==================== design 1
Figure 1. Signal wires by layer (design 1).
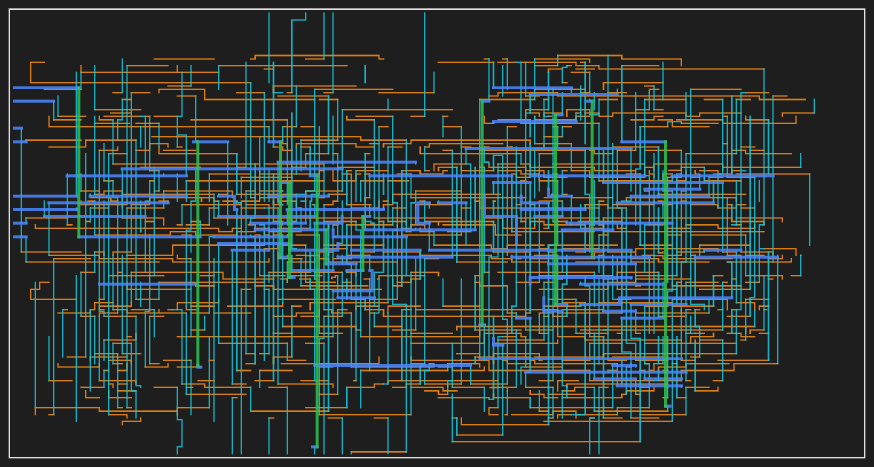

### src/rtl/rr_arbiter_83.sv
`default_nettype none
// ============================================================================
// Module   : rr_arbiter_83
// Purpose  : 8-way arbiter with selectable fixed-priority / round-robin
//            winner selection and a hold counter that forces re-arbitration
//            when one owner keeps the grant while others are waiting.
// Ports    : clk    - clock, all state updates on rising edge
//            rst    - asynchronous active-high reset
//            en     - enable; 0 blocks new grants and revokes the active one
//            mode   - 0 fixed priority (index 7 highest), 1 round-robin
//            req    - request lines, held until served
//            done   - one-cycle pulse from the current owner ending its grant
//            gnt    - one-hot registered grant
//            gnt_id - registered binary index of the granted requester
//            v      - grant valid (gnt nonzero)
// Revision : 1.0 - initial release
// ============================================================================
module rr_arbiter_83 #(
    parameter int HOLD_MAX = 16
) (
    input  logic       clk,
    input  logic       rst,
    input  logic       en,
    input  logic       mode,
    input  logic [7:0] req,
    input  logic       done,
    output logic [7:0] gnt,
    output logic [2:0] gnt_id,
    output logic       v
);

    localparam int              c_CNT_W   = (HOLD_MAX > 1) ? $clog2(HOLD_MAX) : 1;
    localparam logic [c_CNT_W-1:0] c_CNT_MAX = c_CNT_W'(HOLD_MAX - 1);

    localparam logic [0:0] c_IDLE  = 1'b0;
    localparam logic [0:0] c_GRANT = 1'b1;

    logic [0:0]         r_state;
    logic [0:0]         w_state_nxt;
    logic [7:0]         r_gnt;
    logic [2:0]         r_gnt_id;
    logic               r_v;
    logic [c_CNT_W-1:0] r_cnt;
    logic [2:0]         r_last_id;

    logic [7:0]         w_gnt_d;
    logic [2:0]         w_gnt_id_d;
    logic               w_v_d;
    logic [c_CNT_W-1:0] w_cnt_d;
    logic [2:0]         w_last_id_d;

    logic [2:0]         w_fp_id;
    logic [2:0]         w_rr_id;
    logic               w_rr_found;
    logic [2:0]         w_win;
    logic               w_start;
    logic               w_release;

    // Fixed priority: the loop leaves the highest set index in w_fp_id.
    always_comb begin
        w_fp_id = 3'd0;
        for (int i = 0; i < 8; i++) begin
            if (req[i]) w_fp_id = 3'(i);
        end
    end

    // Round-robin: scan last_id+1 .. last_id+8 (mod 8); the last step lands
    // back on last_id itself so a lone repeat requester is still served.
    always_comb begin
        logic [2:0] idx;
        w_rr_found = 1'b0;
        w_rr_id    = 3'd0;
        idx        = 3'd0;
        for (int i = 1; i <= 8; i++) begin
            idx = r_last_id + 3'(i);
            if (!w_rr_found && req[idx]) begin
                w_rr_found = 1'b1;
                w_rr_id    = idx;
            end
        end
    end

    // mode only matters here, i.e. while IDLE picks a new owner.
    assign w_win   = mode ? w_rr_id : w_fp_id;
    assign w_start = en && (req != 8'h00);

    // Forced release at the hold limit only when someone else is waiting.
    assign w_release = done || !req[r_gnt_id] || !en ||
                       ((r_cnt == c_CNT_MAX) && ((req & ~r_gnt) != 8'h00));

    // ---------------------------------------------------------------- state
    always_ff @(posedge clk or posedge rst) begin
        if (rst) r_state <= c_IDLE;
        else     r_state <= w_state_nxt;
    end

    // ----------------------------------------------------------- next state
    always_comb begin
        w_state_nxt = r_state;
        case (r_state)
            c_IDLE:  if (w_start)   w_state_nxt = c_GRANT;
            c_GRANT: if (w_release) w_state_nxt = c_IDLE;
            default:                w_state_nxt = c_IDLE;
        endcase
    end

    // --------------------------------------------------------------- output
    // Computes the values the output/bookkeeping registers take next edge.
    always_comb begin
        w_gnt_d     = 8'h00;
        w_gnt_id_d  = 3'd0;
        w_v_d       = 1'b0;
        w_cnt_d     = '0;
        w_last_id_d = r_last_id;
        case (r_state)
            c_IDLE: begin
                if (w_start) begin
                    w_gnt_d     = 8'b1 << w_win;
                    w_gnt_id_d  = w_win;
                    w_v_d       = 1'b1;
                    w_last_id_d = w_win;
                end
            end
            c_GRANT: begin
                if (!w_release) begin
                    w_gnt_d    = r_gnt;
                    w_gnt_id_d = r_gnt_id;
                    w_v_d      = 1'b1;
                    w_cnt_d    = (r_cnt == c_CNT_MAX) ? r_cnt : r_cnt + 1'b1;
                end
            end
            default: ;
        endcase
    end

    always_ff @(posedge clk or posedge rst) begin
        if (rst) begin
            r_gnt     <= 8'h00;
            r_gnt_id  <= 3'd0;
            r_v       <= 1'b0;
            r_cnt     <= '0;
            r_last_id <= 3'd7;
        end else begin
            r_gnt     <= w_gnt_d;
            r_gnt_id  <= w_gnt_id_d;
            r_v       <= w_v_d;
            r_cnt     <= w_cnt_d;
            r_last_id <= w_last_id_d;
        end
    end

    assign gnt    = r_gnt;
    assign gnt_id = r_gnt_id;
    assign v      = r_v;

endmodule
`default_nettype wire

### config.mk
export PLATFORM = sky130hd
export DESIGN_NAME = rr_arbiter_83
export DESIGN_NICKNAME = d
export VERILOG_FILES = /design/src/rtl/rr_arbiter_83.sv
export SDC_FILE = /design/constraint.sdc
export NUM_CORES = 1
export LEC_CHECK = 0
export ABC_CLOCK_PERIOD_IN_PS = 8600
export CORE_ASPECT_RATIO = 0.5
export CORE_MARGIN = 2
export CORE_UTILIZATION = 63
export CTS_BUF_LIST = sky130_fd_sc_hd__clkbuf_4 sky130_fd_sc_hd__clkbuf_8
export CTS_CLUSTER_DIAMETER = 200
export DETAILED_ROUTE_END_ITERATION = 10
export PLACE_DENSITY_LB_ADDON = 0.25
export SETUP_SLACK_MARGIN = 0.05
export SLEW_MARGIN = 20
export SYNTH_ARGS = -nofsm -noshare
export SYNTH_HDL_FRONTEND = slang
export SYNTH_SLANG_ARGS = --single-unit
export TNS_END_PERCENT = 100
### constraint.sdc
create_clock -name clk -period 8.6 [get_ports clk]
set_input_delay 0.86 -clock clk [delete_from_list [all_inputs] [get_ports clk]]
set_output_delay 0.86 -clock clk [all_outputs]
set_load 0.05 [all_outputs]
==================== design 2
==> src/rtl/bnn_pkg.sv <==
// rtl/bnn_pkg.sv - shared defaults, state encoding and error word for the BNN memory sequencer
package bnn_pkg;

    localparam int BNN_ADDR_W = 6;
    localparam int BNN_DATA_W = 28;

    typedef enum logic [2:0] {
        IDLE     = 3'd0,
        RD       = 3'd1,
        CAP      = 3'd2,
        SEND     = 3'd3,
        WAIT_RES = 3'd4,
        WR       = 3'd5,
        DONE     = 3'd6
    } bnn_state_t;

    // Result word written back when the core never answers.
    localparam logic [BNN_DATA_W-1:0] BNN_ERR_WORD = 28'hFFFFFFF;

endpackage

==> src/rtl/bnn_feat_skid.sv <==
// rtl/bnn_feat_skid.sv - feature word holding register with valid/ready handshake
module bnn_feat_skid
    import bnn_pkg::*;
#(
    parameter int DATA_W = BNN_DATA_W
) (
    input  logic              clk,
    input  logic              rst_n,
    input  logic              clr,
    input  logic              load,
    input  logic [DATA_W-1:0] load_data,
    input  logic              tready,
    output logic              tvalid,
    output logic [DATA_W-1:0] tdata,
    output logic              accept
);

    logic              valid_q;
    logic [DATA_W-1:0] data_q;

    // Capture a word from RAM and hold it, unchanged, until the core takes it.
    always_ff @(posedge clk or negedge rst_n) begin
        if (!rst_n) begin
            valid_q <= 1'b0;
            data_q  <= '0;
        end else if (clr) begin
            valid_q <= 1'b0;
            data_q  <= '0;
        end else if (load) begin
            valid_q <= 1'b1;
            data_q  <= load_data;
        end else if (valid_q && tready) begin
            valid_q <= 1'b0;
        end
    end

    // Clear masks valid in its own cycle so the core never takes a word being abandoned.
    assign tvalid = valid_q && !clr;
    assign tdata  = data_q;
    assign accept = tvalid && tready;

endmodule

==> src/rtl/bnn_mem_sequencer.sv <==
// rtl/bnn_mem_sequencer.sv - streams RAM feature words to the BNN core, writes back its result (BNN_SEQ_TIMEOUT_EN adds a result-wait timeout)
module bnn_mem_sequencer
    import bnn_pkg::*;
#(
    parameter int ADDR_W      = BNN_ADDR_W,
    parameter int DATA_W      = BNN_DATA_W,
    parameter int NUM_IN      = 47,
    parameter int RESULT_ADDR = 47
`ifdef BNN_SEQ_TIMEOUT_EN
    ,
    parameter int TIMEOUT_CYC = 1024
`endif
) (
    input  logic              iCLK,
    input  logic              iRSTn,
    input  logic              iCLR,
    input  logic              iSTART,
    output logic [ADDR_W-1:0] oMEM_ADDR,
    output logic              oMEM_Rd_EN,
    output logic              oMEM_Wr_EN,
    output logic [DATA_W-1:0] oMEM_DATA,
    input  logic [DATA_W-1:0] iMEM_DATA,
    output logic              oFEAT_VALID,
    output logic [DATA_W-1:0] oFEAT_DATA,
    output logic              oFEAT_LAST,
    input  logic              iFEAT_READY,
    input  logic              iRES_VALID,
    input  logic [DATA_W-1:0] iRES_DATA,
    output logic              oBUSY,
    output logic              oDONE,
    output logic              oERR
);

    localparam logic [ADDR_W-1:0] LAST_IDX = ADDR_W'(NUM_IN - 1);
    localparam logic [ADDR_W-1:0] RES_ADDR = ADDR_W'(RESULT_ADDR);

    bnn_state_t        state_q;
    bnn_state_t        state_nxt;
    logic [ADDR_W-1:0] cnt_q;
    logic [ADDR_W-1:0] cnt_nxt;
    logic [DATA_W-1:0] wdata_nxt;
    logic              accept;
    logic              last_word;
    logic              timeout_hit;

    logic [ADDR_W-1:0] mem_addr_q;
    logic              mem_rd_q;
    logic              mem_wr_q;
    logic [DATA_W-1:0] mem_wdata_q;
    logic              done_q;

    assign last_word = (cnt_q == LAST_IDX);

    bnn_feat_skid #(
        .DATA_W (DATA_W)
    ) u_feat_skid (
        .clk       (iCLK),
        .rst_n     (iRSTn),
        .clr       (iCLR),
        .load      (state_q == CAP),
        .load_data (iMEM_DATA),
        .tready    (iFEAT_READY),
        .tvalid    (oFEAT_VALID),
        .tdata     (oFEAT_DATA),
        .accept    (accept)
    );

`ifdef BNN_SEQ_TIMEOUT_EN
    localparam int TW = $clog2(TIMEOUT_CYC + 1);

    logic [TW-1:0] tcnt_q;
    logic          err_q;

    assign timeout_hit = (state_q == WAIT_RES) && (tcnt_q == TW'(TIMEOUT_CYC - 1));

    // Count cycles spent waiting for the core; restarts on every entry to WAIT_RES.
    always_ff @(posedge iCLK or negedge iRSTn) begin
        if (!iRSTn) begin
            tcnt_q <= '0;
        end else if (iCLR || state_q != WAIT_RES) begin
            tcnt_q <= '0;
        end else begin
            tcnt_q <= tcnt_q + 1'b1;
        end
    end

    // Sticky error: set on timeout, cleared only by an accepted start, reset or clear.
    always_ff @(posedge iCLK or negedge iRSTn) begin
        if (!iRSTn) begin
            err_q <= 1'b0;
        end else if (iCLR) begin
            err_q <= 1'b0;
        end else if (state_q == IDLE && iSTART) begin
            err_q <= 1'b0;
        end else if (timeout_hit && !iRES_VALID) begin
            err_q <= 1'b1;
        end
    end

    assign oERR = err_q;
`else
    assign timeout_hit = 1'b0;
    assign oERR        = 1'b0;
`endif

    // Next-state, next-counter and write-back data selection.
    always_comb begin
        state_nxt = state_q;
        cnt_nxt   = cnt_q;
        wdata_nxt = iRES_DATA;
        case (state_q)
            IDLE: begin
                if (iSTART) begin
                    state_nxt = RD;
                    cnt_nxt   = '0;
                end
            end
            RD:   state_nxt = CAP;
            CAP:  state_nxt = SEND;
            SEND: begin
                if (accept) begin
                    if (last_word) begin
                        state_nxt = WAIT_RES;
                    end else begin
                        state_nxt = RD;
                        cnt_nxt   = cnt_q + 1'b1;
                    end
                end
            end
            WAIT_RES: begin
                if (iRES_VALID) begin
                    state_nxt = WR;
                end else if (timeout_hit) begin
                    state_nxt = WR;
                    wdata_nxt = DATA_W'(BNN_ERR_WORD);
                end
            end
            WR:      state_nxt = DONE;
            DONE:    state_nxt = IDLE;
            default: state_nxt = IDLE;
        endcase
    end

    // State, counter and RAM/done outputs, registered from the next state.
    always_ff @(posedge iCLK or negedge iRSTn) begin
        if (!iRSTn) begin
            state_q     <= IDLE;
            cnt_q       <= '0;
            mem_addr_q  <= '0;
            mem_rd_q    <= 1'b0;
            mem_wr_q    <= 1'b0;
            mem_wdata_q <= '0;
            done_q      <= 1'b0;
        end else if (iCLR) begin
            state_q     <= IDLE;
            cnt_q       <= '0;
            mem_addr_q  <= '0;
            mem_rd_q    <= 1'b0;
            mem_wr_q    <= 1'b0;
            mem_wdata_q <= '0;
            done_q      <= 1'b0;
        end else begin
            state_q     <= state_nxt;
            cnt_q       <= cnt_nxt;
            mem_rd_q    <= (state_nxt == RD);
            mem_wr_q    <= (state_nxt == WR);
            mem_addr_q  <= (state_nxt == RD) ? cnt_nxt :
                           (state_nxt == WR) ? RES_ADDR : '0;
            mem_wdata_q <= (state_nxt == WR) ? wdata_nxt : '0;
            done_q      <= (state_nxt == DONE);
        end
    end

    assign oMEM_ADDR  = mem_addr_q;
    assign oMEM_Rd_EN = mem_rd_q;
    assign oMEM_Wr_EN = mem_wr_q;
    assign oMEM_DATA  = mem_wdata_q;
    assign oDONE      = done_q;
    assign oBUSY      = (state_q != IDLE);
    assign oFEAT_LAST = oFEAT_VALID && last_word;

endmodule

==> config.mk <==
export PLATFORM = sky130hd
export DESIGN_NAME = bnn_mem_sequencer
export DESIGN_NICKNAME = d
export VERILOG_FILES = /design/src/rtl/bnn_pkg.sv /design/src/rtl/bnn_feat_skid.sv /design/src/rtl/bnn_mem_sequencer.sv
export SDC_FILE = /design/constraint.sdc
export NUM_CORES = 1
export LEC_CHECK = 0
export ABC_AREA = 1
export CAP_MARGIN = 30
export CORE_MARGIN = 10
export CORE_UTILIZATION = 30
export CTS_BUF_LIST = sky130_fd_sc_hd__clkbuf_4
export DETAILED_ROUTE_END_ITERATION = 10
export PLACE_DENSITY = 0.63
export SYNTH_ARGS = -nofsm -noshare
export SYNTH_HDL_FRONTEND = slang
export SYNTH_HIERARCHICAL = 1
export SYNTH_SLANG_ARGS = --single-unit
==> constraint.sdc <==
create_clock -name iCLK -period 2.45 [get_ports iCLK]
set_input_delay 0.3675 -clock iCLK [delete_from_list [all_inputs] [get_ports iCLK]]
set_output_delay 0.3675 -clock iCLK [all_outputs]
set_load 0.02 [all_outputs]
==================== design 3
[src/rtl/hc4_prog_loader_pkg.sv]
// Shared definitions for the HC4 program loader: state encodings, defaults
// and the in-frame predicate used by the loader and its idle timer.
package hc4_prog_loader_pkg;

  localparam int         PROG_ADDR_W   = 12;
  localparam logic [7:0] DEF_SYNC_BYTE = 8'hA5;

  typedef enum logic [2:0] {
    ST_IDLE   = 3'd0,
    ST_LEN_HI = 3'd1,
    ST_LEN_LO = 3'd2,
    ST_DATA   = 3'd3,
    ST_CSUM   = 3'd4,
    ST_RUN    = 3'd5,
    ST_ERR    = 3'd6
  } state_t;

  // True while a frame is being received (LEN_HI through CSUM).
  function automatic logic in_frame(input state_t s);
    return (s == ST_LEN_HI) || (s == ST_LEN_LO) || (s == ST_DATA) || (s == ST_CSUM);
  endfunction

endpackage

[src/rtl/hc4_loader_timer.sv]
// Idle counter for the loader: counts enabled cycles up to LIMIT and holds
// there with expired high until cleared.
module hc4_loader_timer #(
  parameter int LIMIT = 8
) (
  input  logic clk,
  input  logic nReset,
  input  logic clear,
  input  logic enable,
  output logic expired
);

  localparam int W = $clog2(LIMIT + 1);

  logic [W-1:0] cnt;

  assign expired = (cnt == W'(LIMIT));

  always_ff @(posedge clk or negedge nReset) begin
    if (!nReset) begin
      cnt <= '0;
    end else if (clear) begin
      cnt <= '0;
    end else if (enable && !expired) begin
      cnt <= cnt + 1'b1;
    end
  end

endmodule

[src/rtl/hc4_prog_loader.sv]
// Byte-stream boot loader for the HC4 program memory. Receives a framed image
// (sync, length, data, checksum), writes it to memory and releases the core.
module hc4_prog_loader
  import hc4_prog_loader_pkg::*;
#(
  parameter int         ADDR_W    = PROG_ADDR_W,
  parameter logic [7:0] SYNC_BYTE = DEF_SYNC_BYTE,
  parameter int         TIMEOUT   = 0,
  parameter int         BOOT_RUN  = 0
) (
  input  logic              clk,
  input  logic              nReset,
  input  logic              in_valid,
  input  logic [7:0]        in_data,
  output logic              in_ready,
  output logic              mem_we,
  output logic [ADDR_W-1:0] mem_addr,
  output logic [7:0]        mem_wdata,
  output logic              core_nreset,
  output logic              busy,
  output logic              error,
  output state_t            state_dbg
);

  // Handshake: a byte transfers on posedge clk when in_valid & in_ready; the
  // loader is always ready because every memory write completes in one cycle.
  assign in_ready = 1'b1;

  state_t            state;
  logic [ADDR_W-9:0] len_hi;
  logic [ADDR_W-1:0] count;
  logic [ADDR_W-1:0] addr;
  logic [7:0]        sum;
  logic [7:0]        csum_total;
  logic              accept;
  logic              tmr_expired;

  assign accept     = in_valid & in_ready;
  assign csum_total = sum + in_data;
  assign state_dbg  = state;

  generate
    if (TIMEOUT > 0) begin : g_timer
      logic tmr_clear;
      logic tmr_enable;
      assign tmr_enable = in_frame(state);
      assign tmr_clear  = !in_frame(state) || accept;
      hc4_loader_timer #(.LIMIT(TIMEOUT)) u_timer (
        .clk     (clk),
        .nReset  (nReset),
        .clear   (tmr_clear),
        .enable  (tmr_enable),
        .expired (tmr_expired)
      );
    end else begin : g_no_timer
      assign tmr_expired = 1'b0;
    end
  endgenerate

  always_ff @(posedge clk or negedge nReset) begin
    if (!nReset) begin
      state       <= (BOOT_RUN != 0) ? ST_RUN : ST_IDLE;
      core_nreset <= (BOOT_RUN != 0);
      mem_we      <= 1'b0;
      mem_addr    <= '0;
      mem_wdata   <= '0;
      busy        <= 1'b0;
      error       <= 1'b0;
      len_hi      <= '0;
      count       <= '0;
      addr        <= '0;
      sum         <= '0;
    end else begin
      mem_we <= 1'b0;
      if (accept) begin
        case (state)
          ST_IDLE: begin
            if (in_data == SYNC_BYTE) begin
              state <= ST_LEN_HI;
              busy  <= 1'b1;
            end
          end
          ST_LEN_HI: begin
            len_hi <= in_data[ADDR_W-9:0];
            state  <= ST_LEN_LO;
          end
          ST_LEN_LO: begin
            // A zero length wraps the countdown and so spans the whole memory.
            count <= {len_hi, in_data};
            addr  <= '0;
            sum   <= '0;
            state <= ST_DATA;
          end
          ST_DATA: begin
            mem_we    <= 1'b1;
            mem_addr  <= addr;
            mem_wdata <= in_data;
            sum       <= csum_total;
            addr      <= addr + 1'b1;
            count     <= count - 1'b1;
            if (count == ADDR_W'(1)) begin
              state <= ST_CSUM;
            end
          end
          ST_CSUM: begin
            busy <= 1'b0;
            if (csum_total == 8'h00) begin
              state       <= ST_RUN;
              core_nreset <= 1'b1;
              error       <= 1'b0;
            end else begin
              state <= ST_ERR;
              error <= 1'b1;
            end
          end
          ST_RUN: begin
            if (in_data == SYNC_BYTE) begin
              state       <= ST_LEN_HI;
              core_nreset <= 1'b0;
              busy        <= 1'b1;
            end
          end
          ST_ERR: begin
            if (in_data == SYNC_BYTE) begin
              state <= ST_LEN_HI;
              error <= 1'b0;
              busy  <= 1'b1;
            end
          end
          default: begin
            state <= ST_IDLE;
            busy  <= 1'b0;
          end
        endcase
      end else if (in_frame(state) && tmr_expired) begin
        state <= ST_ERR;
        error <= 1'b1;
        busy  <= 1'b0;
      end
    end
  end

endmodule
[config.mk]
export PLATFORM = sky130hd
export DESIGN_NAME = hc4_prog_loader
export DESIGN_NICKNAME = d
export VERILOG_FILES = /design/src/rtl/hc4_prog_loader_pkg.sv /design/src/rtl/hc4_loader_timer.sv /design/src/rtl/hc4_prog_loader.sv
export SDC_FILE = /design/constraint.sdc
export NUM_CORES = 1
export LEC_CHECK = 0
export CAP_MARGIN = 5
export CORE_ASPECT_RATIO = 1.75
export CORE_MARGIN = 2
export CORE_UTILIZATION = 45
export CTS_CLUSTER_DIAMETER = 60
export DETAILED_ROUTE_END_ITERATION = 12
export MAX_ROUTING_LAYER = met4
export PLACE_DENSITY = 0.66
export SYNTH_ARGS = -nofsm -noshare
export SYNTH_HDL_FRONTEND = slang
export SYNTH_SLANG_ARGS = --single-unit
[constraint.sdc]
create_clock -name clk -period 3.3 [get_ports clk]
set_input_delay 0.495 -clock clk [delete_from_list [all_inputs] [get_ports clk]]
set_output_delay 0.495 -clock clk [all_outputs]
set_load 0.005 [all_outputs]
==================== design 4
$ cat config.mk
export PLATFORM = sky130hd
export DESIGN_NAME = vending_machine_param
export DESIGN_NICKNAME = d
export VERILOG_FILES = /design/src/rtl/vending_machine_param_pkg.sv /design/src/rtl/vending_machine_param.sv
export SDC_FILE = /design/constraint.sdc
export NUM_CORES = 1
export LEC_CHECK = 0
export CORE_AREA = 2 2 57 59
export DETAILED_ROUTE_END_ITERATION = 12
export DIE_AREA = 0 0 59 61
export PLACE_DENSITY = 0.66
export SYNTH_ARGS = -nofsm -noshare
export SYNTH_HDL_FRONTEND = slang
export SYNTH_SLANG_ARGS = --single-unit
$ cat constraint.sdc
create_clock -name clk -period 3.4 [get_ports clk]
set_input_delay 0.85 -clock clk [delete_from_list [all_inputs] [get_ports clk]]
set_output_delay 0.85 -clock clk [all_outputs]
set_load 0.01 [all_outputs]
$ cat src/rtl/vending_machine_param_pkg.sv
// Shared types for the parametrised vending controller: FSM states, coin codes, coin values.
package vending_pkg;

  typedef enum logic [1:0] {IDLE, ACCUM, VEND, REFUND} state_t;
  typedef enum logic [1:0] {COIN_NONE, COIN_5, COIN_10, COIN_20} coin_t;

  localparam int CHANGE_UNIT = 5;

  function automatic int unsigned coin_value(input coin_t c);
    case (c)
      COIN_5:  return 5;
      COIN_10: return 10;
      COIN_20: return 20;
      default: return 0;
    endcase
  endfunction

endpackage

$ cat src/rtl/vending_machine_param.sv
// Coin-accumulating vending FSM with cancel/refund and Rs5 change pulses; all outputs registered.
// Coin at cycle t shows in CREDIT at t+1; no backpressure -- coins arriving while BUSY are rejected.
module vending_machine_param
  import vending_pkg::*;
#(
  parameter int PRICE      = 15,
  parameter int MAX_CREDIT = 40,
  parameter int CREDIT_W   = 6
) (
  input  logic                clk,
  input  logic                reset,
  input  logic [1:0]          COIN,
  input  logic                CANCEL,
  output logic                OPEN,
  output logic                CHANGE,
  output logic                COIN_REJECT,
  output logic                BUSY,
  output logic [CREDIT_W-1:0] CREDIT
);

  localparam int W1 = CREDIT_W + 1;

  localparam logic [W1-1:0]       PRICE_X = W1'(PRICE);
  localparam logic [W1-1:0]       MAX_X   = W1'(MAX_CREDIT);
  localparam logic [CREDIT_W-1:0] PRICE_C = CREDIT_W'(PRICE);
  localparam logic [CREDIT_W-1:0] UNIT_C  = CREDIT_W'(CHANGE_UNIT);

  state_t              state;
  state_t              state_nxt;
  logic [CREDIT_W-1:0] credit_nxt;
  logic                reject_nxt;
  logic                coin_in;
  logic [W1-1:0]       sum;
  logic [CREDIT_W-1:0] remain;

  // One extra bit on the sum so an over-limit coin is caught before any wrap.
  assign coin_in = (COIN != 2'b00);
  assign sum     = {1'b0, CREDIT} + W1'(coin_value(coin_t'(COIN)));
  assign remain  = CREDIT - PRICE_C;

  always_comb begin
    state_nxt  = state;
    credit_nxt = CREDIT;
    reject_nxt = 1'b0;
    case (state)
      IDLE, ACCUM: begin
        if (CANCEL) begin
          reject_nxt = coin_in;
          if (state == ACCUM) state_nxt = REFUND;
        end else if (coin_in) begin
          if (sum <= MAX_X) begin
            credit_nxt = sum[CREDIT_W-1:0];
            state_nxt  = (sum >= PRICE_X) ? VEND : ACCUM;
          end else begin
            reject_nxt = 1'b1;
          end
        end
      end
      VEND: begin
        reject_nxt = coin_in;
        credit_nxt = remain;
        state_nxt  = (remain != '0) ? REFUND : IDLE;
      end
      REFUND: begin
        reject_nxt = coin_in;
        credit_nxt = CREDIT - UNIT_C;
        state_nxt  = (CREDIT == UNIT_C) ? IDLE : REFUND;
      end
      default: begin
        state_nxt  = IDLE;
        credit_nxt = '0;
      end
    endcase
  end

  // Moore outputs are registered from the next state so they line up with it.
  always_ff @(posedge clk) begin
    if (reset) begin
      state       <= IDLE;
      CREDIT      <= '0;
      OPEN        <= 1'b0;
      CHANGE      <= 1'b0;
      COIN_REJECT <= 1'b0;
      BUSY        <= 1'b0;
    end else begin
      state       <= state_nxt;
      CREDIT      <= credit_nxt;
      OPEN        <= (state_nxt == VEND);
      CHANGE      <= (state_nxt == REFUND);
      COIN_REJECT <= reject_nxt;
      BUSY        <= (state_nxt == VEND) || (state_nxt == REFUND);
    end
  end

endmodule


==> layout pictures side by side <==
Cell sizes after repair.
image #1
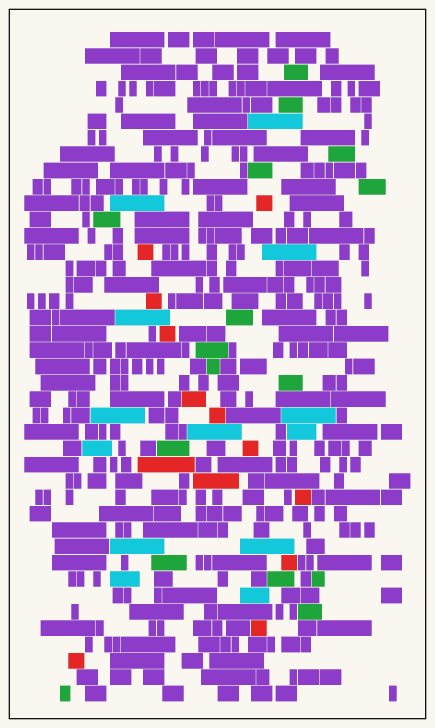
image #2
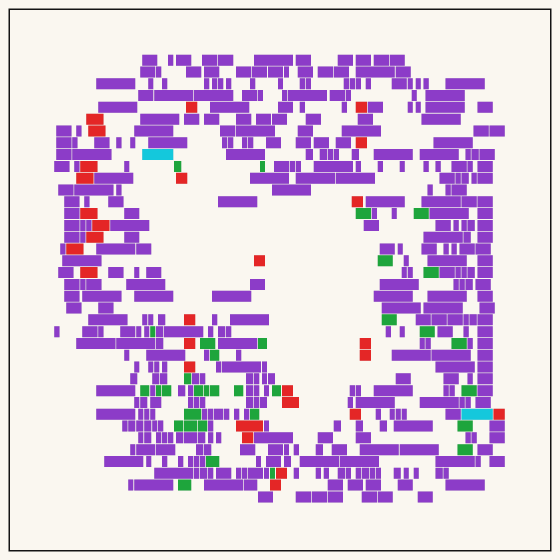
image #3
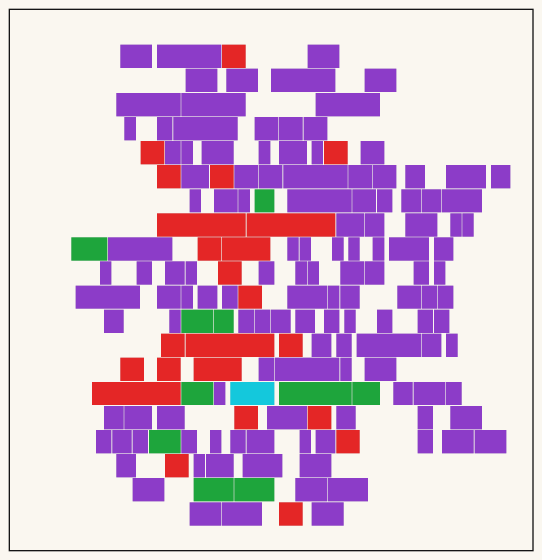
image #4
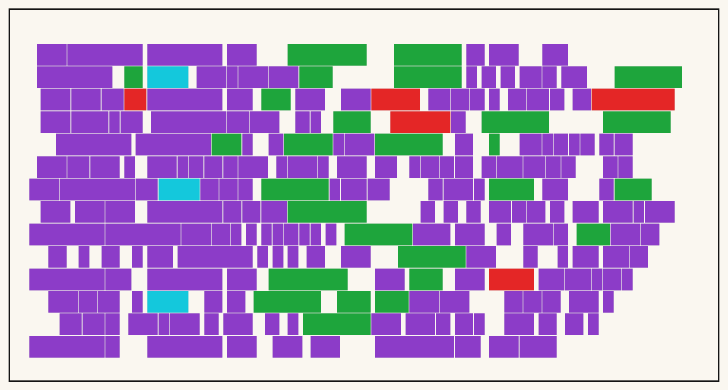
image #3: design 4
image #1: design 3
image #2: design 2
image #4: design 1
The one with the most cells is image #2.
The one with the fewest cells is image #3.

Figure 2. Cell placement (design 2).
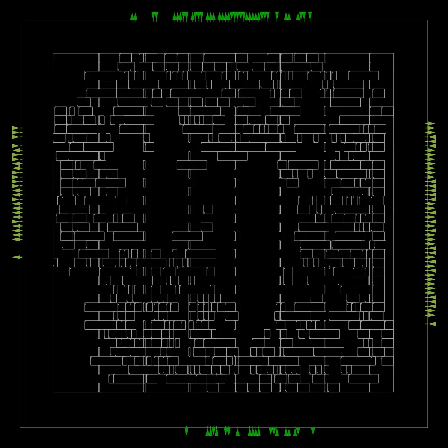
tap cells: 140
Core Footprint: 10700 um^2
filler cell count: 1057

==> flow_summary.yaml, design 2 <==
# physical design summary
logic_synthesis:
  syn_inst: 349
  ys_area_um2: 3270
  ys.flop_type: "dfrtp_1"
  yosysTopAreaCell: "dfrtp_1"
  edf_count: 0
  synthesis.area_um2: 3270
  yosysCellCount: 349
  top_cell_area_share_pct: 57.4
  synthTopCellsByCount: "nand2_1 (88), dfrtp_1 (75), inv_1 (46)"
  topCombFamilyByArea: "simple AND/OR/NAND/NOR gates"
  ys_ff: 75
  simple_gate_area_share_pct: 28.5
final_timing:
  max_slew_margin_pct: 55.2
  hold_viol: 0
  rsz0062_at_grt: "no"
  fin_crit_ps: 2250
clocking:
  cts_setup_buffers: 0
  cts.sinks: 75
  ctsResizeCount: 1
  cts_root_buf: "clkbuf_4"
critical_path:
  worst-path-max-fanout: 7
  startpoint_type: "register"
  ff2ff_setup_slack_ps: 780
  startpoint: "cnt_q[0]$_DFF_PN0_"
  critPathBufInv: 3
  cp-end-kind: "output pin"
  r2r_end: "oMEM_ADDR[2]$_DFF_PN0_"
  cp.depth: 7
detailed_routing:
  wirelength_um: 8860
  wl_per_cell_um: 14.1
  dr_wl_met3_um: 637
  met2_length_um: 4300
  topRoutingLayerUsed: "met4"
  antenna_left: 0
  drt-met1-wl_um: 3800
power:
  seqPwrFrac_pct: 55.6
  switching_share_pct: 27.2
  comb_cell_power_uw: 410
  sequentialPower_mw: 1.30
  power_leader: "registers"
final_layout:
  n_all_inverters: 51
  nFlopsAndLatches: 75
  ff_latch_area_um2: 1880
  logic_area_um2: 1070
  clkCellAreaFrac_pct: 2.24
  n_all_buffers: 136
  clock_buffer_count: 12
  seq_area_share_pct: 39.2
placement:
  dp_cells: 609
  place_area_um2: 4660
global_route:
  grt_antenna_before_repair: 0
  grt_pass1_vias: 2763
  grt_use_met2_pct: 18.5
  busiest_layer: "met2"
outcome:
  status: "complete, no violations"
die:
  die_area_um2: 15500
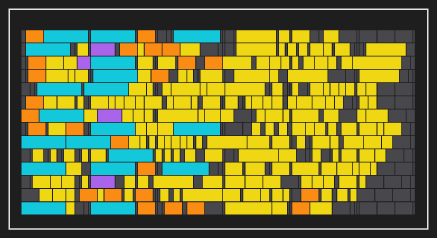
Figure 3: design 1, cell classes on the final placement.
Fill, decap, tap and diode cells in grey.
[clock drivers and dummy loads] purple | cells: 4 | share of their area: 2.1%
[remaining buffers and delay cells] orange | cells: 24 | share of their area: 10%
[registers] cyan | cells: 19 | share of their area: 21%
[remaining logic cells] yellow | cells: 192 | share of their area: 67%

Figure 4. Nets reached from selected ports (design 1).
Bar = 20 um.
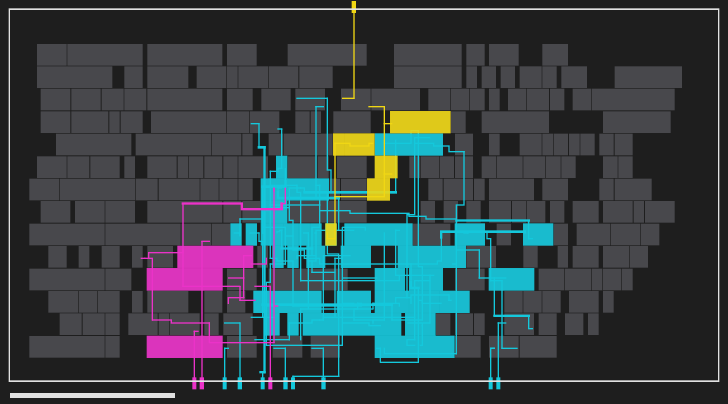
[req] cyan | bits: 8 | direction: input | end cells: 34 | wire: 726 um
[gnt_id] magenta | bits: 3 | direction: output | end cells: 3 | wire: 136 um
[mode] yellow | bits: 1 | direction: input | end cells: 6 | wire: 50.7 um

## Picture notes: Figure 1
[M2] cyan | wire length: 2650 um
[M3] blue | wire length: 609 um
[M4] green | wire length: 178 um
[M1] orange | wire length: 2580 um

==> flow_summary.yaml, design 1 <==
# physical design summary
outcome:
  status: "complete, no violations"
logic_synthesis:
  ys.flop_type: "dfrtp_1"
  yosysCellCount: 226
  ys_types: 61
  ys_area_um2: 2100
  simple_gate_area_share_pct: 17.0
  ys_ff: 19
  edf_count: 0
  syn-num-nets: 242
  yosysTopAreaCell: "dfrtp_1"
  top_cell_area_share_pct: 19.0
final_layout:
  final_cells: 279
  fillers: 206
  layout_top_cell: "clkdlybuf4s50_1"
  ff_latch_area_um2: 479
  drive_gt1_share_pct: 14.6
  logic_gates: 176
  fin_util_pct: 76.7
  clkCellAreaFrac_pct: 2.06
  final_cell_mix: "clkdlybuf4s50_1 (24), mux2i_1 (16), dfrtp_1 (16)"
  final_cell_area_um2: 2360
clocking:
  cts.sinks: 19
  htreeDepth: 1
critical_path:
  cp-end-kind: "register"
  worst-path-max-fanout: 23
  critical_path.cell_chain: "clkinv_1, ha_1, nand2_1, o221ai_1, nor3_1, o2111ai_1, a21boi_1, a41oi_1, a32o_1"
  cp.arrival_ps: 4020
final_timing:
  fmax_mhz: 261
  worst_pin_slew_ps: 997
  hold_viol: 0
  fin_crit_sh_pct: 44.5
  setup_ws_ps: 4770
  max_slew_margin_pct: 33.6
placement:
  gp_congestion: 1.02
  place_area_um2: 2310
  portBuffers: 24
die:
  ios: 25
  fp-utilization_pct: 68.2
power:
  p_leak_nw: 0.935
  intPower_uw: 454
  pwr-share-comb_pct: 74.3
  p_clk_uw: 65.3
  ir_worst_vdd_uv: 238
  comb_cell_power_uw: 715
global_route:
  grt_pass1_vias: 1914
  grt_overflow: 0
  grt_use_met2_pct: 54.2
detailed_routing:
  vias_per_cell: 7.42
  drc_errors: 0
  dr_wl_met3_um: 608
  topRoutingLayerUsed: "met4"
  met2_length_um: 2650
  drt-met1-wl_um: 2580
flow_run:
  warnings: 27
worst_hold_path:
  hold_depth: 2
  hold_path_end: "gnt[5]$_DFFE_PP0P_"
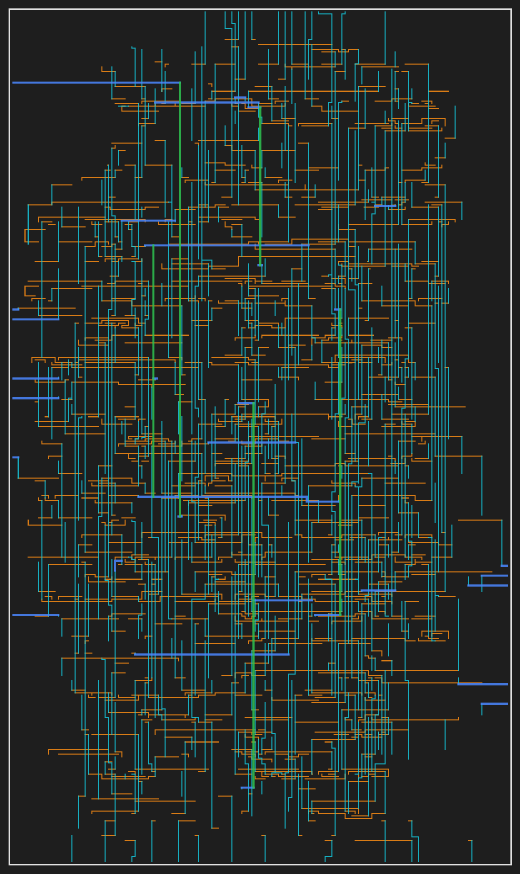
Figure 5: design 3, signal wires by layer.
[M1] orange | wire length: 3100 um
[M4] green | wire length: 212 um
[M3] blue | wire length: 204 um
[M2] cyan | wire length: 4550 um

Figure 6. Cell placement (design 3).
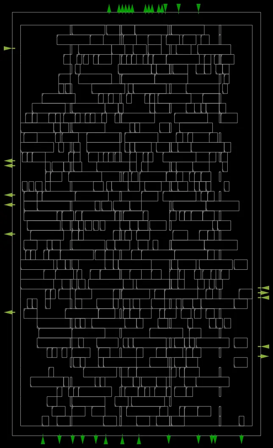
Core Footprint: 7180 um^2
registers: 63

==> flow_summary.yaml, design 3 <==
# physical design summary
final_layout:
  final_cells: 486
  reg_top3: "addr: 12 flops, count: 12 flops, mem_addr: 12 flops"
  final_cell_mix: "nand2_1 (88), dfrtp_1 (63), clkdlybuf4s50_1 (36)"
  seq_area_share_pct: 38.6
  n_all_inverters: 10
  comb_share_pct: 40.0
  logic_gates: 266
  drive_gt1_share_pct: 10.5
  nNetsFinal: 419
  fillers: 681
placement:
  portBuffers: 37
  dp_slack_ps: 320
  gp_congestion: 0.881
logic_synthesis:
  synthTopCellsByCount: "nand2_1 (88), dfrtp_1 (63), a21oi_1 (19), o21ai_0 (19), nor2_1 (16)"
  yosysCellCount: 355
  ys_warn_count: 0
  synth-compound-area-share_pct: 14.5
  simple_gate_area_share_pct: 23.7
  ys_ff: 63
  synthesis.area_um2: 3330
  ys_sh_xor_pct: 3.12
  most_common_cell: "nand2_1"
  ys_area_um2: 3330
detailed_routing:
  met2_length_um: 4550
  vias_per_cell: 5.63
  vias: 2734
  drt_iter0_markers: 157
clocking:
  clk_latency_ps: 320
  cts_tree: "done"
  cts_root_buf: "clkbuf_16"
  cts_hold_buf: 0
  cts.sinks: 63
  htreeDepth: 3
power:
  pwr-share-comb_pct: 38.4
  comb_cell_power_mw: 1.34
  p_leak_nw: 1.84
  seqPwrFrac_pct: 36.3
  power_leader: "combinational logic"
  finalPower_mw: 3.49
  intPower_mw: 2.20
  power_per_cell_area_nw_per_um2: 856
die:
  tapCellCount: 86
  fp-utilization_pct: 46.4
  fp.dieH_um: 118
  die_width_um: 69.0
  die_area_um2: 8130
final_timing:
  hold_viol: 0
  fmax_mhz: 373
  setup_viol: 0
  setup_ws_ps: 617
  whs_ps: 243
  tns_ps: 0
critical_path:
  path_class: "primary input to register"
  cp.arrival_ps: 2940
  critPathBufInv: 1
  critical_path.cell_chain: "clkdlybuf4s50_1, ha_1, fa_1, a211o_1, a21oi_1, o221ai_2, nor4_4, o31a_1"
  critPathTopFamily: "AND-OR/OR-AND gates"
global_route:
  grt_antenna_before_repair: 0
  grt.met1_usage_pct: 22.7
  grt_pass1_wl_um: 13300
outcome:
  status: "complete, no violations"
flow_run:
  drv_cap: 0
worst_hold_path:
  hold_path_class: "primary input to asynchronous set/reset pin"
Figure 7. Signal wires by layer (design 4).
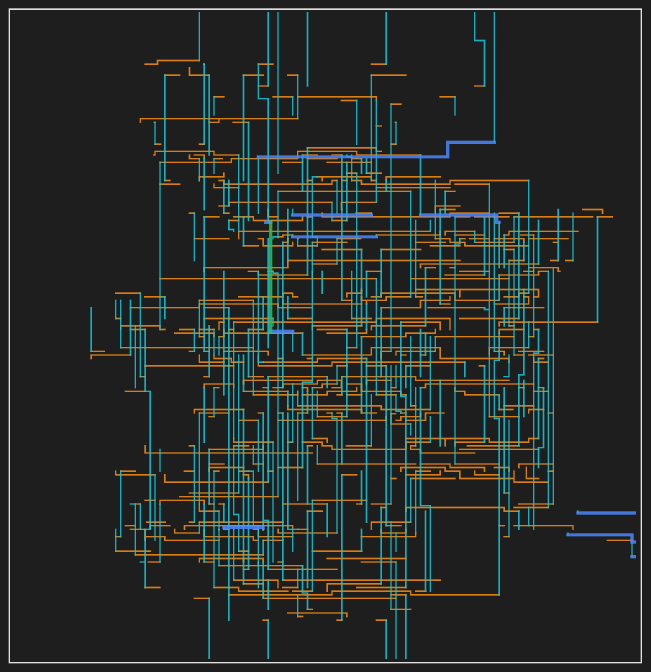
[M3] blue | wire length: 65.0 um
[M4] green | wire length: 10.2 um
[M1] orange | wire length: 1390 um
[M2] cyan | wire length: 1490 um

==> flow_summary.yaml, design 4 <==
# physical design summary
outcome:
  status: "complete, no violations"
die:
  row_count: 20
  tapCellCount: 33
  fp-utilization_pct: 38.5
  die_width_um: 59
  core-area_um2: 2950
logic_synthesis:
  synth.area.mux_share_pct: 3.63
  synth-compound-area-share_pct: 32.6
  syn_avg_cell_area_um2: 8.07
  syn-num-nets: 155
  ys_types: 45
  synthesis.area_um2: 1140
  yosysTopAreaCell: "dfxtp_1"
  ys_warn_count: 0
  ys_sh_xor_pct: 2.31
  ys_ff: 12
final_timing:
  tns_ps: 0
  max_slew_margin_pct: 66.6
  fin_crit_ps: 3270
  fin_crit_sh_pct: 96.2
  whs_ps: 661
  worst_pin_slew_ps: 500
clocking:
  cts_hold_buf: 0
  cts_made_buffers: 3
  ctsResizeCount: 0
final_layout:
  drive_gt1_share_pct: 20.7
  n_antenna_cell: 0
  nNetsFinal: 179
  final_cell_mix: "nor2_1 (16), clkdlybuf4s50_1 (14), buf_4 (14)"
  clock_buffer_count: 4
  logic_area_um2: 877
  fin_util_pct: 49.4
  final_cells: 197
  buffer_area_share_pct: 16.8
  reg_top3: "CREDIT: 6 flops, state: 2 flops"
  clkCellAreaFrac_pct: 2.49
  final_cell_area_um2: 1460
  fillers: 298
  logic_gates: 115
power:
  ir_worst_vdd_uv: 282
  p_sw_uw: 581
  finalPower_mw: 1.28
  pwr-share-comb_pct: 66.4
  power_per_cell_area_nw_per_um2: 875
  p_leak_nw: 0.616
  sequentialPower_uw: 312
critical_path:
  startpoint: "COIN[1]"
  slowest_stage: "clkdlybuf4s50_1"
  critPathMaxStageDelay_ps: 520
  cp.depth: 10
  critPathBufInv: 1
  r2r_cells: 7
  cp.required_ps: 3590
  r2r_end: "CREDIT[1]$_SDFFE_PP0P_"
  worstReg2RegStart: "CREDIT[1]$_SDFFE_PP0P_"
  startpoint_type: "primary input"
worst_hold_path:
  hold_path_end: "CREDIT[0]$_SDFFE_PP0P_"
  hp-start: "CREDIT[0]$_SDFFE_PP0P_"
global_route:
  grt_pass1_vias: 1063
  grt_use_met2_pct: 29.0
  grt_pass1_wl_um: 4860
placement:
  place_area_um2: 1390
  dp_cells: 193
  gp_congestion: 0.854
detailed_routing:
  met2_length_um: 1490
  vias_per_cell: 5.67
  drt_iter0_markers: 49
  wl_per_cell_um: 15.0

==================== design 5
Figure 8. Nets reached from selected ports (design 5).
Bar = 50 um.
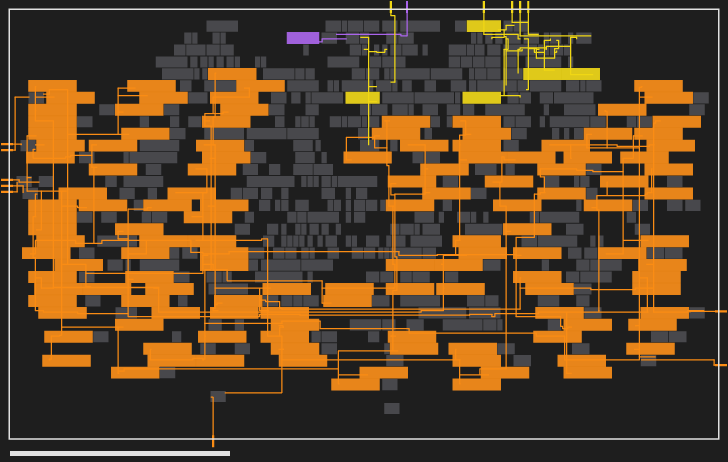

`config.mk`:
```
export PLATFORM = sky130hd
export DESIGN_NAME = rs232_echo_fifo
export DESIGN_NICKNAME = d
export VERILOG_FILES = /design/src/rtl/rs232_pkg.sv /design/src/rtl/rs232_fifo_mem.sv /design/src/rtl/rs232_echo_fifo.sv
export SDC_FILE = /design/constraint.sdc
export NUM_CORES = 1
export LEC_CHECK = 0
export CORE_ASPECT_RATIO = 0.6
export CORE_UTILIZATION = 42
export DETAILED_ROUTE_END_ITERATION = 6
export PLACE_DENSITY = 0.61
export SYNTH_ARGS = -nofsm -noshare
export SYNTH_HDL_FRONTEND = slang
export SYNTH_SLANG_ARGS = --single-unit
```
`constraint.sdc`:
```
create_clock -name clk -period 2.77 [get_ports clk]
set_input_delay 0.4155 -clock clk [delete_from_list [all_inputs] [get_ports clk]]
set_output_delay 0.4155 -clock clk [all_outputs]
set_load 0.01 [all_outputs]
```
`src/rtl/rs232_pkg.sv`:
```
// Shared constants and the pacing-FSM state type for the RS232 echo buffer.
package rs232_pkg;

    // Width of one serial data byte.
    localparam int unsigned BYTE_W = 8;

    // Baud cycles from a Tx start pulse until the transmitter is idle again.
    // This is the minimum legal guard interval.
    localparam int unsigned BAUD_FRAME_CYCLES = 11;

    // Pacing FSM encodings.
    localparam logic [1:0] ST_IDLE  = 2'd0;
    localparam logic [1:0] ST_ISSUE = 2'd1;
    localparam logic [1:0] ST_HOLD  = 2'd2;

    typedef enum logic [1:0] {
        S_IDLE  = ST_IDLE,
        S_ISSUE = ST_ISSUE,
        S_HOLD  = ST_HOLD
    } pace_state_e;

    // Returns 1 when a guard interval is long enough to cover a full Tx frame.
    function automatic logic gap_is_legal(input int unsigned gap);
        return (gap >= BAUD_FRAME_CYCLES);
    endfunction

endpackage

```
`src/rtl/rs232_fifo_mem.sv`:
```
// Byte FIFO: storage array, read/write pointers, occupancy count and full/empty.
// The caller decides when a write or read is legal; this block just applies it.
module rs232_fifo_mem
    import rs232_pkg::*;
#(
    parameter int unsigned DEPTH = 16,
    parameter int unsigned AW    = 4
) (
    input  logic              clk,
    input  logic              reset,
    input  logic              i_wr_en,
    input  logic [BYTE_W-1:0] i_wr_data,
    input  logic              i_rd_en,
    output logic [BYTE_W-1:0] o_rd_data,
    output logic [AW:0]       o_count,
    output logic              o_empty,
    output logic              o_full
);

    logic [BYTE_W-1:0] r_mem [DEPTH];
    logic [AW-1:0]     r_wr_ptr;
    logic [AW-1:0]     r_rd_ptr;
    logic [AW:0]       r_count;
    logic [AW:0]       w_count_next;

    // Storage write; contents deliberately survive reset.
    always_ff @(posedge clk) begin
        if (i_wr_en) begin
            r_mem[r_wr_ptr] <= i_wr_data;
        end
    end

    // Pointers wrap naturally because DEPTH is a power of two.
    always_ff @(posedge clk) begin
        if (reset) begin
            r_wr_ptr <= '0;
            r_rd_ptr <= '0;
            r_count  <= '0;
        end else begin
            if (i_wr_en) begin
                r_wr_ptr <= r_wr_ptr + AW'(1);
            end
            if (i_rd_en) begin
                r_rd_ptr <= r_rd_ptr + AW'(1);
            end
            r_count <= w_count_next;
        end
    end

    // Occupancy update: simultaneous write and read cancel out.
    always_comb begin
        w_count_next = r_count;
        unique case ({i_wr_en, i_rd_en})
            2'b10:   w_count_next = r_count + (AW+1)'(1);
            2'b01:   w_count_next = r_count - (AW+1)'(1);
            default: w_count_next = r_count;
        endcase
    end

    // Head-of-queue byte is read combinationally; the top level registers it.
    assign o_rd_data = r_mem[r_rd_ptr];
    assign o_count   = r_count;
    assign o_empty   = (r_count == '0);
    assign o_full    = (r_count == (AW+1)'(DEPTH));

endmodule

```
`src/rtl/rs232_echo_fifo.sv`:
```
// Buffers bytes from the RS232 receiver and paces them out to the transmitter,
// one start pulse per byte followed by a guard interval covering a whole Tx frame.
module rs232_echo_fifo
    import rs232_pkg::*;
#(
    parameter int unsigned DEPTH = 16,
    parameter int unsigned AW    = 4,
    // GAP must be at least BAUD_FRAME_CYCLES (see gap_is_legal).
    parameter int unsigned GAP   = 12
) (
    input  logic              clk,
    input  logic              reset,
    input  logic [BYTE_W-1:0] rx_data,
    input  logic              rx_start,
    input  logic              ovf_clr,
    output logic [BYTE_W-1:0] tx_data,
    output logic              tx_start,
    output logic [AW:0]       count,
    output logic              empty,
    output logic              full,
    output logic              overflow
);

    // Gap counter only needs to hold GAP-1.
    localparam int unsigned GW = (GAP > 2) ? $clog2(GAP) : 1;

    pace_state_e       r_state;
    pace_state_e       w_state_next;
    logic [GW-1:0]     r_gap;
    logic [BYTE_W-1:0] r_tx_data;
    logic              r_tx_start;
    logic              r_overflow;

    logic              w_pop;
    logic              w_push;
    logic              w_drop;
    logic [BYTE_W-1:0] w_rd_data;
    logic [AW:0]       w_count;
    logic              w_empty;
    logic              w_full;

    // A pop frees a slot in the same edge, so a push into a full FIFO is still
    // accepted when a pop coincides with it.
    assign w_pop  = (r_state == S_IDLE) && !w_empty;
    assign w_push = rx_start && (!w_full || w_pop);
    assign w_drop = rx_start && !w_push;

    rs232_fifo_mem #(
        .DEPTH (DEPTH),
        .AW    (AW)
    ) u_fifo_mem (
        .clk       (clk),
        .reset     (reset),
        .i_wr_en   (w_push),
        .i_wr_data (rx_data),
        .i_rd_en   (w_pop),
        .o_rd_data (w_rd_data),
        .o_count   (w_count),
        .o_empty   (w_empty),
        .o_full    (w_full)
    );

    // Pacing FSM next-state; unknown encodings fall back to IDLE.
    always_comb begin
        w_state_next = S_IDLE;
        case (r_state)
            S_IDLE: begin
                w_state_next = w_empty ? S_IDLE : S_ISSUE;
            end
            S_ISSUE: begin
                w_state_next = S_HOLD;
            end
            S_HOLD: begin
                w_state_next = (r_gap == '0) ? S_IDLE : S_HOLD;
            end
            default: begin
                w_state_next = S_IDLE;
            end
        endcase
    end

    // State register, registered tx_start decode and the byte latched on pop.
    always_ff @(posedge clk) begin
        if (reset) begin
            r_state    <= S_IDLE;
            r_tx_start <= 1'b0;
            r_tx_data  <= '0;
        end else begin
            r_state    <= w_state_next;
            r_tx_start <= (w_state_next == S_ISSUE);
            if (w_pop) begin
                r_tx_data <= w_rd_data;
            end
        end
    end

    // Guard-interval counter: loaded in ISSUE, counted down through HOLD.
    always_ff @(posedge clk) begin
        if (reset) begin
            r_gap <= '0;
        end else if (r_state == S_ISSUE) begin
            r_gap <= GW'(GAP - 1);
        end else if ((r_state == S_HOLD) && (r_gap != '0)) begin
            r_gap <= r_gap - GW'(1);
        end
    end

    // Sticky overflow; a drop in the same cycle as a clear keeps the flag set.
    always_ff @(posedge clk) begin
        if (reset) begin
            r_overflow <= 1'b0;
        end else if (w_drop) begin
            r_overflow <= 1'b1;
        end else if (ovf_clr) begin
            r_overflow <= 1'b0;
        end
    end

    assign tx_data  = r_tx_data;
    assign tx_start = r_tx_start;
    assign count    = w_count;
    assign empty    = w_empty;
    assign full     = w_full;
    assign overflow = r_overflow;

endmodule
```
==================== design 6
--- src/rtl/virtual_input_encoder_if.sv ---
// Host-side request/status bundle and receiver strobe lines of the virtual-input encoder.
// The encoder takes the slave view; whoever issues requests takes the master view.
interface virtual_input_encoder_if;
  logic [6:0] target;
  logic       sync_req;
  logic       force_reset;
  logic [2:0] number;
  logic       control;
  logic       busy;
  logic       done;
  logic [6:0] shadow;

  modport master (
    output target, sync_req, force_reset,
    input  number, control, busy, done, shadow
  );

  modport slave (
    input  target, sync_req, force_reset,
    output number, control, busy, done, shadow
  );
endinterface

--- src/rtl/virtual_input_encoder.sv ---
// Drives the number/control toggle protocol so the downstream virtual-input receiver
// reaches a requested 7-bit state, tracking the receiver state in a shadow register.
module virtual_input_encoder #(
  parameter int unsigned SETUP_CYC = 2,
  parameter int unsigned PULSE_CYC = 2,
  parameter int unsigned HOLD_CYC  = 2
) (
  input logic                     clk,
  input logic                     rst_n,
  virtual_input_encoder_if.slave  vif
);

  localparam logic [6:0] SHADOW_INIT = 7'b0001111;
  localparam logic [2:0] CODE_RESET  = 3'd7;
  localparam logic [7:0] SETUP_LOAD  = 8'(SETUP_CYC - 1);
  localparam logic [7:0] PULSE_LOAD  = 8'(PULSE_CYC - 1);
  localparam logic [7:0] HOLD_LOAD   = 8'(HOLD_CYC - 1);

  typedef enum logic [2:0] {
    S_SCAN  = 3'd0,
    S_SETUP = 3'd1,
    S_PULSE = 3'd2,
    S_HOLD  = 3'd3,
    S_DONE  = 3'd4,
    S_IDLE  = 3'd5
  } state_t;

  state_t     state_q, state_d;
  logic [7:0] cnt_q, cnt_d;
  logic [2:0] number_q, number_d;
  logic [6:0] shadow_q, shadow_d;
  logic [6:0] tgt_q, tgt_d;
  logic       init_q, init_d;

  logic [6:0] diff;
  logic [6:0] lowest_oh;
  logic [2:0] lowest_idx;

  assign diff = tgt_q ^ shadow_q;

  // One-hot of the lowest differing bit; toggles must go out in ascending index order.
  generate
    for (genvar gi = 0; gi < 7; gi++) begin : g_lowest
      if (gi == 0) begin : g_first
        assign lowest_oh[gi] = diff[0];
      end else begin : g_rest
        assign lowest_oh[gi] = diff[gi] & ~(|diff[gi-1:0]);
      end
    end
  endgenerate

  always_comb begin
    lowest_idx = 3'd0;
    for (int i = 0; i < 7; i++) begin
      if (lowest_oh[i]) begin
        lowest_idx = lowest_idx | 3'(i);
      end
    end
  end

  always_comb begin
    state_d  = state_q;
    cnt_d    = cnt_q;
    number_d = number_q;
    shadow_d = shadow_q;
    tgt_d    = tgt_q;
    init_d   = init_q;

    case (state_q)
      S_IDLE: begin
        if (vif.force_reset) begin
          number_d = CODE_RESET;
          init_d   = 1'b1;
          cnt_d    = SETUP_LOAD;
          state_d  = S_SETUP;
        end else if (vif.sync_req) begin
          tgt_d   = vif.target;
          init_d  = 1'b0;
          state_d = S_SCAN;
        end
      end

      S_SCAN: begin
        if (diff == 7'd0) begin
          state_d = S_DONE;
        end else begin
          number_d = lowest_idx;
          cnt_d    = SETUP_LOAD;
          state_d  = S_SETUP;
        end
      end

      S_SETUP: begin
        if (cnt_q == 8'd0) begin
          cnt_d   = PULSE_LOAD;
          state_d = S_PULSE;
          // The receiver acts on this rising edge, so the shadow follows it here.
          if (number_q == CODE_RESET) begin
            shadow_d = SHADOW_INIT;
          end else begin
            shadow_d = shadow_q ^ (7'd1 << number_q);
          end
        end else begin
          cnt_d = cnt_q - 8'd1;
        end
      end

      S_PULSE: begin
        if (cnt_q == 8'd0) begin
          cnt_d   = HOLD_LOAD;
          state_d = S_HOLD;
        end else begin
          cnt_d = cnt_q - 8'd1;
        end
      end

      S_HOLD: begin
        if (cnt_q == 8'd0) begin
          state_d = init_q ? S_DONE : S_SCAN;
        end else begin
          cnt_d = cnt_q - 8'd1;
        end
      end

      S_DONE: begin
        state_d = S_IDLE;
      end

      default: begin
        state_d = S_IDLE;
      end
    endcase
  end

  // Reset parks the FSM in SETUP with code 7 loaded, so release always resynchronises the link.
  always_ff @(posedge clk) begin
    if (!rst_n) begin
      state_q  <= S_SETUP;
      cnt_q    <= SETUP_LOAD;
      number_q <= CODE_RESET;
      shadow_q <= SHADOW_INIT;
      tgt_q    <= SHADOW_INIT;
      init_q   <= 1'b1;
    end else begin
      state_q  <= state_d;
      cnt_q    <= cnt_d;
      number_q <= number_d;
      shadow_q <= shadow_d;
      tgt_q    <= tgt_d;
      init_q   <= init_d;
    end
  end

  assign vif.number  = number_q;
  assign vif.control = (state_q == S_PULSE);
  assign vif.busy    = (state_q != S_IDLE);
  assign vif.done    = (state_q == S_DONE);
  assign vif.shadow  = shadow_q;

endmodule

--- src/flat_wrapper.sv ---
// flat-port wrapper written by rule: the top's interface ports become plain ports
module virtual_input_encoder_flat 
#(
  parameter int unsigned SETUP_CYC = 2,
  parameter int unsigned PULSE_CYC = 2,
  parameter int unsigned HOLD_CYC  = 2
)
  (clk, rst_n, vif_target, vif_sync_req, vif_force_reset, vif_number, vif_control, vif_busy, vif_done, vif_shadow);
  virtual_input_encoder_if vif_i ();
  input logic clk;
  input logic rst_n;
  input wire logic [$bits(vif_i.target)-1:0] vif_target;
  input wire logic [$bits(vif_i.sync_req)-1:0] vif_sync_req;
  input wire logic [$bits(vif_i.force_reset)-1:0] vif_force_reset;
  output wire logic [$bits(vif_i.number)-1:0] vif_number;
  output wire logic [$bits(vif_i.control)-1:0] vif_control;
  output wire logic [$bits(vif_i.busy)-1:0] vif_busy;
  output wire logic [$bits(vif_i.done)-1:0] vif_done;
  output wire logic [$bits(vif_i.shadow)-1:0] vif_shadow;
  assign vif_i.target = vif_target;
  assign vif_i.sync_req = vif_sync_req;
  assign vif_i.force_reset = vif_force_reset;
  assign vif_number = vif_i.number;
  assign vif_control = vif_i.control;
  assign vif_busy = vif_i.busy;
  assign vif_done = vif_i.done;
  assign vif_shadow = vif_i.shadow;
  virtual_input_encoder #(.SETUP_CYC(SETUP_CYC), .PULSE_CYC(PULSE_CYC), .HOLD_CYC(HOLD_CYC)) u_core (.clk(clk), .rst_n(rst_n), .vif(vif_i));
endmodule
--- config.mk ---
export PLATFORM = sky130hd
export DESIGN_NAME = virtual_input_encoder_flat
export DESIGN_NICKNAME = d
export VERILOG_FILES = /design/src/rtl/virtual_input_encoder_if.sv /design/src/rtl/virtual_input_encoder.sv /design/src/flat_wrapper.sv
export SDC_FILE = /design/constraint.sdc
export NUM_CORES = 1
export LEC_CHECK = 0
export CAP_MARGIN = 20
export CORE_MARGIN = 2
export CORE_UTILIZATION = 45
export CTS_CLUSTER_DIAMETER = 80
export DETAILED_ROUTE_END_ITERATION = 16
export PLACE_DENSITY = 0.75
export SETUP_SLACK_MARGIN = 0.02
export SYNTH_ARGS = -nofsm -noshare
export SYNTH_HDL_FRONTEND = slang
export SYNTH_SLANG_ARGS = --single-unit
--- constraint.sdc ---
create_clock -name clk -period 1.9 [get_ports clk]
set_input_delay 0.38 -clock clk [delete_from_list [all_inputs] [get_ports clk]]
set_output_delay 0.38 -clock clk [all_outputs]
set_load 0.05 [all_outputs]
==================== design 7
**src/rtl/clap_pkg.sv**
```systemverilog
// Shared definitions for the clap detection path: sequencer state encoding,
// default frame constants and the counter width helper.
package clap_pkg;

  // Defaults kept in one place so the detector and the sequencer agree.
  localparam int DEF_WINDOW_FRAMES  = 32;
  localparam int DEF_REFRACT_FRAMES = 2;

  typedef enum logic {
    IDLE   = 1'b0,
    ACTIVE = 1'b1
  } state_t;

  // Bits needed to hold values 0..value-1; never less than one bit.
  function automatic int clogb2(input int value);
    int r;
    r = 0;
    for (int v = value - 1; v > 0; v = v >> 1) r++;
    return (r < 1) ? 1 : r;
  endfunction

endpackage

```
**src/rtl/clap_window_timer.sv**
```systemverilog
// Inactivity window and refractory counters, both advanced by energy-frame ticks.
// A restart (counted clap) overrides a simultaneous tick or clear.
module clap_window_timer
  import clap_pkg::*;
#(
  parameter int WINDOW_FRAMES  = DEF_WINDOW_FRAMES,
  parameter int REFRACT_FRAMES = DEF_REFRACT_FRAMES
) (
  input  logic clock,
  input  logic reset,
  input  logic tick,
  input  logic restart,
  input  logic clear,
  output logic window_expired,
  output logic refract_active
);

  localparam int WW = clogb2(WINDOW_FRAMES);
  localparam int RW = clogb2(REFRACT_FRAMES + 1);
  localparam logic [WW-1:0] WIN_LAST     = WW'(WINDOW_FRAMES - 1);
  localparam logic [RW-1:0] REFRACT_LOAD = RW'(REFRACT_FRAMES);

  logic [WW-1:0] window;
  logic [RW-1:0] refract;

  always_ff @(posedge clock or posedge reset) begin
    if (reset) begin
      window  <= '0;
      refract <= '0;
    end else if (restart) begin
      window  <= '0;
      refract <= REFRACT_LOAD;
    end else if (clear) begin
      window  <= '0;
      refract <= '0;
    end else if (tick) begin
      window <= (window == WIN_LAST) ? '0 : window + WW'(1);
      if (refract != '0) refract <= refract - RW'(1);
    end
  end

  assign window_expired = (window == WIN_LAST);
  assign refract_active = (refract != '0);

endmodule

```
**src/rtl/successive_clap_sequencer.sv**
```systemverilog
// Groups accepted claps into bursts closed by a silent frame window and
// reports each burst length through a one-entry valid/ready output slot.
module successive_clap_sequencer
  import clap_pkg::*;
#(
  parameter int SUC_CLAPS_WIDTH = 8,
  parameter int WINDOW_FRAMES   = DEF_WINDOW_FRAMES,
  parameter int REFRACT_FRAMES  = DEF_REFRACT_FRAMES,
  parameter bit EMIT_ZERO       = 1'b0
) (
  input  logic                       clock,
  input  logic                       reset,
  input  logic                       clap_valid,
  output logic                       clap_ready,
  input  logic                       energy_valid,
  input  logic                       energy_ready,
  output logic [SUC_CLAPS_WIDTH-1:0] suc_claps_data,
  output logic                       suc_claps_valid,
  input  logic                       suc_claps_ready,
  output logic                       drop_pulse,
  output logic                       busy
);

  state_t                     state_q, state_d;
  logic [SUC_CLAPS_WIDTH-1:0] count_q, count_d;
  logic [SUC_CLAPS_WIDTH-1:0] result;
  logic tick, accept, counted, produce, slot_load;
  logic timer_tick, timer_clear, window_expired, refract_active;

  assign tick    = energy_valid & energy_ready;
  assign accept  = clap_valid & clap_ready;
  assign counted = accept & ~refract_active;

  clap_window_timer #(
    .WINDOW_FRAMES (WINDOW_FRAMES),
    .REFRACT_FRAMES(REFRACT_FRAMES)
  ) u_timer (
    .clock         (clock),
    .reset         (reset),
    .tick          (timer_tick),
    .restart       (counted),
    .clear         (timer_clear),
    .window_expired(window_expired),
    .refract_active(refract_active)
  );

  always_comb begin
    state_d     = state_q;
    count_d     = count_q;
    produce     = 1'b0;
    result      = '0;
    timer_tick  = 1'b0;
    timer_clear = 1'b0;
    case (state_q)
      IDLE: begin
        if (counted) begin
          state_d = ACTIVE;
          count_d = SUC_CLAPS_WIDTH'(1);
        end else if (EMIT_ZERO && tick) begin
          timer_tick = 1'b1;
          if (window_expired) begin
            produce     = 1'b1;
            timer_clear = 1'b1;
          end
        end
      end
      ACTIVE: begin
        // A counted clap keeps the burst open even on the closing tick.
        if (counted) begin
          count_d = (count_q == '1) ? count_q : count_q + SUC_CLAPS_WIDTH'(1);
        end else if (tick) begin
          timer_tick = 1'b1;
          if (window_expired) begin
            produce     = 1'b1;
            result      = count_q;
            state_d     = IDLE;
            count_d     = '0;
            timer_clear = 1'b1;
          end
        end
      end
      default: state_d = IDLE;
    endcase
  end

  assign slot_load = produce & (~suc_claps_valid | suc_claps_ready);

  always_ff @(posedge clock or posedge reset) begin
    if (reset) begin
      state_q         <= IDLE;
      count_q         <= '0;
      clap_ready      <= 1'b0;
      suc_claps_valid <= 1'b0;
      suc_claps_data  <= '0;
      drop_pulse      <= 1'b0;
    end else begin
      state_q    <= state_d;
      count_q    <= count_d;
      clap_ready <= 1'b1;
      drop_pulse <= produce & ~slot_load;
      if (slot_load) begin
        suc_claps_valid <= 1'b1;
        suc_claps_data  <= result;
      end else if (suc_claps_ready) begin
        suc_claps_valid <= 1'b0;
      end
    end
  end

  assign busy = (state_q == ACTIVE);

endmodule

```
**config.mk**
```make
export PLATFORM = sky130hd
export DESIGN_NAME = successive_clap_sequencer
export DESIGN_NICKNAME = d
export VERILOG_FILES = /design/src/rtl/clap_pkg.sv /design/src/rtl/clap_window_timer.sv /design/src/rtl/successive_clap_sequencer.sv
export SDC_FILE = /design/constraint.sdc
export NUM_CORES = 1
export LEC_CHECK = 0
export ABC_AREA = 1
export CAP_MARGIN = 0
export CORE_MARGIN = 2
export CORE_UTILIZATION = 49
export DETAILED_ROUTE_END_ITERATION = 6
export PLACE_DENSITY = 0.77
export REMOVE_ABC_BUFFERS = 1
export SYNTH_ARGS = -nofsm -noshare
export SYNTH_HDL_FRONTEND = slang
export SYNTH_HIERARCHICAL = 1
export SYNTH_SLANG_ARGS = --single-unit
```
**constraint.sdc**
```tcl
create_clock -name clock -period 2.05 [get_ports clock]
set_input_delay 0.41 -clock clock [delete_from_list [all_inputs] [get_ports clock]]
set_output_delay 0.41 -clock clock [all_outputs]
set_load 0.05 [all_outputs]
```
==================== design 8
## config.mk

```make
export PLATFORM = sky130hd
export DESIGN_NAME = fact_calc
export DESIGN_NICKNAME = d
export VERILOG_FILES = /design/src/rtl/fact_calc.sv
export SDC_FILE = /design/constraint.sdc
export NUM_CORES = 1
export LEC_CHECK = 0
export ABC_AREA = 0
export CAP_MARGIN = 10
export CORE_ASPECT_RATIO = 0.7
export CORE_UTILIZATION = 40
export CTS_BUF_LIST = sky130_fd_sc_hd__clkbuf_16
export DETAILED_ROUTE_END_ITERATION = 8
export HOLD_SLACK_MARGIN = 0.12
export MAX_ROUTING_LAYER = met4
export PLACE_DENSITY_LB_ADDON = 0.1
export RECOVER_POWER = 50
export SYNTH_ARGS = -nofsm -noshare
export SYNTH_HDL_FRONTEND = slang
export SYNTH_SLANG_ARGS = --single-unit
```

## constraint.sdc

```tcl
create_clock -name clk -period 10.1 [get_ports clk]
set_clock_uncertainty 0.2 [all_clocks]
set_input_delay 2.02 -clock clk [delete_from_list [all_inputs] [get_ports clk]]
set_output_delay 2.02 -clock clk [all_outputs]
set_load 0.05 [all_outputs]
```

## src/rtl/fact_calc.sv

```systemverilog
// rtl/fact_calc.sv - iterative n! responder on a four-phase req/ack handshake
// Shift-add multiply, one multiplier bit per cycle; ovf is sticky over the whole product chain.
module fact_calc #(
   parameter int N_IN  = 7,
   parameter int N_OUT = 90
) (
   input  logic             clk,
   input  logic             RSTN,
   input  logic             req,
   input  logic [N_IN-1:0]  n,
   output logic             ack,
   output logic [N_OUT-1:0] result,
   output logic             ovf,
   output logic             busy
);

   localparam int PW = N_OUT + N_IN;
   localparam int BW = (N_IN > 1) ? $clog2(N_IN) : 1;

   typedef enum logic [1:0] {S_IDLE, S_MUL, S_DONE} state_t;

   state_t           r_state;
   state_t           w_next;
   logic [N_IN-1:0]  r_n;
   logic [N_IN-1:0]  r_k;
   logic [BW-1:0]    r_bit;
   logic [N_OUT-1:0] r_acc;
   logic [N_OUT-1:0] r_result;
   logic [PW-1:0]    r_prod;
   logic             r_ack;
   logic             r_ovf;

   logic [PW-1:0]    w_addend;
   logic [PW-1:0]    w_sum;
   logic             w_small;
   logic             w_last;
   logic             w_final;

   assign w_small  = (n < N_IN'(2));
   assign w_last   = (r_bit == BW'(N_IN - 1));
   assign w_final  = w_last && (r_k == r_n);
   assign w_addend = r_k[r_bit] ? ({{N_IN{1'b0}}, r_acc} << r_bit) : '0;
   // Bit 0 starts a fresh partial product, so r_prod never needs an explicit clear.
   assign w_sum    = ((r_bit == '0) ? '0 : r_prod) + w_addend;

   always_ff @(posedge clk or negedge RSTN) begin
      if (!RSTN) r_state <= S_IDLE;
      else       r_state <= w_next;
   end

   always_comb begin
      w_next = r_state;
      case (r_state)
         S_IDLE: if (req) w_next = w_small ? S_DONE : S_MUL;
         S_MUL: begin
            if (!req)         w_next = S_IDLE;
            else if (w_final) w_next = S_DONE;
         end
         S_DONE: if (!req) w_next = S_IDLE;
         default: w_next = S_IDLE;
      endcase
   end

   always_comb begin
      busy   = (r_state == S_MUL);
      ack    = r_ack;
      result = r_result;
      ovf    = r_ovf;
   end

   always_ff @(posedge clk or negedge RSTN) begin
      if (!RSTN) begin
         r_n      <= '0;
         r_k      <= '0;
         r_bit    <= '0;
         r_acc    <= '0;
         r_result <= '0;
         r_prod   <= '0;
         r_ack    <= 1'b0;
         r_ovf    <= 1'b0;
      end else begin
         case (r_state)
            S_IDLE: if (req) begin
               r_n   <= n;
               r_k   <= N_IN'(2);
               r_bit <= '0;
               r_acc <= N_OUT'(1);
               r_ovf <= 1'b0;
               if (w_small) begin
                  r_result <= N_OUT'(1);
                  r_ack    <= 1'b1;
               end
            end
            S_MUL: begin
               if (!req) begin
                  r_bit <= '0;
               end else begin
                  r_prod <= w_sum;
                  if (w_last) begin
                     r_acc <= w_sum[N_OUT-1:0];
                     r_ovf <= r_ovf | (|w_sum[PW-1:N_OUT]);
                     r_k   <= r_k + N_IN'(1);
                     r_bit <= '0;
                     if (w_final) begin
                        r_result <= w_sum[N_OUT-1:0];
                        r_ack    <= 1'b1;
                     end
                  end else begin
                     r_bit <= r_bit + BW'(1);
                  end
               end
            end
            S_DONE: if (!req) r_ack <= 1'b0;
            default: r_ack <= 1'b0;
         endcase
      end
   end

endmodule

```

Figure 9. Cell classes on the final placement (design 7).
Fill, decap, tap and diode cells in grey.
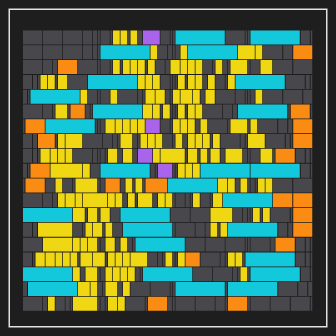
[remaining buffers and delay cells] orange | cells: 21 | share of their area: 12%
[remaining logic cells] yellow | cells: 156 | share of their area: 46%
[clock drivers and dummy loads] purple | cells: 4 | share of their area: 1.9%
[registers] cyan | cells: 27 | share of their area: 40%

==> flow_summary.yaml, design 7 <==
# physical design summary
global_route:
  grt_max_degree: 21
  grt_pass1_vias: 1204
  use_met3_pct: 2.90
logic_synthesis:
  ys_top_cells_by_area: "dfrtp_1 (47%), nand2_1 (16%), inv_1 (6.0%)"
  postSynthSeqShare_pct: 47.1
  synthArstFlopShare_pct: 100
  yosysTopAreaCell: "dfrtp_1"
  synthTopCellsByCount: "nand2_1 (63), dfrtp_1 (27), inv_1 (23)"
  fa_ha_area_share_pct: 3.49
  simple_gate_area_share_pct: 34.6
  ys_area_um2: 1430
  yosysCellCount: 184
power:
  p_leak_nw: 0.857
  ir_worst_vdd_uv: 349
  sequentialPower_uw: 535
  pwr-share-comb_pct: 3.8
  intPower_uw: 625
final_timing:
  finalClockSkew_ps: 15.9
  max_slew_margin_pct: 65.7
  tns_ps: 0
detailed_routing:
  vias: 1216
  first_pass_iters: 4
  drt-met1-wl_um: 1270
  topRoutingLayerUsed: "met4"
  drt_iter0_markers: 29
final_layout:
  n_antenna_cell: 0
  nNetsFinal: 219
  seq_area_share_pct: 39.6
  comb_share_pct: 39.0
  n_all_inverters: 25
  ff_latch_area_um2: 676
  clock_buffer_count: 3
  n_all_buffers: 21
  nFlopsAndLatches: 27
  layout-area-overhead-vs-synth_pct: 19.1
  dominant-cell-class: "sequential cells"
  logic_gates: 131
  reg_top3: "count_q: 8 flops, suc_claps_data: 8 flops, u_timer/window: 5 flops"
critical_path:
  critPathBufInv: 1
  cp.required_ps: 1640
  slowest_stage: "clkdlybuf4s50_1"
  path_class: "register to output pin"
  ff2ff_setup_slack_ps: 170
clocking:
  htreeDepth: 1
  clk_pin_slew_ps: 170
  cts_hold_buf: 0
  cts.sinks: 27
  clk_latency_ps: 330
placement:
  portBuffers: 17
flow_run:
  drv_cap: 0
outcome:
  status: "complete, no violations"
die:
  row_count: 19
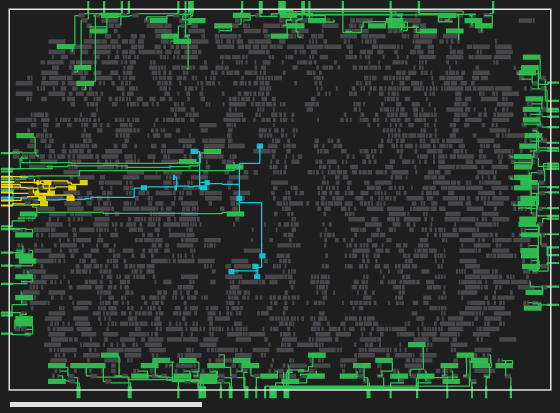
Figure 10: design 8, nets reached from selected ports.
Bar = 100 um.
[req] cyan | bits: 1 | direction: input | end cells: 12 | wire: 262 um
[n] yellow | bits: 7 | direction: input | end cells: 9 | wire: 187 um
[result] green | bits: 90 | direction: output | end cells: 90 | wire: 3200 um

Figure 11. Cell placement (design 8).
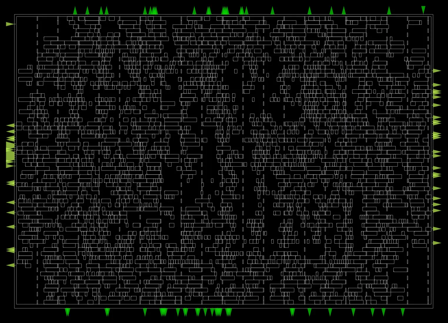
row count: 71
register share of the cell area: 30.9%
Core Footprint: 53700 um^2

==> flow_summary.yaml, design 8 <==
# physical design summary
power:
  ir_worst_vdd_uv: 194
  p_clk_mw: 1.11
  p_leak_nw: 9.81
  power_per_cell_area_nw_per_um2: 217
  finalPower_mw: 5.25
  comb_cell_power_mw: 2.37
  sequentialPower_mw: 1.76
logic_synthesis:
  ys_types: 90
  ys_area_um2: 21800
  ys.flop_type: "dfrtp_1"
  simple_gate_area_share_pct: 20.1
  synthesis.area_um2: 21800
  syn_inst: 2599
  fa_ha_area_share_pct: 5.66
  synthArstFlopShare_pct: 100
  ys_warn_count: 0
final_layout:
  layout-area-overhead-vs-synth_pct: 10.9
  final_cells: 3331
  nNetsFinal: 2686
  ff_latch_area_um2: 7460
  n_all_inverters: 29
  fillers: 5399
  largest_reg_flops: 97
  logic_gates: 2093
  final_cell_area_um2: 24200
  logic_area_um2: 13500
critical_path:
  path_class: "primary input to asynchronous set/reset pin"
  critPathMaxStageDelay_ps: 3520
  startpoint_type: "primary input"
  cp.required_ps: 10300
  worstReg2RegStart: "r_bit[2]$_DFFE_PN0P_"
  ff2ff_setup_slack_ps: 2950
  crit_path_end: "r_acc[10]$_DFFE_PN0P_"
  cp.depth: 2
  startpoint: "RSTN"
  cp.arrival_ps: 7410
global_route:
  grt_max_degree: 140
  grt_usage_pct: 28.2
  grt.met1_usage_pct: 47.6
  grt_pass1_wl_um: 116000
  busiest_layer: "met1"
detailed_routing:
  drt_iter0_markers: 1952
  vias_per_cell: 5.94
  met2_length_um: 28200
  first_pass_iters: 8
  wl_per_cell_um: 22.8
  drc_errors: 0
  vias: 19800
  topRoutingLayerUsed: "met4"
outcome:
  violations: "max-capacitance violations, max-slew violations"
  status: "finished, violations left"
clocking:
  cts.sinks: 298
  cts_root_buf: "clkbuf_16"
  clk_latency_ps: 610
  htreeDepth: 1
die:
  die_area_um2: 55400
  die_width_um: 281
final_timing:
  fmax_mhz: 139
  maxSlewViolCount: 254
  worst_pin_slew_ps: 5130
flow_run:
  drv_cap: 4
worst_hold_path:
  hold_depth: 2
Figure 12. Cell classes on the final placement (design 6).
Fill, decap, tap and diode cells in grey.
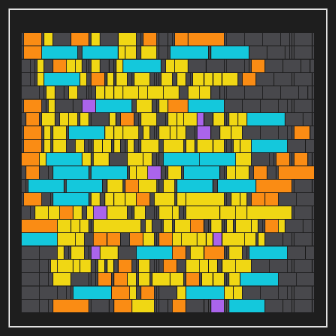
[remaining buffers and delay cells] orange | cells: 49 | share of their area: 21%
[clock drivers and dummy loads] purple | cells: 8 | share of their area: 2.4%
[remaining logic cells] yellow | cells: 162 | share of their area: 49%
[registers] cyan | cells: 29 | share of their area: 27%

==> flow_summary.yaml, design 6 <==
# physical design summary
critical_path:
  cp-end-kind: "register"
  critPathMaxStageDelay_ps: 540
  worstReg2RegStart: "u_core.cnt_q[2]$_SDFFE_PN0P_"
  critical_path.cell_chain: "buf_4, or4_1, nor3_1, or3b_2, a21oi_1"
  cp.required_ps: 2170
  r2r_cells: 5
  ff2ff_setup_slack_ps: 40
  worst-path-max-fanout: 7
global_route:
  grt_usage_pct: 21.4
  grt_use_met2_pct: 34.0
  busiest_layer: "met2"
  grt_antenna_before_repair: 0
  grt_max_degree: 24
  grt.met1_usage_pct: 27.6
final_layout:
  n_all_buffers: 49
  clkCellAreaFrac_pct: 2.31
  final_cells: 294
  nFlopsAndLatches: 29
  seq_area_share_pct: 26.6
  final_cell_area_um2: 2220
  ff_latch_area_um2: 592
  nNetsFinal: 260
  largest_register: "u_core.cnt_q"
final_timing:
  hold_viol: 0
  maxSlewViolCount: 0
  rsz0062_at_grt: "yes"
  setup_viol: 0
  fin_crit_ps: 1860
logic_synthesis:
  top_cell_area_share_pct: 35.3
  ys_top_cells_by_area: "dfxtp_1 (35%), o21ai_0 (6.1%), xnor2_1 (4.8%)"
  postSynthSeqShare_pct: 35.3
  syn_avg_cell_area_um2: 8.10
  topCombFamilyByArea: "simple AND/OR/NAND/NOR gates"
  ys_ff: 29
  edf_count: 0
  synth-compound-area-share_pct: 22.5
  synth.area.mux_share_pct: 0.609
  simple_gate_area_share_pct: 29.1
power:
  seqPwrFrac_pct: 31.1
  sequentialPower_uw: 876
  power_leader: "combinational logic"
  p_leak_nw: 0.861
  finalPower_mw: 2.82
  power_frac_clock_pct: 12.9
  p_clk_uw: 365
detailed_routing:
  vias_per_cell: 5.54
  dr_wl_met3_um: 192
  topRoutingLayerUsed: "met4"
  met2_length_um: 1840
  antenna_left: 0
  wirelength_um: 3930
clocking:
  cts_tree: "done"
  cts.sinks: 29
  ctsResizeCount: 4
  cts_hold_buf: 0
  clock_path_buffers: 2
outcome:
  status: "complete, no violations"
placement:
  gp_congestion: 0.815
Figure 13. Signal wires by layer (design 5).
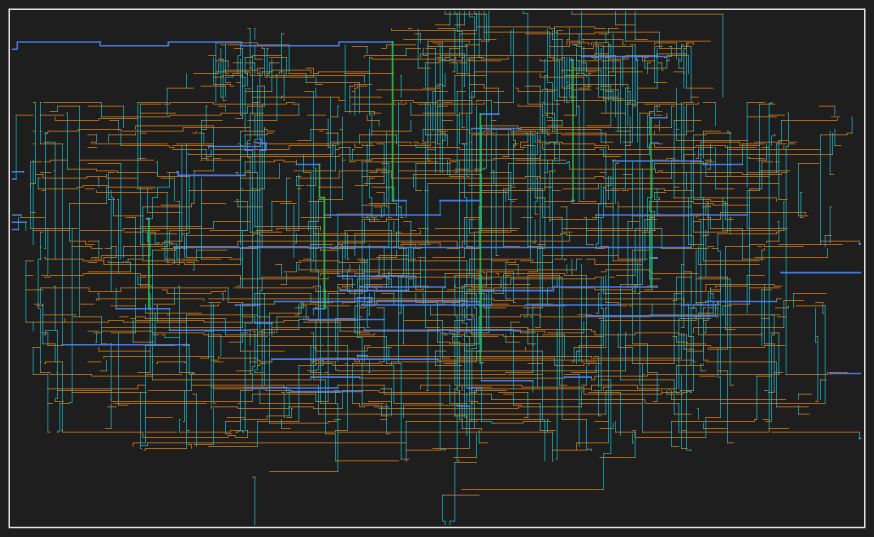
[M3] blue | wire length: 760 um
[M4] green | wire length: 180 um
[M1] orange | wire length: 7190 um
[M2] cyan | wire length: 6060 um

About Figure 8:
[rx_data] orange | bits: 8 | direction: input | end cells: 128 | wire: 2140 um
[overflow] purple | bits: 1 | direction: output | end cells: 1 | wire: 29.2 um
[count] yellow | bits: 5 | direction: output | end cells: 5 | wire: 224 um

==> flow_summary.yaml, design 5 <==
# physical design summary
clocking:
  ctsResizeCount: 6
  cts.sinks: 157
  cts_setup_buffers: 11
  cts_made_buffers: 17
  clk_latency_ps: 420
  clk_pin_slew_ps: 60
power:
  power_per_cell_area_nw_per_um2: 886
  p_leak_nw: 2.58
  comb_cell_power_mw: 1.57
  p_sw_mw: 1.88
  sequentialPower_mw: 2.85
  power_frac_clock_pct: 35.8
  ir_worst_vdd_uv: 414
final_layout:
  ff_latch_area_um2: 4440
  largest_reg_flops: 128
  nNetsFinal: 518
  drive_gt1_share_pct: 21.5
  layout-area-overhead-vs-synth_pct: 21.6
  clock_buffer_count: 21
  seq_area_share_pct: 57.2
logic_synthesis:
  ys_warn_count: 0
  yosysCellCount: 429
  simple_gate_area_share_pct: 6.96
  syn_avg_cell_area_um2: 14.9
  edf_count: 128
  synthArstFlopShare_pct: 0
  ys_ff: 157
  synthesis.area_um2: 6390
  syn-num-nets: 453
  ys_types: 42
  ys.flop_type: "edfxtp_1"
placement:
  dp_slack_ps: -141
  place_area_um2: 6980
critical_path:
  startpoint: "u_fifo_mem.o_count[3]$_SDFFE_PP0P_"
  cp.required_ps: 3070
  r2r_cells: 11
  cp.depth: 11
  worstReg2RegStart: "u_fifo_mem.o_count[3]$_SDFFE_PP0P_"
  critPathBufInv: 2
  crit_path_end: "u_fifo_mem.o_count[4]$_SDFFE_PP0P_"
  path_class: "register to register"
final_timing:
  hold_viol: 0
  worst_pin_slew_ps: 737
  setup_viol: 0
  fmax_mhz: 367
  max_slew_margin_pct: 50.7
  maxSlewViolCount: 0
  fin_crit_sh_pct: 98.5
global_route:
  grt_use_met2_pct: 26.8
  grt_pass1_vias: 3691
  busiest_layer: "met1"
  grt_usage_pct: 19.2
  grt_overflow: 0
outcome:
  status: "complete, no violations"
detailed_routing:
  drt-met1-wl_um: 7190
  topRoutingLayerUsed: "met4"
  wirelength_um: 14200
  drc_errors: 0
  drt_iter0_markers: 272
flow_run:
  drv_cap: 0
worst_hold_path:
  hold_path_class: "register to register"
  hp-start: "overflow$_SDFFE_PP0P_"
die:
  fp.dieH_um: 97.5
  die_area_um2: 15700
  tapCellCount: 198
  fp-utilization_pct: 43.5
  ios: 29

==> layout pictures side by side <==
Cell sizes after repair.
shot_01.png
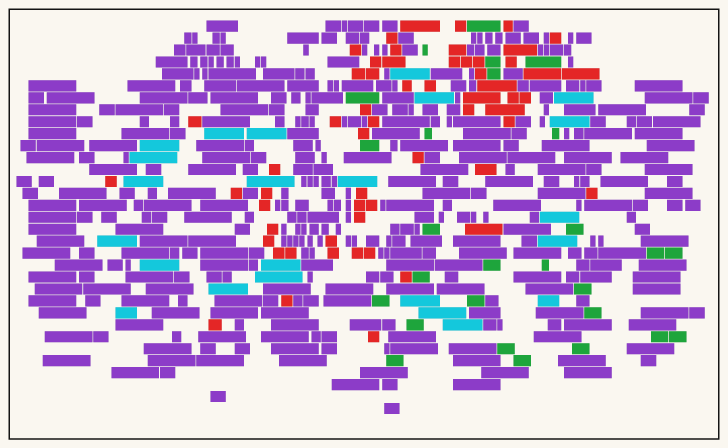
shot_02.png
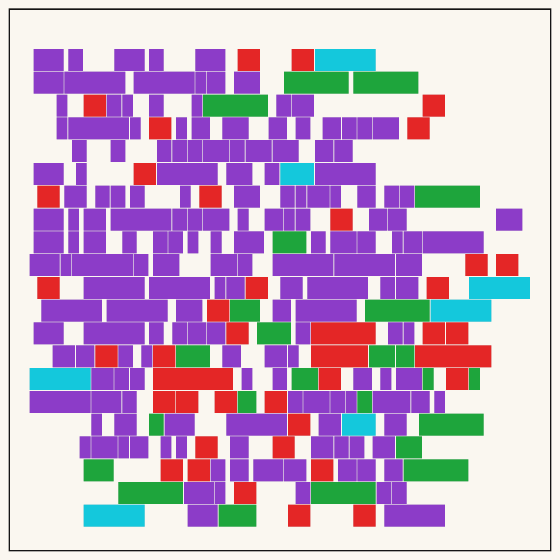
shot_03.png
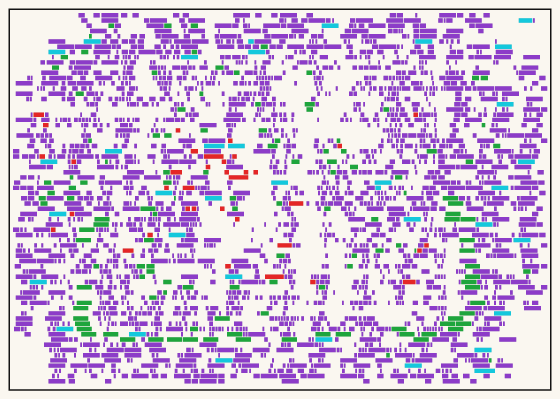
shot_04.png
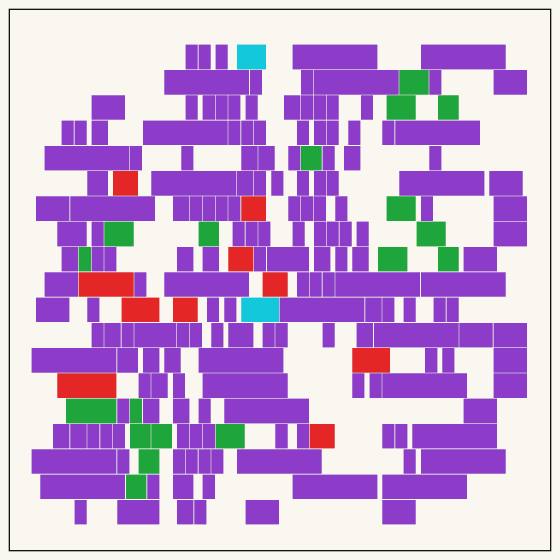
The one with the fewest cells is shot_04.png.
design 6 -> shot_02.png
design 8 -> shot_03.png
design 5 -> shot_01.png
design 7 -> shot_04.png

Key to shot_04.png:
[x6 and larger] cyan | cells: 2
[x1 and smaller] purple | cells: 178 | most used: nand2_1
[x2] green | cells: 18 | most used: o21ai_2
[x3 and x4] red | cells: 10


==================== design 9
Figure 14. Cell classes on the final placement (design 9).
Fill, decap, tap and diode cells in grey.
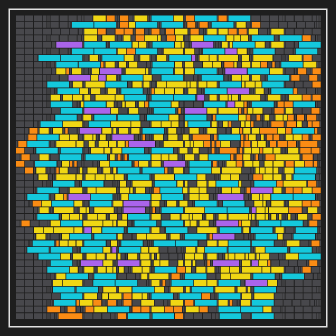

==> config.mk <==
export PLATFORM = sky130hd
export DESIGN_NAME = operand_fetch
export DESIGN_NICKNAME = d
export VERILOG_FILES = /design/src/rtl/operand_fetch.sv
export SDC_FILE = /design/constraint.sdc
export NUM_CORES = 1
export LEC_CHECK = 0
export CORE_MARGIN = 2
export CORE_UTILIZATION = 58
export DETAILED_ROUTE_END_ITERATION = 7
export GPL_TIMING_DRIVEN = 0
export PLACE_DENSITY = 0.81
export SYNTH_ARGS = -nofsm -noshare
export SYNTH_HDL_FRONTEND = slang
export SYNTH_SLANG_ARGS = --single-unit
export TNS_END_PERCENT = 30
==> constraint.sdc <==
create_clock -name clk -period 2.5 [get_ports clk]
set_input_delay 0.5 -clock clk [delete_from_list [all_inputs] [get_ports clk]]
set_output_delay 0.5 -clock clk [all_outputs]
set_load 0.1 [all_outputs]
==> src/rtl/operand_fetch.sv <==
// Issue stage in front of the 16-bit ALU: register file, scoreboard, hazard stall
// and a registered {in1, in2, op, rd} bundle presented over valid/ready.
module operand_fetch #(
  parameter int NREGS = 8,
  parameter int AW    = 3,
  parameter int IMM_W = 8
) (
  input  logic             clk,
  input  logic             rst_n,

  input  logic             in_valid,
  output logic             in_ready,
  input  logic [AW-1:0]    in_rs1,
  input  logic [AW-1:0]    in_rs2,
  input  logic [AW-1:0]    in_rd,
  input  logic [IMM_W-1:0] in_imm,
  input  logic             in_use_imm,
  input  logic [3:0]       in_op,

  output logic             alu_valid,
  input  logic             alu_ready,
  output logic [15:0]      alu_in1,
  output logic [15:0]      alu_in2,
  output logic [3:0]       alu_op,
  output logic [AW-1:0]    alu_rd,

  input  logic             wb_en,
  input  logic [AW-1:0]    wb_addr,
  input  logic [15:0]      wb_data
);

  logic [15:0]      rf [NREGS];
  logic [NREGS-1:0] pending;
  logic [NREGS-1:0] pending_nxt;

  logic [15:0] rd1;
  logic [15:0] rd2;
  logic [15:0] imm_ext;
  logic        wb_hit1;
  logic        wb_hit2;
  logic        haz1;
  logic        haz2;
  logic        hazard;
  logic        accept;
  logic        wb_wr;

  assign wb_wr   = wb_en && (wb_addr != '0);
  assign wb_hit1 = wb_en && (wb_addr == in_rs1);
  assign wb_hit2 = wb_en && (wb_addr == in_rs2);
  assign imm_ext = {{(16-IMM_W){in_imm[IMM_W-1]}}, in_imm};

  // Combinational reads with write-through of the value landing this cycle.
  always_comb begin
    rd1 = rf[in_rs1];
    if (in_rs1 == '0) begin
      rd1 = '0;
    end else if (wb_hit1) begin
      rd1 = wb_data;
    end
  end

  always_comb begin
    rd2 = rf[in_rs2];
    if (in_rs2 == '0) begin
      rd2 = '0;
    end else if (wb_hit2) begin
      rd2 = wb_data;
    end
  end

  // A result arriving this cycle resolves the dependency, so it does not stall.
  assign haz1     = pending[in_rs1] && !wb_hit1;
  assign haz2     = !in_use_imm && pending[in_rs2] && !wb_hit2;
  assign hazard   = haz1 || haz2;
  assign in_ready = !hazard && (!alu_valid || alu_ready);
  assign accept   = in_valid && in_ready;

  // Clear first, then set: the newly issued producer wins on a collision.
  always_comb begin
    pending_nxt = pending;
    if (wb_en) begin
      pending_nxt[wb_addr] = 1'b0;
    end
    if (accept && (in_rd != '0)) begin
      pending_nxt[in_rd] = 1'b1;
    end
    pending_nxt[0] = 1'b0;
  end

  always_ff @(posedge clk or negedge rst_n) begin
    if (!rst_n) begin
      pending <= '0;
    end else begin
      pending <= pending_nxt;
    end
  end

  always_ff @(posedge clk or negedge rst_n) begin
    if (!rst_n) begin
      for (int i = 0; i < NREGS; i++) begin
        rf[i] <= '0;
      end
    end else if (wb_wr) begin
      rf[wb_addr] <= wb_data;
    end
  end

  always_ff @(posedge clk or negedge rst_n) begin
    if (!rst_n) begin
      alu_valid <= 1'b0;
      alu_in1   <= '0;
      alu_in2   <= '0;
      alu_op    <= '0;
      alu_rd    <= '0;
    end else if (accept) begin
      alu_valid <= 1'b1;
      alu_in1   <= rd1;
      alu_in2   <= in_use_imm ? imm_ext : rd2;
      alu_op    <= in_op;
      alu_rd    <= in_rd;
    end else if (alu_ready) begin
      alu_valid <= 1'b0;
    end
  end

endmodule

==================== design 10
### config.mk
export PLATFORM = sky130hd
export DESIGN_NAME = encrypter_out
export DESIGN_NICKNAME = d
export VERILOG_FILES = /design/src/rtl/encrypter_out_pkg.sv /design/src/rtl/encrypter_out.sv
export SDC_FILE = /design/constraint.sdc
export NUM_CORES = 1
export LEC_CHECK = 0
export CAP_MARGIN = 40
export CORE_MARGIN = 2
export CORE_UTILIZATION = 49
export CTS_BUF_LIST = sky130_fd_sc_hd__clkbuf_4
export DETAILED_ROUTE_END_ITERATION = 16
export PLACE_DENSITY = 0.79
export SYNTH_ARGS = -nofsm -noshare
export SYNTH_HDL_FRONTEND = slang
export SYNTH_SLANG_ARGS = --single-unit
export TNS_END_PERCENT = 10
### constraint.sdc
create_clock -name clk -period 1.7 [get_ports clk]
set_clock_uncertainty 0.15 [all_clocks]
set_input_delay 0.255 -clock clk [delete_from_list [all_inputs] [get_ports clk]]
set_output_delay 0.255 -clock clk [all_outputs]
set_load 0.03 [all_outputs]
### src/rtl/encrypter_out_pkg.sv
// Shared constants, state encoding and n_len clamp for the encrypter output stage.
package encrypter_out_pkg;

    localparam int unsigned DATA_W    = 32;
    localparam int unsigned BYTE_W    = 8;
    localparam int unsigned NLEN_IN_W = 8;
    localparam int unsigned NLEN_W    = 6;
    localparam int unsigned BCNT_W    = 3;
    localparam int unsigned N_LEN_MIN = 2;
    localparam int unsigned N_LEN_MAX = 32;

    typedef enum logic [2:0] {
        ST_IDLE      = 3'd0,
        ST_WAIT_WORD = 3'd1,
        ST_SHIFT     = 3'd2,
        ST_SEND      = 3'd3,
        ST_PAD       = 3'd4
    } state_e;

    // Clamp the packer's length output into the range the shifter supports.
    function automatic logic [NLEN_W-1:0] clamp_n_len(input logic [NLEN_IN_W-1:0] raw);
        logic [NLEN_W-1:0] res;
        if (raw < NLEN_IN_W'(N_LEN_MIN)) begin
            res = NLEN_W'(N_LEN_MIN);
        end else if (raw > NLEN_IN_W'(N_LEN_MAX)) begin
            res = NLEN_W'(N_LEN_MAX);
        end else begin
            res = NLEN_W'(raw);
        end
        return res;
    endfunction

endpackage

### src/rtl/encrypter_out.sv
// Repacks n_len-bit FME ciphertext words into a continuous LSB-first byte stream for the UART.
module encrypter_out
    import encrypter_out_pkg::*;
(
    input  logic                 clk,
    input  logic                 rst,
    input  logic                 start,
    input  logic [NLEN_IN_W-1:0] n_len_in,
    input  logic                 fme_done,
    input  logic [DATA_W-1:0]    fme_data_out,
    output logic                 word_ready,
    input  logic                 flush,
    input  logic                 tx_ready,
    output logic                 tx_start,
    output logic [BYTE_W-1:0]    tx_data,
    output logic                 flush_done,
    output logic                 overrun
);

    state_e              state_q,      state_d;
    logic [NLEN_W-1:0]   n_len_q,      n_len_d;
    logic [BCNT_W-1:0]   bit_cnt_q,    bit_cnt_d;
    logic [BYTE_W-1:0]   byte_buf_q,   byte_buf_d;
    logic [DATA_W-1:0]   word_buf_q,   word_buf_d;
    logic [NLEN_W-1:0]   bits_left_q,  bits_left_d;
    logic                flushing_q,   flushing_d;
    logic                word_ready_q, word_ready_d;
    logic                tx_start_q,   tx_start_d;
    logic [BYTE_W-1:0]   tx_data_q,    tx_data_d;
    logic                flush_done_q, flush_done_d;
    logic                overrun_q,    overrun_d;

    logic                flush_pend_c;
    logic                byte_full_c;

    // Register block: synchronous reset clears everything, including any partial byte.
    always_ff @(posedge clk) begin
        if (rst) begin
            state_q      <= ST_IDLE;
            n_len_q      <= '0;
            bit_cnt_q    <= '0;
            byte_buf_q   <= '0;
            word_buf_q   <= '0;
            bits_left_q  <= '0;
            flushing_q   <= 1'b0;
            word_ready_q <= 1'b0;
            tx_start_q   <= 1'b0;
            tx_data_q    <= '0;
            flush_done_q <= 1'b0;
            overrun_q    <= 1'b0;
        end else begin
            state_q      <= state_d;
            n_len_q      <= n_len_d;
            bit_cnt_q    <= bit_cnt_d;
            byte_buf_q   <= byte_buf_d;
            word_buf_q   <= word_buf_d;
            bits_left_q  <= bits_left_d;
            flushing_q   <= flushing_d;
            word_ready_q <= word_ready_d;
            tx_start_q   <= tx_start_d;
            tx_data_q    <= tx_data_d;
            flush_done_q <= flush_done_d;
            overrun_q    <= overrun_d;
        end
    end

    // Flush pending now or earlier; current shift/pad cycle completes a byte.
    assign flush_pend_c = flushing_q | flush;
    assign byte_full_c  = (bit_cnt_q == BCNT_W'(BYTE_W - 1));

    // Next-state and registered-output logic.
    always_comb begin
        state_d      = state_q;
        n_len_d      = n_len_q;
        bit_cnt_d    = bit_cnt_q;
        byte_buf_d   = byte_buf_q;
        word_buf_d   = word_buf_q;
        bits_left_d  = bits_left_q;
        flushing_d   = flushing_q;
        tx_data_d    = tx_data_q;
        tx_start_d   = 1'b0;
        flush_done_d = 1'b0;

        // A word arriving while we cannot take it is lost; flag it until reset.
        overrun_d = overrun_q | (fme_done & (state_q != ST_WAIT_WORD));

        // A flush arriving mid-word is remembered and honoured once the word drains.
        if (flush && (state_q != ST_IDLE) && (state_q != ST_WAIT_WORD)) begin
            flushing_d = 1'b1;
        end

        case (state_q)
            ST_IDLE: begin
                flushing_d = 1'b0;
                if (start) begin
                    n_len_d    = clamp_n_len(n_len_in);
                    bit_cnt_d  = '0;
                    byte_buf_d = '0;
                    state_d    = ST_WAIT_WORD;
                end
            end

            ST_WAIT_WORD: begin
                if (fme_done) begin
                    word_buf_d  = fme_data_out;
                    bits_left_d = n_len_q;
                    if (flush) begin
                        flushing_d = 1'b1;
                    end
                    state_d = ST_SHIFT;
                end else if (flush) begin
                    if (bit_cnt_q != '0) begin
                        flushing_d = 1'b1;
                        state_d    = ST_PAD;
                    end else begin
                        flush_done_d = 1'b1;
                        flushing_d   = 1'b0;
                        state_d      = ST_IDLE;
                    end
                end
            end

            ST_SHIFT: begin
                byte_buf_d  = {word_buf_q[0], byte_buf_q[BYTE_W-1:1]};
                word_buf_d  = word_buf_q >> 1;
                bits_left_d = bits_left_q - NLEN_W'(1);
                bit_cnt_d   = bit_cnt_q + BCNT_W'(1);
                if (byte_full_c) begin
                    state_d = ST_SEND;
                end else if (bits_left_q == NLEN_W'(1)) begin
                    state_d = flush_pend_c ? ST_PAD : ST_WAIT_WORD;
                end
            end

            ST_SEND: begin
                if (tx_ready) begin
                    tx_data_d  = byte_buf_q;
                    tx_start_d = 1'b1;
                    bit_cnt_d  = '0;
                    if (bits_left_q != '0) begin
                        state_d = ST_SHIFT;
                    end else if (flush_pend_c) begin
                        // Byte boundary reached with a flush pending: nothing left to pad.
                        flush_done_d = 1'b1;
                        flushing_d   = 1'b0;
                        state_d      = ST_IDLE;
                    end else begin
                        state_d = ST_WAIT_WORD;
                    end
                end
            end

            ST_PAD: begin
                byte_buf_d = {1'b0, byte_buf_q[BYTE_W-1:1]};
                bit_cnt_d  = bit_cnt_q + BCNT_W'(1);
                if (byte_full_c) begin
                    state_d = ST_SEND;
                end
            end

            default: begin
                state_d = ST_IDLE;
            end
        endcase

        word_ready_d = (state_d == ST_WAIT_WORD);
    end

    assign word_ready = word_ready_q;
    assign tx_start   = tx_start_q;
    assign tx_data    = tx_data_q;
    assign flush_done = flush_done_q;
    assign overrun    = overrun_q;

endmodule
==================== design 11
[src/rtl/rs_wakeup_matrix_pkg.sv]
// Shared constants and types for the RS wakeup matrix.
// Provides default sizing, index/latency types and the variable-latency code.
package rs_wakeup_matrix_pkg;

    localparam int RS_ENTRIES = 16;
    localparam int RS_IDX_W   = $clog2(RS_ENTRIES);
    localparam int RS_SRCS    = 2;
    localparam int LAT_W      = 4;

    typedef logic [RS_IDX_W-1:0] rs_idx_t;
    typedef logic [LAT_W-1:0]    lat_t;

    // A latency of zero marks a producer that completes via done_valid.
    localparam lat_t LAT_VARIABLE = '0;

endpackage

[src/rtl/rs_wakeup_matrix_if.sv]
// Dispatch / select / completion / release bundle of the RS wakeup matrix.
// master drives requests and events, slave (the matrix) returns status.
interface rs_wakeup_matrix_if #(
    parameter int NUM_ENTRIES = rs_wakeup_matrix_pkg::RS_ENTRIES,
    parameter int NUM_SRCS    = rs_wakeup_matrix_pkg::RS_SRCS,
    parameter int LAT_W       = rs_wakeup_matrix_pkg::LAT_W
);
    localparam int IDX_W = $clog2(NUM_ENTRIES);

    logic                      flush;
    logic                      disp_valid;
    logic                      disp_ready;
    logic [IDX_W-1:0]          disp_idx;
    logic [NUM_SRCS-1:0]       disp_dep_valid;
    logic [NUM_SRCS*IDX_W-1:0] disp_dep_idx;
    logic [LAT_W-1:0]          disp_latency;
    logic [NUM_ENTRIES-1:0]    req_vec;
    logic                      grant_valid;
    logic [IDX_W-1:0]          grant_idx;
    logic                      done_valid;
    logic [IDX_W-1:0]          done_idx;
    logic                      free_valid;
    logic [IDX_W-1:0]          free_idx;
    logic [IDX_W:0]            num_free;
    logic                      err;

    modport master (
        output flush, disp_valid, disp_dep_valid, disp_dep_idx,
        output disp_latency, grant_valid, grant_idx,
        output done_valid, done_idx, free_valid, free_idx,
        input  disp_ready, disp_idx, req_vec, num_free, err
    );

    modport slave (
        input  flush, disp_valid, disp_dep_valid, disp_dep_idx,
        input  disp_latency, grant_valid, grant_idx,
        input  done_valid, done_idx, free_valid, free_idx,
        output disp_ready, disp_idx, req_vec, num_free, err
    );

endinterface

[src/rtl/rs_wakeup_matrix_countdown.sv]
// Per-entry latency countdown: fires the broadcast of a fixed-latency producer.
// Ports: clk, rst, clr (kill), load+lat (grant), fire (broadcast this cycle).
module rs_wakeup_matrix_countdown #(
    parameter int LAT_W = rs_wakeup_matrix_pkg::LAT_W
) (
    input  logic             clk,
    input  logic             rst,
    input  logic             clr,
    input  logic             load,
    input  logic [LAT_W-1:0] lat,
    output logic             fire
);
    logic [LAT_W-1:0] cnt_q;
    logic             counting_q;
    logic             active;
    logic [LAT_W-1:0] cnt_now;

    // The grant cycle already counts as lat-1, so lat==1 fires at once
    // and a grant at t with latency L fires at t+L-1.
    assign active  = load | counting_q;
    assign cnt_now = load ? lat - LAT_W'(1) : cnt_q;
    assign fire    = active & ~clr & (cnt_now == '0);

    always_ff @(posedge clk) begin
        if (rst || clr) begin
            cnt_q      <= '0;
            counting_q <= 1'b0;
        end else if (fire) begin
            cnt_q      <= '0;
            counting_q <= 1'b0;
        end else if (active) begin
            cnt_q      <= cnt_now - LAT_W'(1);
            counting_q <= 1'b1;
        end
    end

endmodule

[src/rtl/rs_wakeup_matrix.sv]
// Entry-indexed RS wakeup matrix producing the select request vector.
// Ports: clk, rst (sync, active-high), io (slave side of rs_wakeup_matrix_if).
module rs_wakeup_matrix #(
    parameter int NUM_ENTRIES = rs_wakeup_matrix_pkg::RS_ENTRIES,
    parameter int NUM_SRCS    = rs_wakeup_matrix_pkg::RS_SRCS,
    parameter int LAT_W       = rs_wakeup_matrix_pkg::LAT_W,
    parameter int IDX_W       = $clog2(NUM_ENTRIES)
) (
    input logic             clk,
    input logic             rst,
    rs_wakeup_matrix_if.slave io
);
    logic [NUM_ENTRIES-1:0] valid_q;
    logic [NUM_ENTRIES-1:0] sel_q;
    logic [NUM_ENTRIES-1:0] rel_q;
    logic [NUM_ENTRIES-1:0] row_q [NUM_ENTRIES];
    logic [LAT_W-1:0]       lat_q [NUM_ENTRIES];
    logic [IDX_W:0]         num_free_q;
    logic                   err_q;

    logic [NUM_ENTRIES-1:0] free_vec;
    logic [IDX_W-1:0]       alloc_idx;
    logic                   live;
    logic                   grant_legal;
    logic                   done_legal;
    logic                   free_legal;
    logic                   alloc;
    logic                   protocol_err;
    logic [NUM_ENTRIES-1:0] alloc_oh;
    logic [NUM_ENTRIES-1:0] grant_oh;
    logic [NUM_ENTRIES-1:0] done_oh;
    logic [NUM_ENTRIES-1:0] free_oh;
    logic [NUM_ENTRIES-1:0] load;
    logic [NUM_ENTRIES-1:0] fire;
    logic [NUM_ENTRIES-1:0] bcast;
    logic [NUM_ENTRIES-1:0] clear_col;
    logic [NUM_ENTRIES-1:0] new_row;
    logic [IDX_W-1:0]       prod;

    assign free_vec = ~valid_q;

    always_comb begin
        alloc_idx = '0;
        for (int i = NUM_ENTRIES - 1; i >= 0; i--) begin
            if (free_vec[i]) alloc_idx = IDX_W'(i);
        end
    end

    assign io.disp_ready = |free_vec;
    assign io.disp_idx   = alloc_idx;
    assign io.num_free   = num_free_q;
    assign io.err        = err_q;

    assign live = ~io.flush;

    assign grant_legal = valid_q[io.grant_idx] & ~sel_q[io.grant_idx];
    assign done_legal  = valid_q[io.done_idx] & sel_q[io.done_idx]
                       & ~rel_q[io.done_idx]
                       & (lat_q[io.done_idx] == '0);
    assign free_legal  = valid_q[io.free_idx];

    assign alloc = live & io.disp_valid & io.disp_ready;

    assign protocol_err = (io.disp_valid & ~io.disp_ready)
                        | (io.grant_valid & ~grant_legal)
                        | (io.done_valid & ~done_legal)
                        | (io.free_valid & ~free_legal);

    assign alloc_oh = alloc ? NUM_ENTRIES'(1) << alloc_idx : '0;
    assign grant_oh = (live & io.grant_valid & grant_legal)
                    ? NUM_ENTRIES'(1) << io.grant_idx : '0;
    assign done_oh  = (live & io.done_valid & done_legal)
                    ? NUM_ENTRIES'(1) << io.done_idx : '0;
    assign free_oh  = (live & io.free_valid & free_legal)
                    ? NUM_ENTRIES'(1) << io.free_idx : '0;

    // A freed entry neither starts counting nor broadcasts: free wins.
    always_comb begin
        load = '0;
        for (int i = 0; i < NUM_ENTRIES; i++) begin
            load[i] = grant_oh[i] & ~free_oh[i] & (lat_q[i] != '0);
        end
    end

    for (genvar i = 0; i < NUM_ENTRIES; i++) begin : g_cd
        rs_wakeup_matrix_countdown #(
            .LAT_W (LAT_W)
        ) u_cd (
            .clk  (clk),
            .rst  (rst),
            .clr  (io.flush | free_oh[i]),
            .load (load[i]),
            .lat  (lat_q[i]),
            .fire (fire[i])
        );
    end

    assign bcast     = fire | (done_oh & ~free_oh);
    assign clear_col = bcast | free_oh;

    // Producers that broadcast or leave this cycle are bypassed.
    always_comb begin
        new_row = '0;
        prod    = '0;
        for (int s = 0; s < NUM_SRCS; s++) begin
            prod = io.disp_dep_idx[s*IDX_W +: IDX_W];
            if (io.disp_dep_valid[s] && valid_q[prod]
                && !rel_q[prod] && !clear_col[prod]) begin
                new_row[prod] = 1'b1;
            end
        end
    end

    always_comb begin
        io.req_vec = '0;
        for (int i = 0; i < NUM_ENTRIES; i++) begin
            io.req_vec[i] = valid_q[i] & ~sel_q[i] & (row_q[i] == '0);
        end
    end

    always_ff @(posedge clk) begin
        if (rst || io.flush) begin
            valid_q    <= '0;
            sel_q      <= '0;
            rel_q      <= '0;
            num_free_q <= (IDX_W+1)'(NUM_ENTRIES);
            for (int i = 0; i < NUM_ENTRIES; i++) begin
                row_q[i] <= '0;
                lat_q[i] <= '0;
            end
        end else begin
            valid_q    <= (valid_q | alloc_oh) & ~free_oh;
            sel_q      <= (sel_q | grant_oh) & ~free_oh;
            rel_q      <= (rel_q | bcast) & ~free_oh;
            num_free_q <= num_free_q
                        + (IDX_W+1)'(|free_oh)
                        - (IDX_W+1)'(alloc);
            for (int i = 0; i < NUM_ENTRIES; i++) begin
                if (alloc_oh[i]) begin
                    row_q[i] <= new_row;
                    lat_q[i] <= io.disp_latency;
                end else if (free_oh[i]) begin
                    row_q[i] <= '0;
                end else begin
                    row_q[i] <= row_q[i] & ~clear_col;
                end
            end
        end
    end

    // Sticky across flush; only rst clears it.
    always_ff @(posedge clk) begin
        if (rst) begin
            err_q <= 1'b0;
        end else if (live && protocol_err) begin
            err_q <= 1'b1;
        end
    end

endmodule
[src/flat_wrapper.sv]
// flat-port wrapper written by rule: the top's interface ports become plain ports
module rs_wakeup_matrix_flat 
#(
    parameter int NUM_ENTRIES = rs_wakeup_matrix_pkg::RS_ENTRIES,
    parameter int NUM_SRCS    = rs_wakeup_matrix_pkg::RS_SRCS,
    parameter int LAT_W       = rs_wakeup_matrix_pkg::LAT_W,
    parameter int IDX_W       = $clog2(NUM_ENTRIES)
)
  (clk, rst, io_flush, io_disp_valid, io_disp_dep_valid, io_disp_dep_idx, io_disp_latency, io_grant_valid, io_grant_idx, io_done_valid, io_done_idx, io_free_valid, io_free_idx, io_disp_ready, io_disp_idx, io_req_vec, io_num_free, io_err);
  rs_wakeup_matrix_if #(.NUM_ENTRIES(NUM_ENTRIES), .NUM_SRCS(NUM_SRCS), .LAT_W(LAT_W)) io_i ();
  input logic clk;
  input logic rst;
  input wire logic [$bits(io_i.flush)-1:0] io_flush;
  input wire logic [$bits(io_i.disp_valid)-1:0] io_disp_valid;
  input wire logic [$bits(io_i.disp_dep_valid)-1:0] io_disp_dep_valid;
  input wire logic [$bits(io_i.disp_dep_idx)-1:0] io_disp_dep_idx;
  input wire logic [$bits(io_i.disp_latency)-1:0] io_disp_latency;
  input wire logic [$bits(io_i.grant_valid)-1:0] io_grant_valid;
  input wire logic [$bits(io_i.grant_idx)-1:0] io_grant_idx;
  input wire logic [$bits(io_i.done_valid)-1:0] io_done_valid;
  input wire logic [$bits(io_i.done_idx)-1:0] io_done_idx;
  input wire logic [$bits(io_i.free_valid)-1:0] io_free_valid;
  input wire logic [$bits(io_i.free_idx)-1:0] io_free_idx;
  output wire logic [$bits(io_i.disp_ready)-1:0] io_disp_ready;
  output wire logic [$bits(io_i.disp_idx)-1:0] io_disp_idx;
  output wire logic [$bits(io_i.req_vec)-1:0] io_req_vec;
  output wire logic [$bits(io_i.num_free)-1:0] io_num_free;
  output wire logic [$bits(io_i.err)-1:0] io_err;
  assign io_i.flush = io_flush;
  assign io_i.disp_valid = io_disp_valid;
  assign io_i.disp_dep_valid = io_disp_dep_valid;
  assign io_i.disp_dep_idx = io_disp_dep_idx;
  assign io_i.disp_latency = io_disp_latency;
  assign io_i.grant_valid = io_grant_valid;
  assign io_i.grant_idx = io_grant_idx;
  assign io_i.done_valid = io_done_valid;
  assign io_i.done_idx = io_done_idx;
  assign io_i.free_valid = io_free_valid;
  assign io_i.free_idx = io_free_idx;
  assign io_disp_ready = io_i.disp_ready;
  assign io_disp_idx = io_i.disp_idx;
  assign io_req_vec = io_i.req_vec;
  assign io_num_free = io_i.num_free;
  assign io_err = io_i.err;
  rs_wakeup_matrix #(.NUM_ENTRIES(NUM_ENTRIES), .NUM_SRCS(NUM_SRCS), .LAT_W(LAT_W), .IDX_W(IDX_W)) u_core (.clk(clk), .rst(rst), .io(io_i));
endmodule
[config.mk]
export PLATFORM = sky130hd
export DESIGN_NAME = rs_wakeup_matrix_flat
export DESIGN_NICKNAME = d
export VERILOG_FILES = /design/src/rtl/rs_wakeup_matrix_pkg.sv /design/src/rtl/rs_wakeup_matrix_if.sv /design/src/rtl/rs_wakeup_matrix_countdown.sv /design/src/rtl/rs_wakeup_matrix.sv /design/src/flat_wrapper.sv
export SDC_FILE = /design/constraint.sdc
export NUM_CORES = 1
export LEC_CHECK = 0
export CAP_MARGIN = 20
export CORE_MARGIN = 2
export CORE_UTILIZATION = 50
export DETAILED_ROUTE_END_ITERATION = 16
export GPL_TIMING_DRIVEN = 0
export PLACE_DENSITY = 0.67
export SLEW_MARGIN = 30
export SYNTH_ARGS = -nofsm -noshare
export SYNTH_HDL_FRONTEND = slang
export SYNTH_SLANG_ARGS = --single-unit
export TNS_END_PERCENT = 50
[constraint.sdc]
create_clock -name clk -period 8.1 [get_ports clk]
set_input_delay 2.025 -clock clk [delete_from_list [all_inputs] [get_ports clk]]
set_output_delay 2.025 -clock clk [all_outputs]
set_load 0.01 [all_outputs]
Figure 15. Cell sizes after repair (design 10).
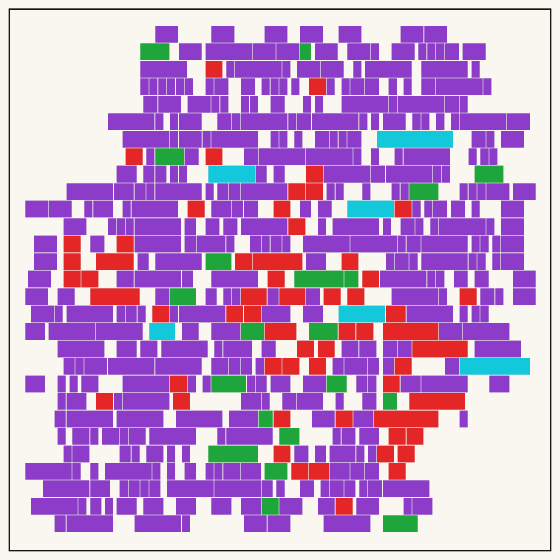
[x6 and larger] cyan | cells: 6 | most used: buf_12
[x1 and smaller] purple | cells: 391 | most used: nor2_1
[x2] green | cells: 20 | most used: nor4_2
[x3 and x4] red | cells: 60 | most used: buf_4

==> flow_summary.yaml, design 10 <==
# physical design summary
die:
  fp.dieH_um: 84.0
  core-area_um2: 6280
  row_count: 29
  tapCellCount: 77
final_timing:
  maxSlewViolCount: 0
  max_slew_margin_pct: 73.3
  tns_ps: -129
  hold_viol: 0
  setup_viol: 5
  setup_ws_ps: -43.5
logic_synthesis:
  ys_ff: 71
  ys_types: 50
  synth-compound-area-share_pct: 13.1
  top_cell_area_share_pct: 45.3
  synthArstFlopShare_pct: 0
  ys_warn_count: 0
  syn_avg_cell_area_um2: 8.07
  synthTopCellsByCount: "nor2_1 (117), dfxtp_1 (71), nor4_1 (33)"
  simple_gate_area_share_pct: 33.5
  syn_inst: 389
  syn-num-nets: 441
  ys_top_cells_by_area: "dfxtp_1 (45%), nor2_1 (14%), nor4_1 (6.6%)"
worst_hold_path:
  hold_depth: 3
critical_path:
  critPathTopFamily: "AND-OR/OR-AND gates"
  cp-end-kind: "register"
  startpoint: "bits_left_q[5]$_SDFFE_PP0P_"
  startpoint_type: "register"
  r2r_end: "word_ready$_SDFF_PP0_"
  crit_path_end: "word_ready$_SDFF_PP0_"
  slowest_stage: "a2111o_1"
clocking:
  cts_made_buffers: 9
  clk_pin_slew_ps: 110
  ctsResizeCount: 18
  cts_tree: "done"
  cts_root_buf: "clkbuf_4"
  cts_hold_buf: 1
power:
  seqPwrFrac_pct: 50.5
  intPower_mw: 2.62
  p_sw_mw: 1.04
  power_frac_clock_pct: 28.8
  power_per_cell_area_nw_per_um2: 857
  p_clk_mw: 1.05
placement:
  gp_congestion: 0.866
  dp_cells: 536
  place_area_um2: 4020
  dp_slack_ps: -387
detailed_routing:
  topRoutingLayerUsed: "met4"
  vias: 3107
  wl_per_cell_um: 14.1
  drt_iter0_markers: 146
final_layout:
  nNetsFinal: 524
  logic_area_um2: 1630
  seq_area_share_pct: 33.6
  largest_register: "word_buf_q"
  final_cell_area_um2: 4270
  final_cell_mix: "nor2_1 (116), dfxtp_1 (66), clkdlybuf4s50_1 (44)"
  clkCellAreaFrac_pct: 3.20
  fillers: 501
global_route:
  grt_pass1_wl_um: 12800
  grt_usage_pct: 22.1
  grt_pass1_vias: 2883
flow_run:
  drv_cap: 0
outcome:
  status: "finished, violations left"
  violations: "negative setup slack"
Figure 16. Nets reached from selected ports (design 9).
Bar = 50 um.
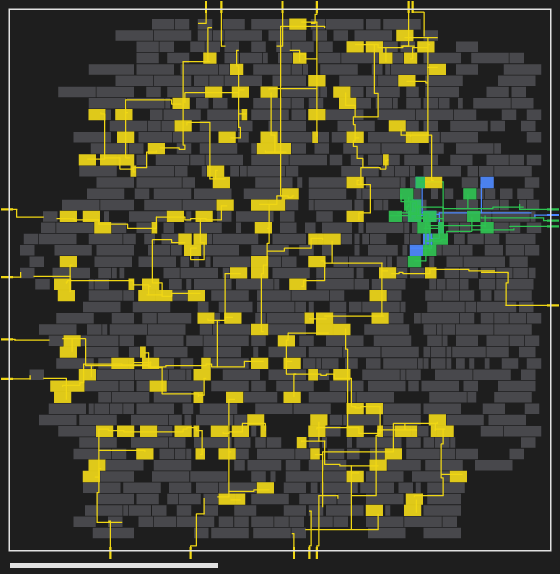
[wb_data] yellow | bits: 16 | direction: input | end cells: 144 | wire: 1520 um
[wb_addr] green | bits: 3 | direction: input | end cells: 15 | wire: 196 um
[wb_en] blue | bits: 1 | direction: input | end cells: 8 | wire: 68.6 um

Notes on Figure 14 above:
[registers] cyan | cells: 174 | share of their area: 40%
[clock drivers and dummy loads] purple | cells: 32 | share of their area: 6.2%
[remaining logic cells] yellow | cells: 420 | share of their area: 41%
[remaining buffers and delay cells] orange | cells: 158 | share of their area: 12%

==> flow_summary.yaml, design 9 <==
# physical design summary
power:
  switching_share_pct: 40.1
  p_leak_nw: 4.77
  p_clk_mw: 3.06
  sequentialPower_mw: 4.06
  power_leader: "combinational logic"
  seqPwrFrac_pct: 33.6
  finalPower_mw: 12.1
die:
  fp-utilization_pct: 58.5
  tapCellCount: 216
  die_area_um2: 16900
  row_count: 46
global_route:
  grt_use_met2_pct: 47.8
  grt_usage_pct: 30.3
  use_met3_pct: 6.81
  grt_pass1_wl_um: 37500
  grt_pass1_vias: 6610
  grt_antenna_before_repair: 0
final_timing:
  max_slew_margin_pct: 25.7
  hold_viol: 2
  tns_ps: 0
  fmax_mhz: 403
  maxSlewViolCount: 0
  fin_crit_ps: 2480
  fin_crit_sh_pct: 99.2
  finalClockSkew_ps: 6.95
  worst_pin_slew_ps: 1110
  whs_ps: -0.450
final_layout:
  logic_gates: 416
  layout_top_cell: "dfrtp_1"
  n_all_buffers: 158
  nNetsFinal: 817
  seq_area_share_pct: 39.2
outcome:
  violations: "negative hold slack"
  status: "finished, violations left"
detailed_routing:
  wl_per_cell_um: 24.9
  dr_wl_met3_um: 1990
  wirelength_um: 24900
critical_path:
  r2r_end: "alu_in1[6]$_DFFE_PN0P_"
  worstReg2RegStart: "pending[1]$_DFF_PN0_"
  path_class: "primary input to register"
  cp.depth: 9
  startpoint: "in_rs2[0]"
clocking:
  cts_setup_buffers: 8
  clk_pin_slew_ps: 70
logic_synthesis:
  ys.flop_type: "dfrtp_1"
  ys_ff: 174
  ys_types: 46
  yosysTopAreaCell: "dfrtp_1"
  synthesis.area_um2: 9190
placement:
  portBuffers: 79
  hpwlAfterDp_um: 16100
flow_run:
  warnings: 28
Figure 17. Cell classes on the final placement (design 11).
Fill, decap, tap and diode cells in grey.
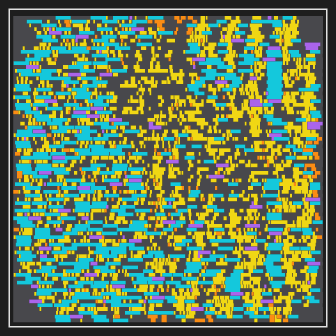
[remaining buffers and delay cells] orange | cells: 180 | share of their area: 3.7%
[clock drivers and dummy loads] purple | cells: 95 | share of their area: 5.9%
[registers] cyan | cells: 454 | share of their area: 44%
[remaining logic cells] yellow | cells: 2195 | share of their area: 47%

==> flow_summary.yaml, design 11 <==
# physical design summary
outcome:
  status: "complete, no violations"
logic_synthesis:
  synthArstFlopShare_pct: 0
  ys.flop_type: "edfxtp_1"
  yosysTopAreaCell: "edfxtp_1"
  ys_types: 95
  synthTopCellsByCount: "nor2_1 (324), edfxtp_1 (320), nand3_1 (213)"
  ys_sh_xor_pct: 3.23
critical_path:
  cp.arrival_ps: 8150
  critical_path.cell_chain: "clkdlybuf4s50_1, buf_2, and4bb_2, and3_1, clkbuf_1, nor4bb_1, clkbuf_1, o21ai_0, ha_1, nor2b_1, o2bb2ai_1, o211ai_1, and3_1, buf_2, a31oi_1, buf_2, o21ai_0"
worst_hold_path:
  hold_path_class: "register to register"
  hold_path_end: "u_core.io.err$_SDFFE_PP0P_"
detailed_routing:
  antenna_left: 0
  drt_iter0_markers: 2852
  wirelength_um: 94600
final_layout:
  layout_top_cell: "nor2_1"
  dominant-cell-class: "logic gates"
  clock_buffer_count: 72
power:
  power_per_cell_area_nw_per_um2: 186
flow_run:
  drv_cap: 0
placement:
  place_area_um2: 27300
  gp_congestion: 1.03
clocking:
  cts_setup_buffers: 0
global_route:
  grt_antenna_before_repair: 2
  busiest_layer: "met2"


==> layout pictures side by side <==
Nets reached from selected ports.
picture 1
Bar = 20 um.
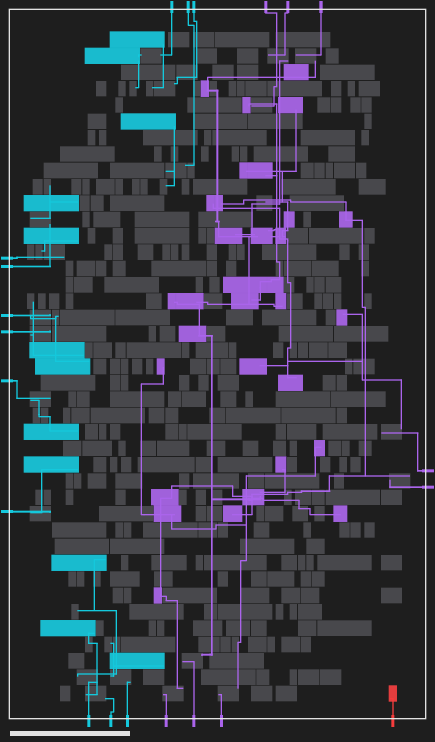
picture 2
Bar = 20 um.
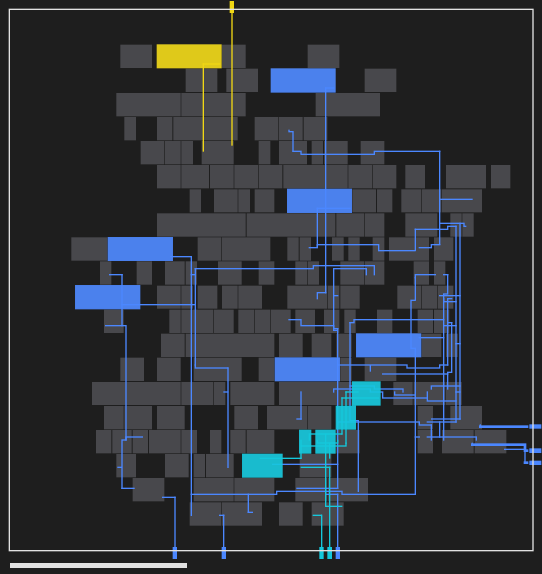
picture 3
Bar = 50 um.
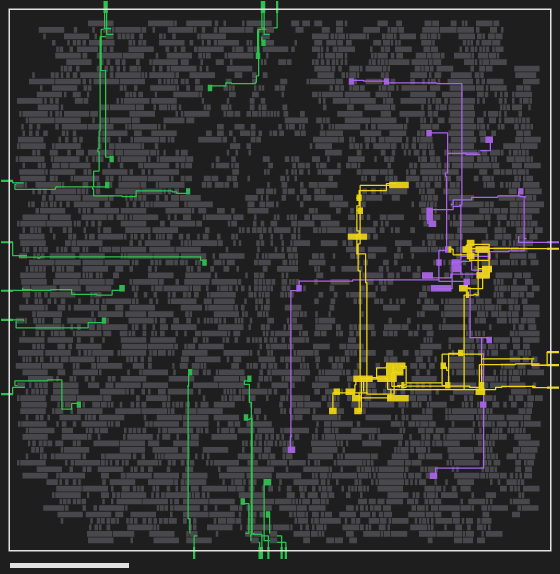
picture 4
Bar = 20 um.
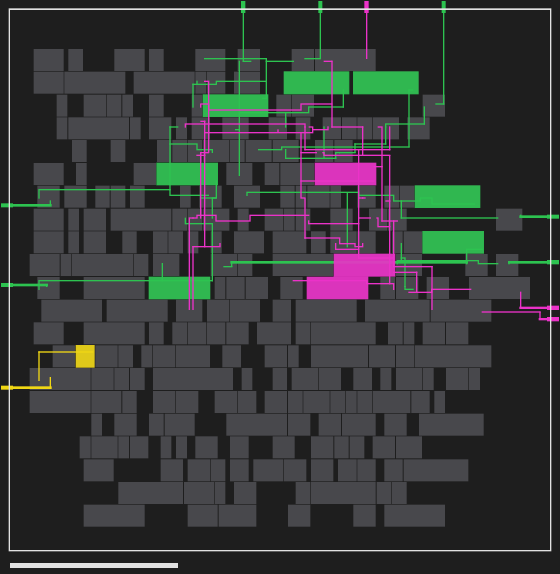
picture 5
Bar = 20 um.
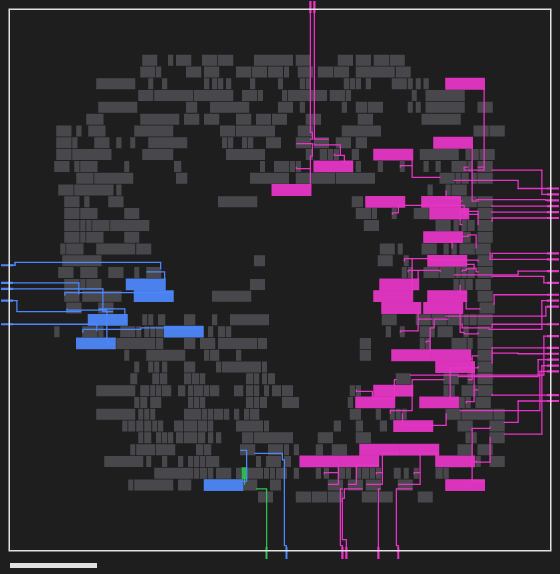
picture 6
Bar = 20 um.
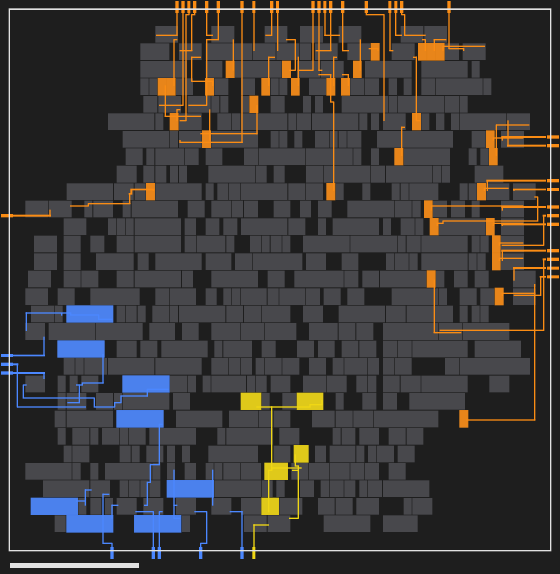
- smallest die: picture 2
| picture | from |
|---|---|
| picture 6 | design 10 |
| picture 2 | design 4 |
| picture 5 | design 2 |
| picture 4 | design 6 |
| picture 1 | design 3 |
| picture 3 | design 11 |

Key to picture 2:
[COIN] cyan | bits: 2 | direction: input | end cells: 5 | wire: 63.2 um
[CREDIT] blue | bits: 6 | direction: output | end cells: 6 | wire: 557 um
[BUSY] yellow | bits: 1 | direction: output | end cells: 1 | wire: 26.7 um


## Gallery

Cell placement.
(a)
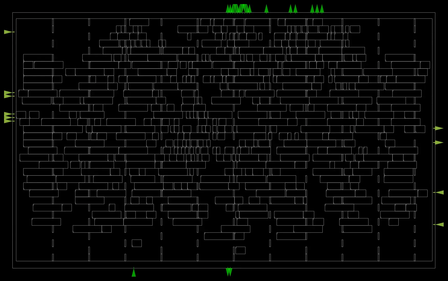
(b)
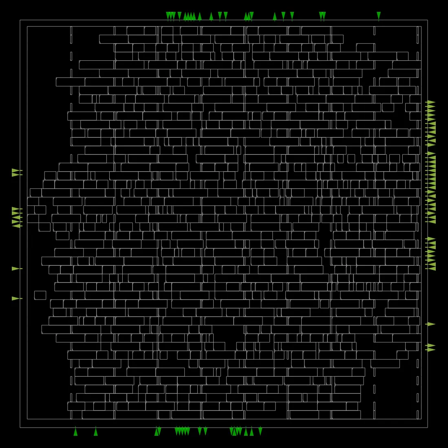
(c)
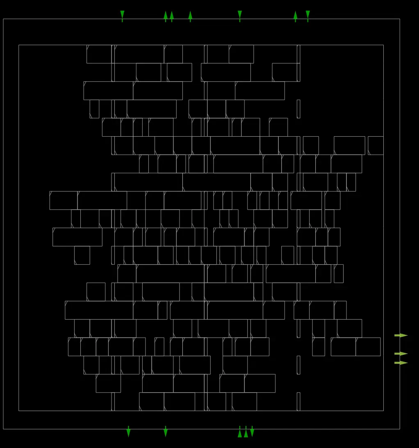
(d)
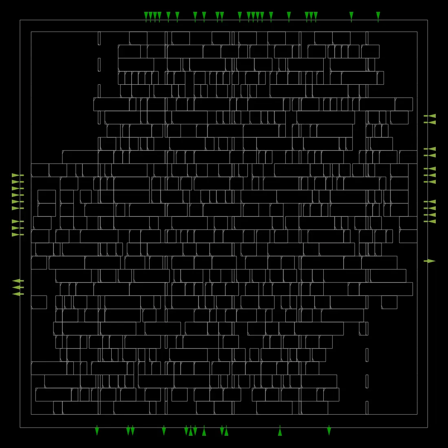
(e)
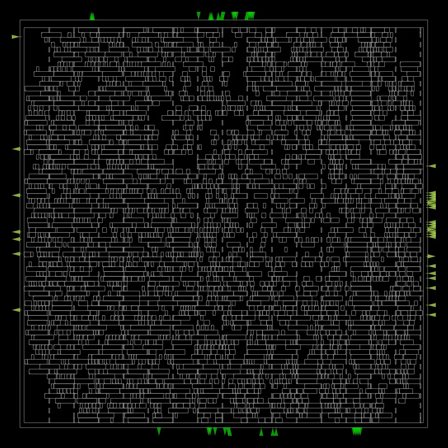
(f)
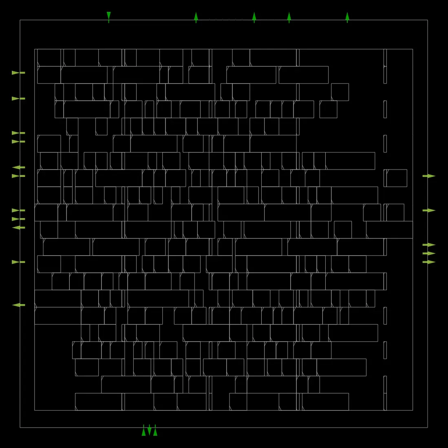
For design 10, see (d).
For design 5, see (a).
For design 11, see (e).
For design 9, see (b).
For design 4, see (c).
For design 6, see (f).
The one with the most sequential cells is (e).
The one with the most cells is (e).

Power figures rest on the tool's default switching activity, not on a simulated workload.
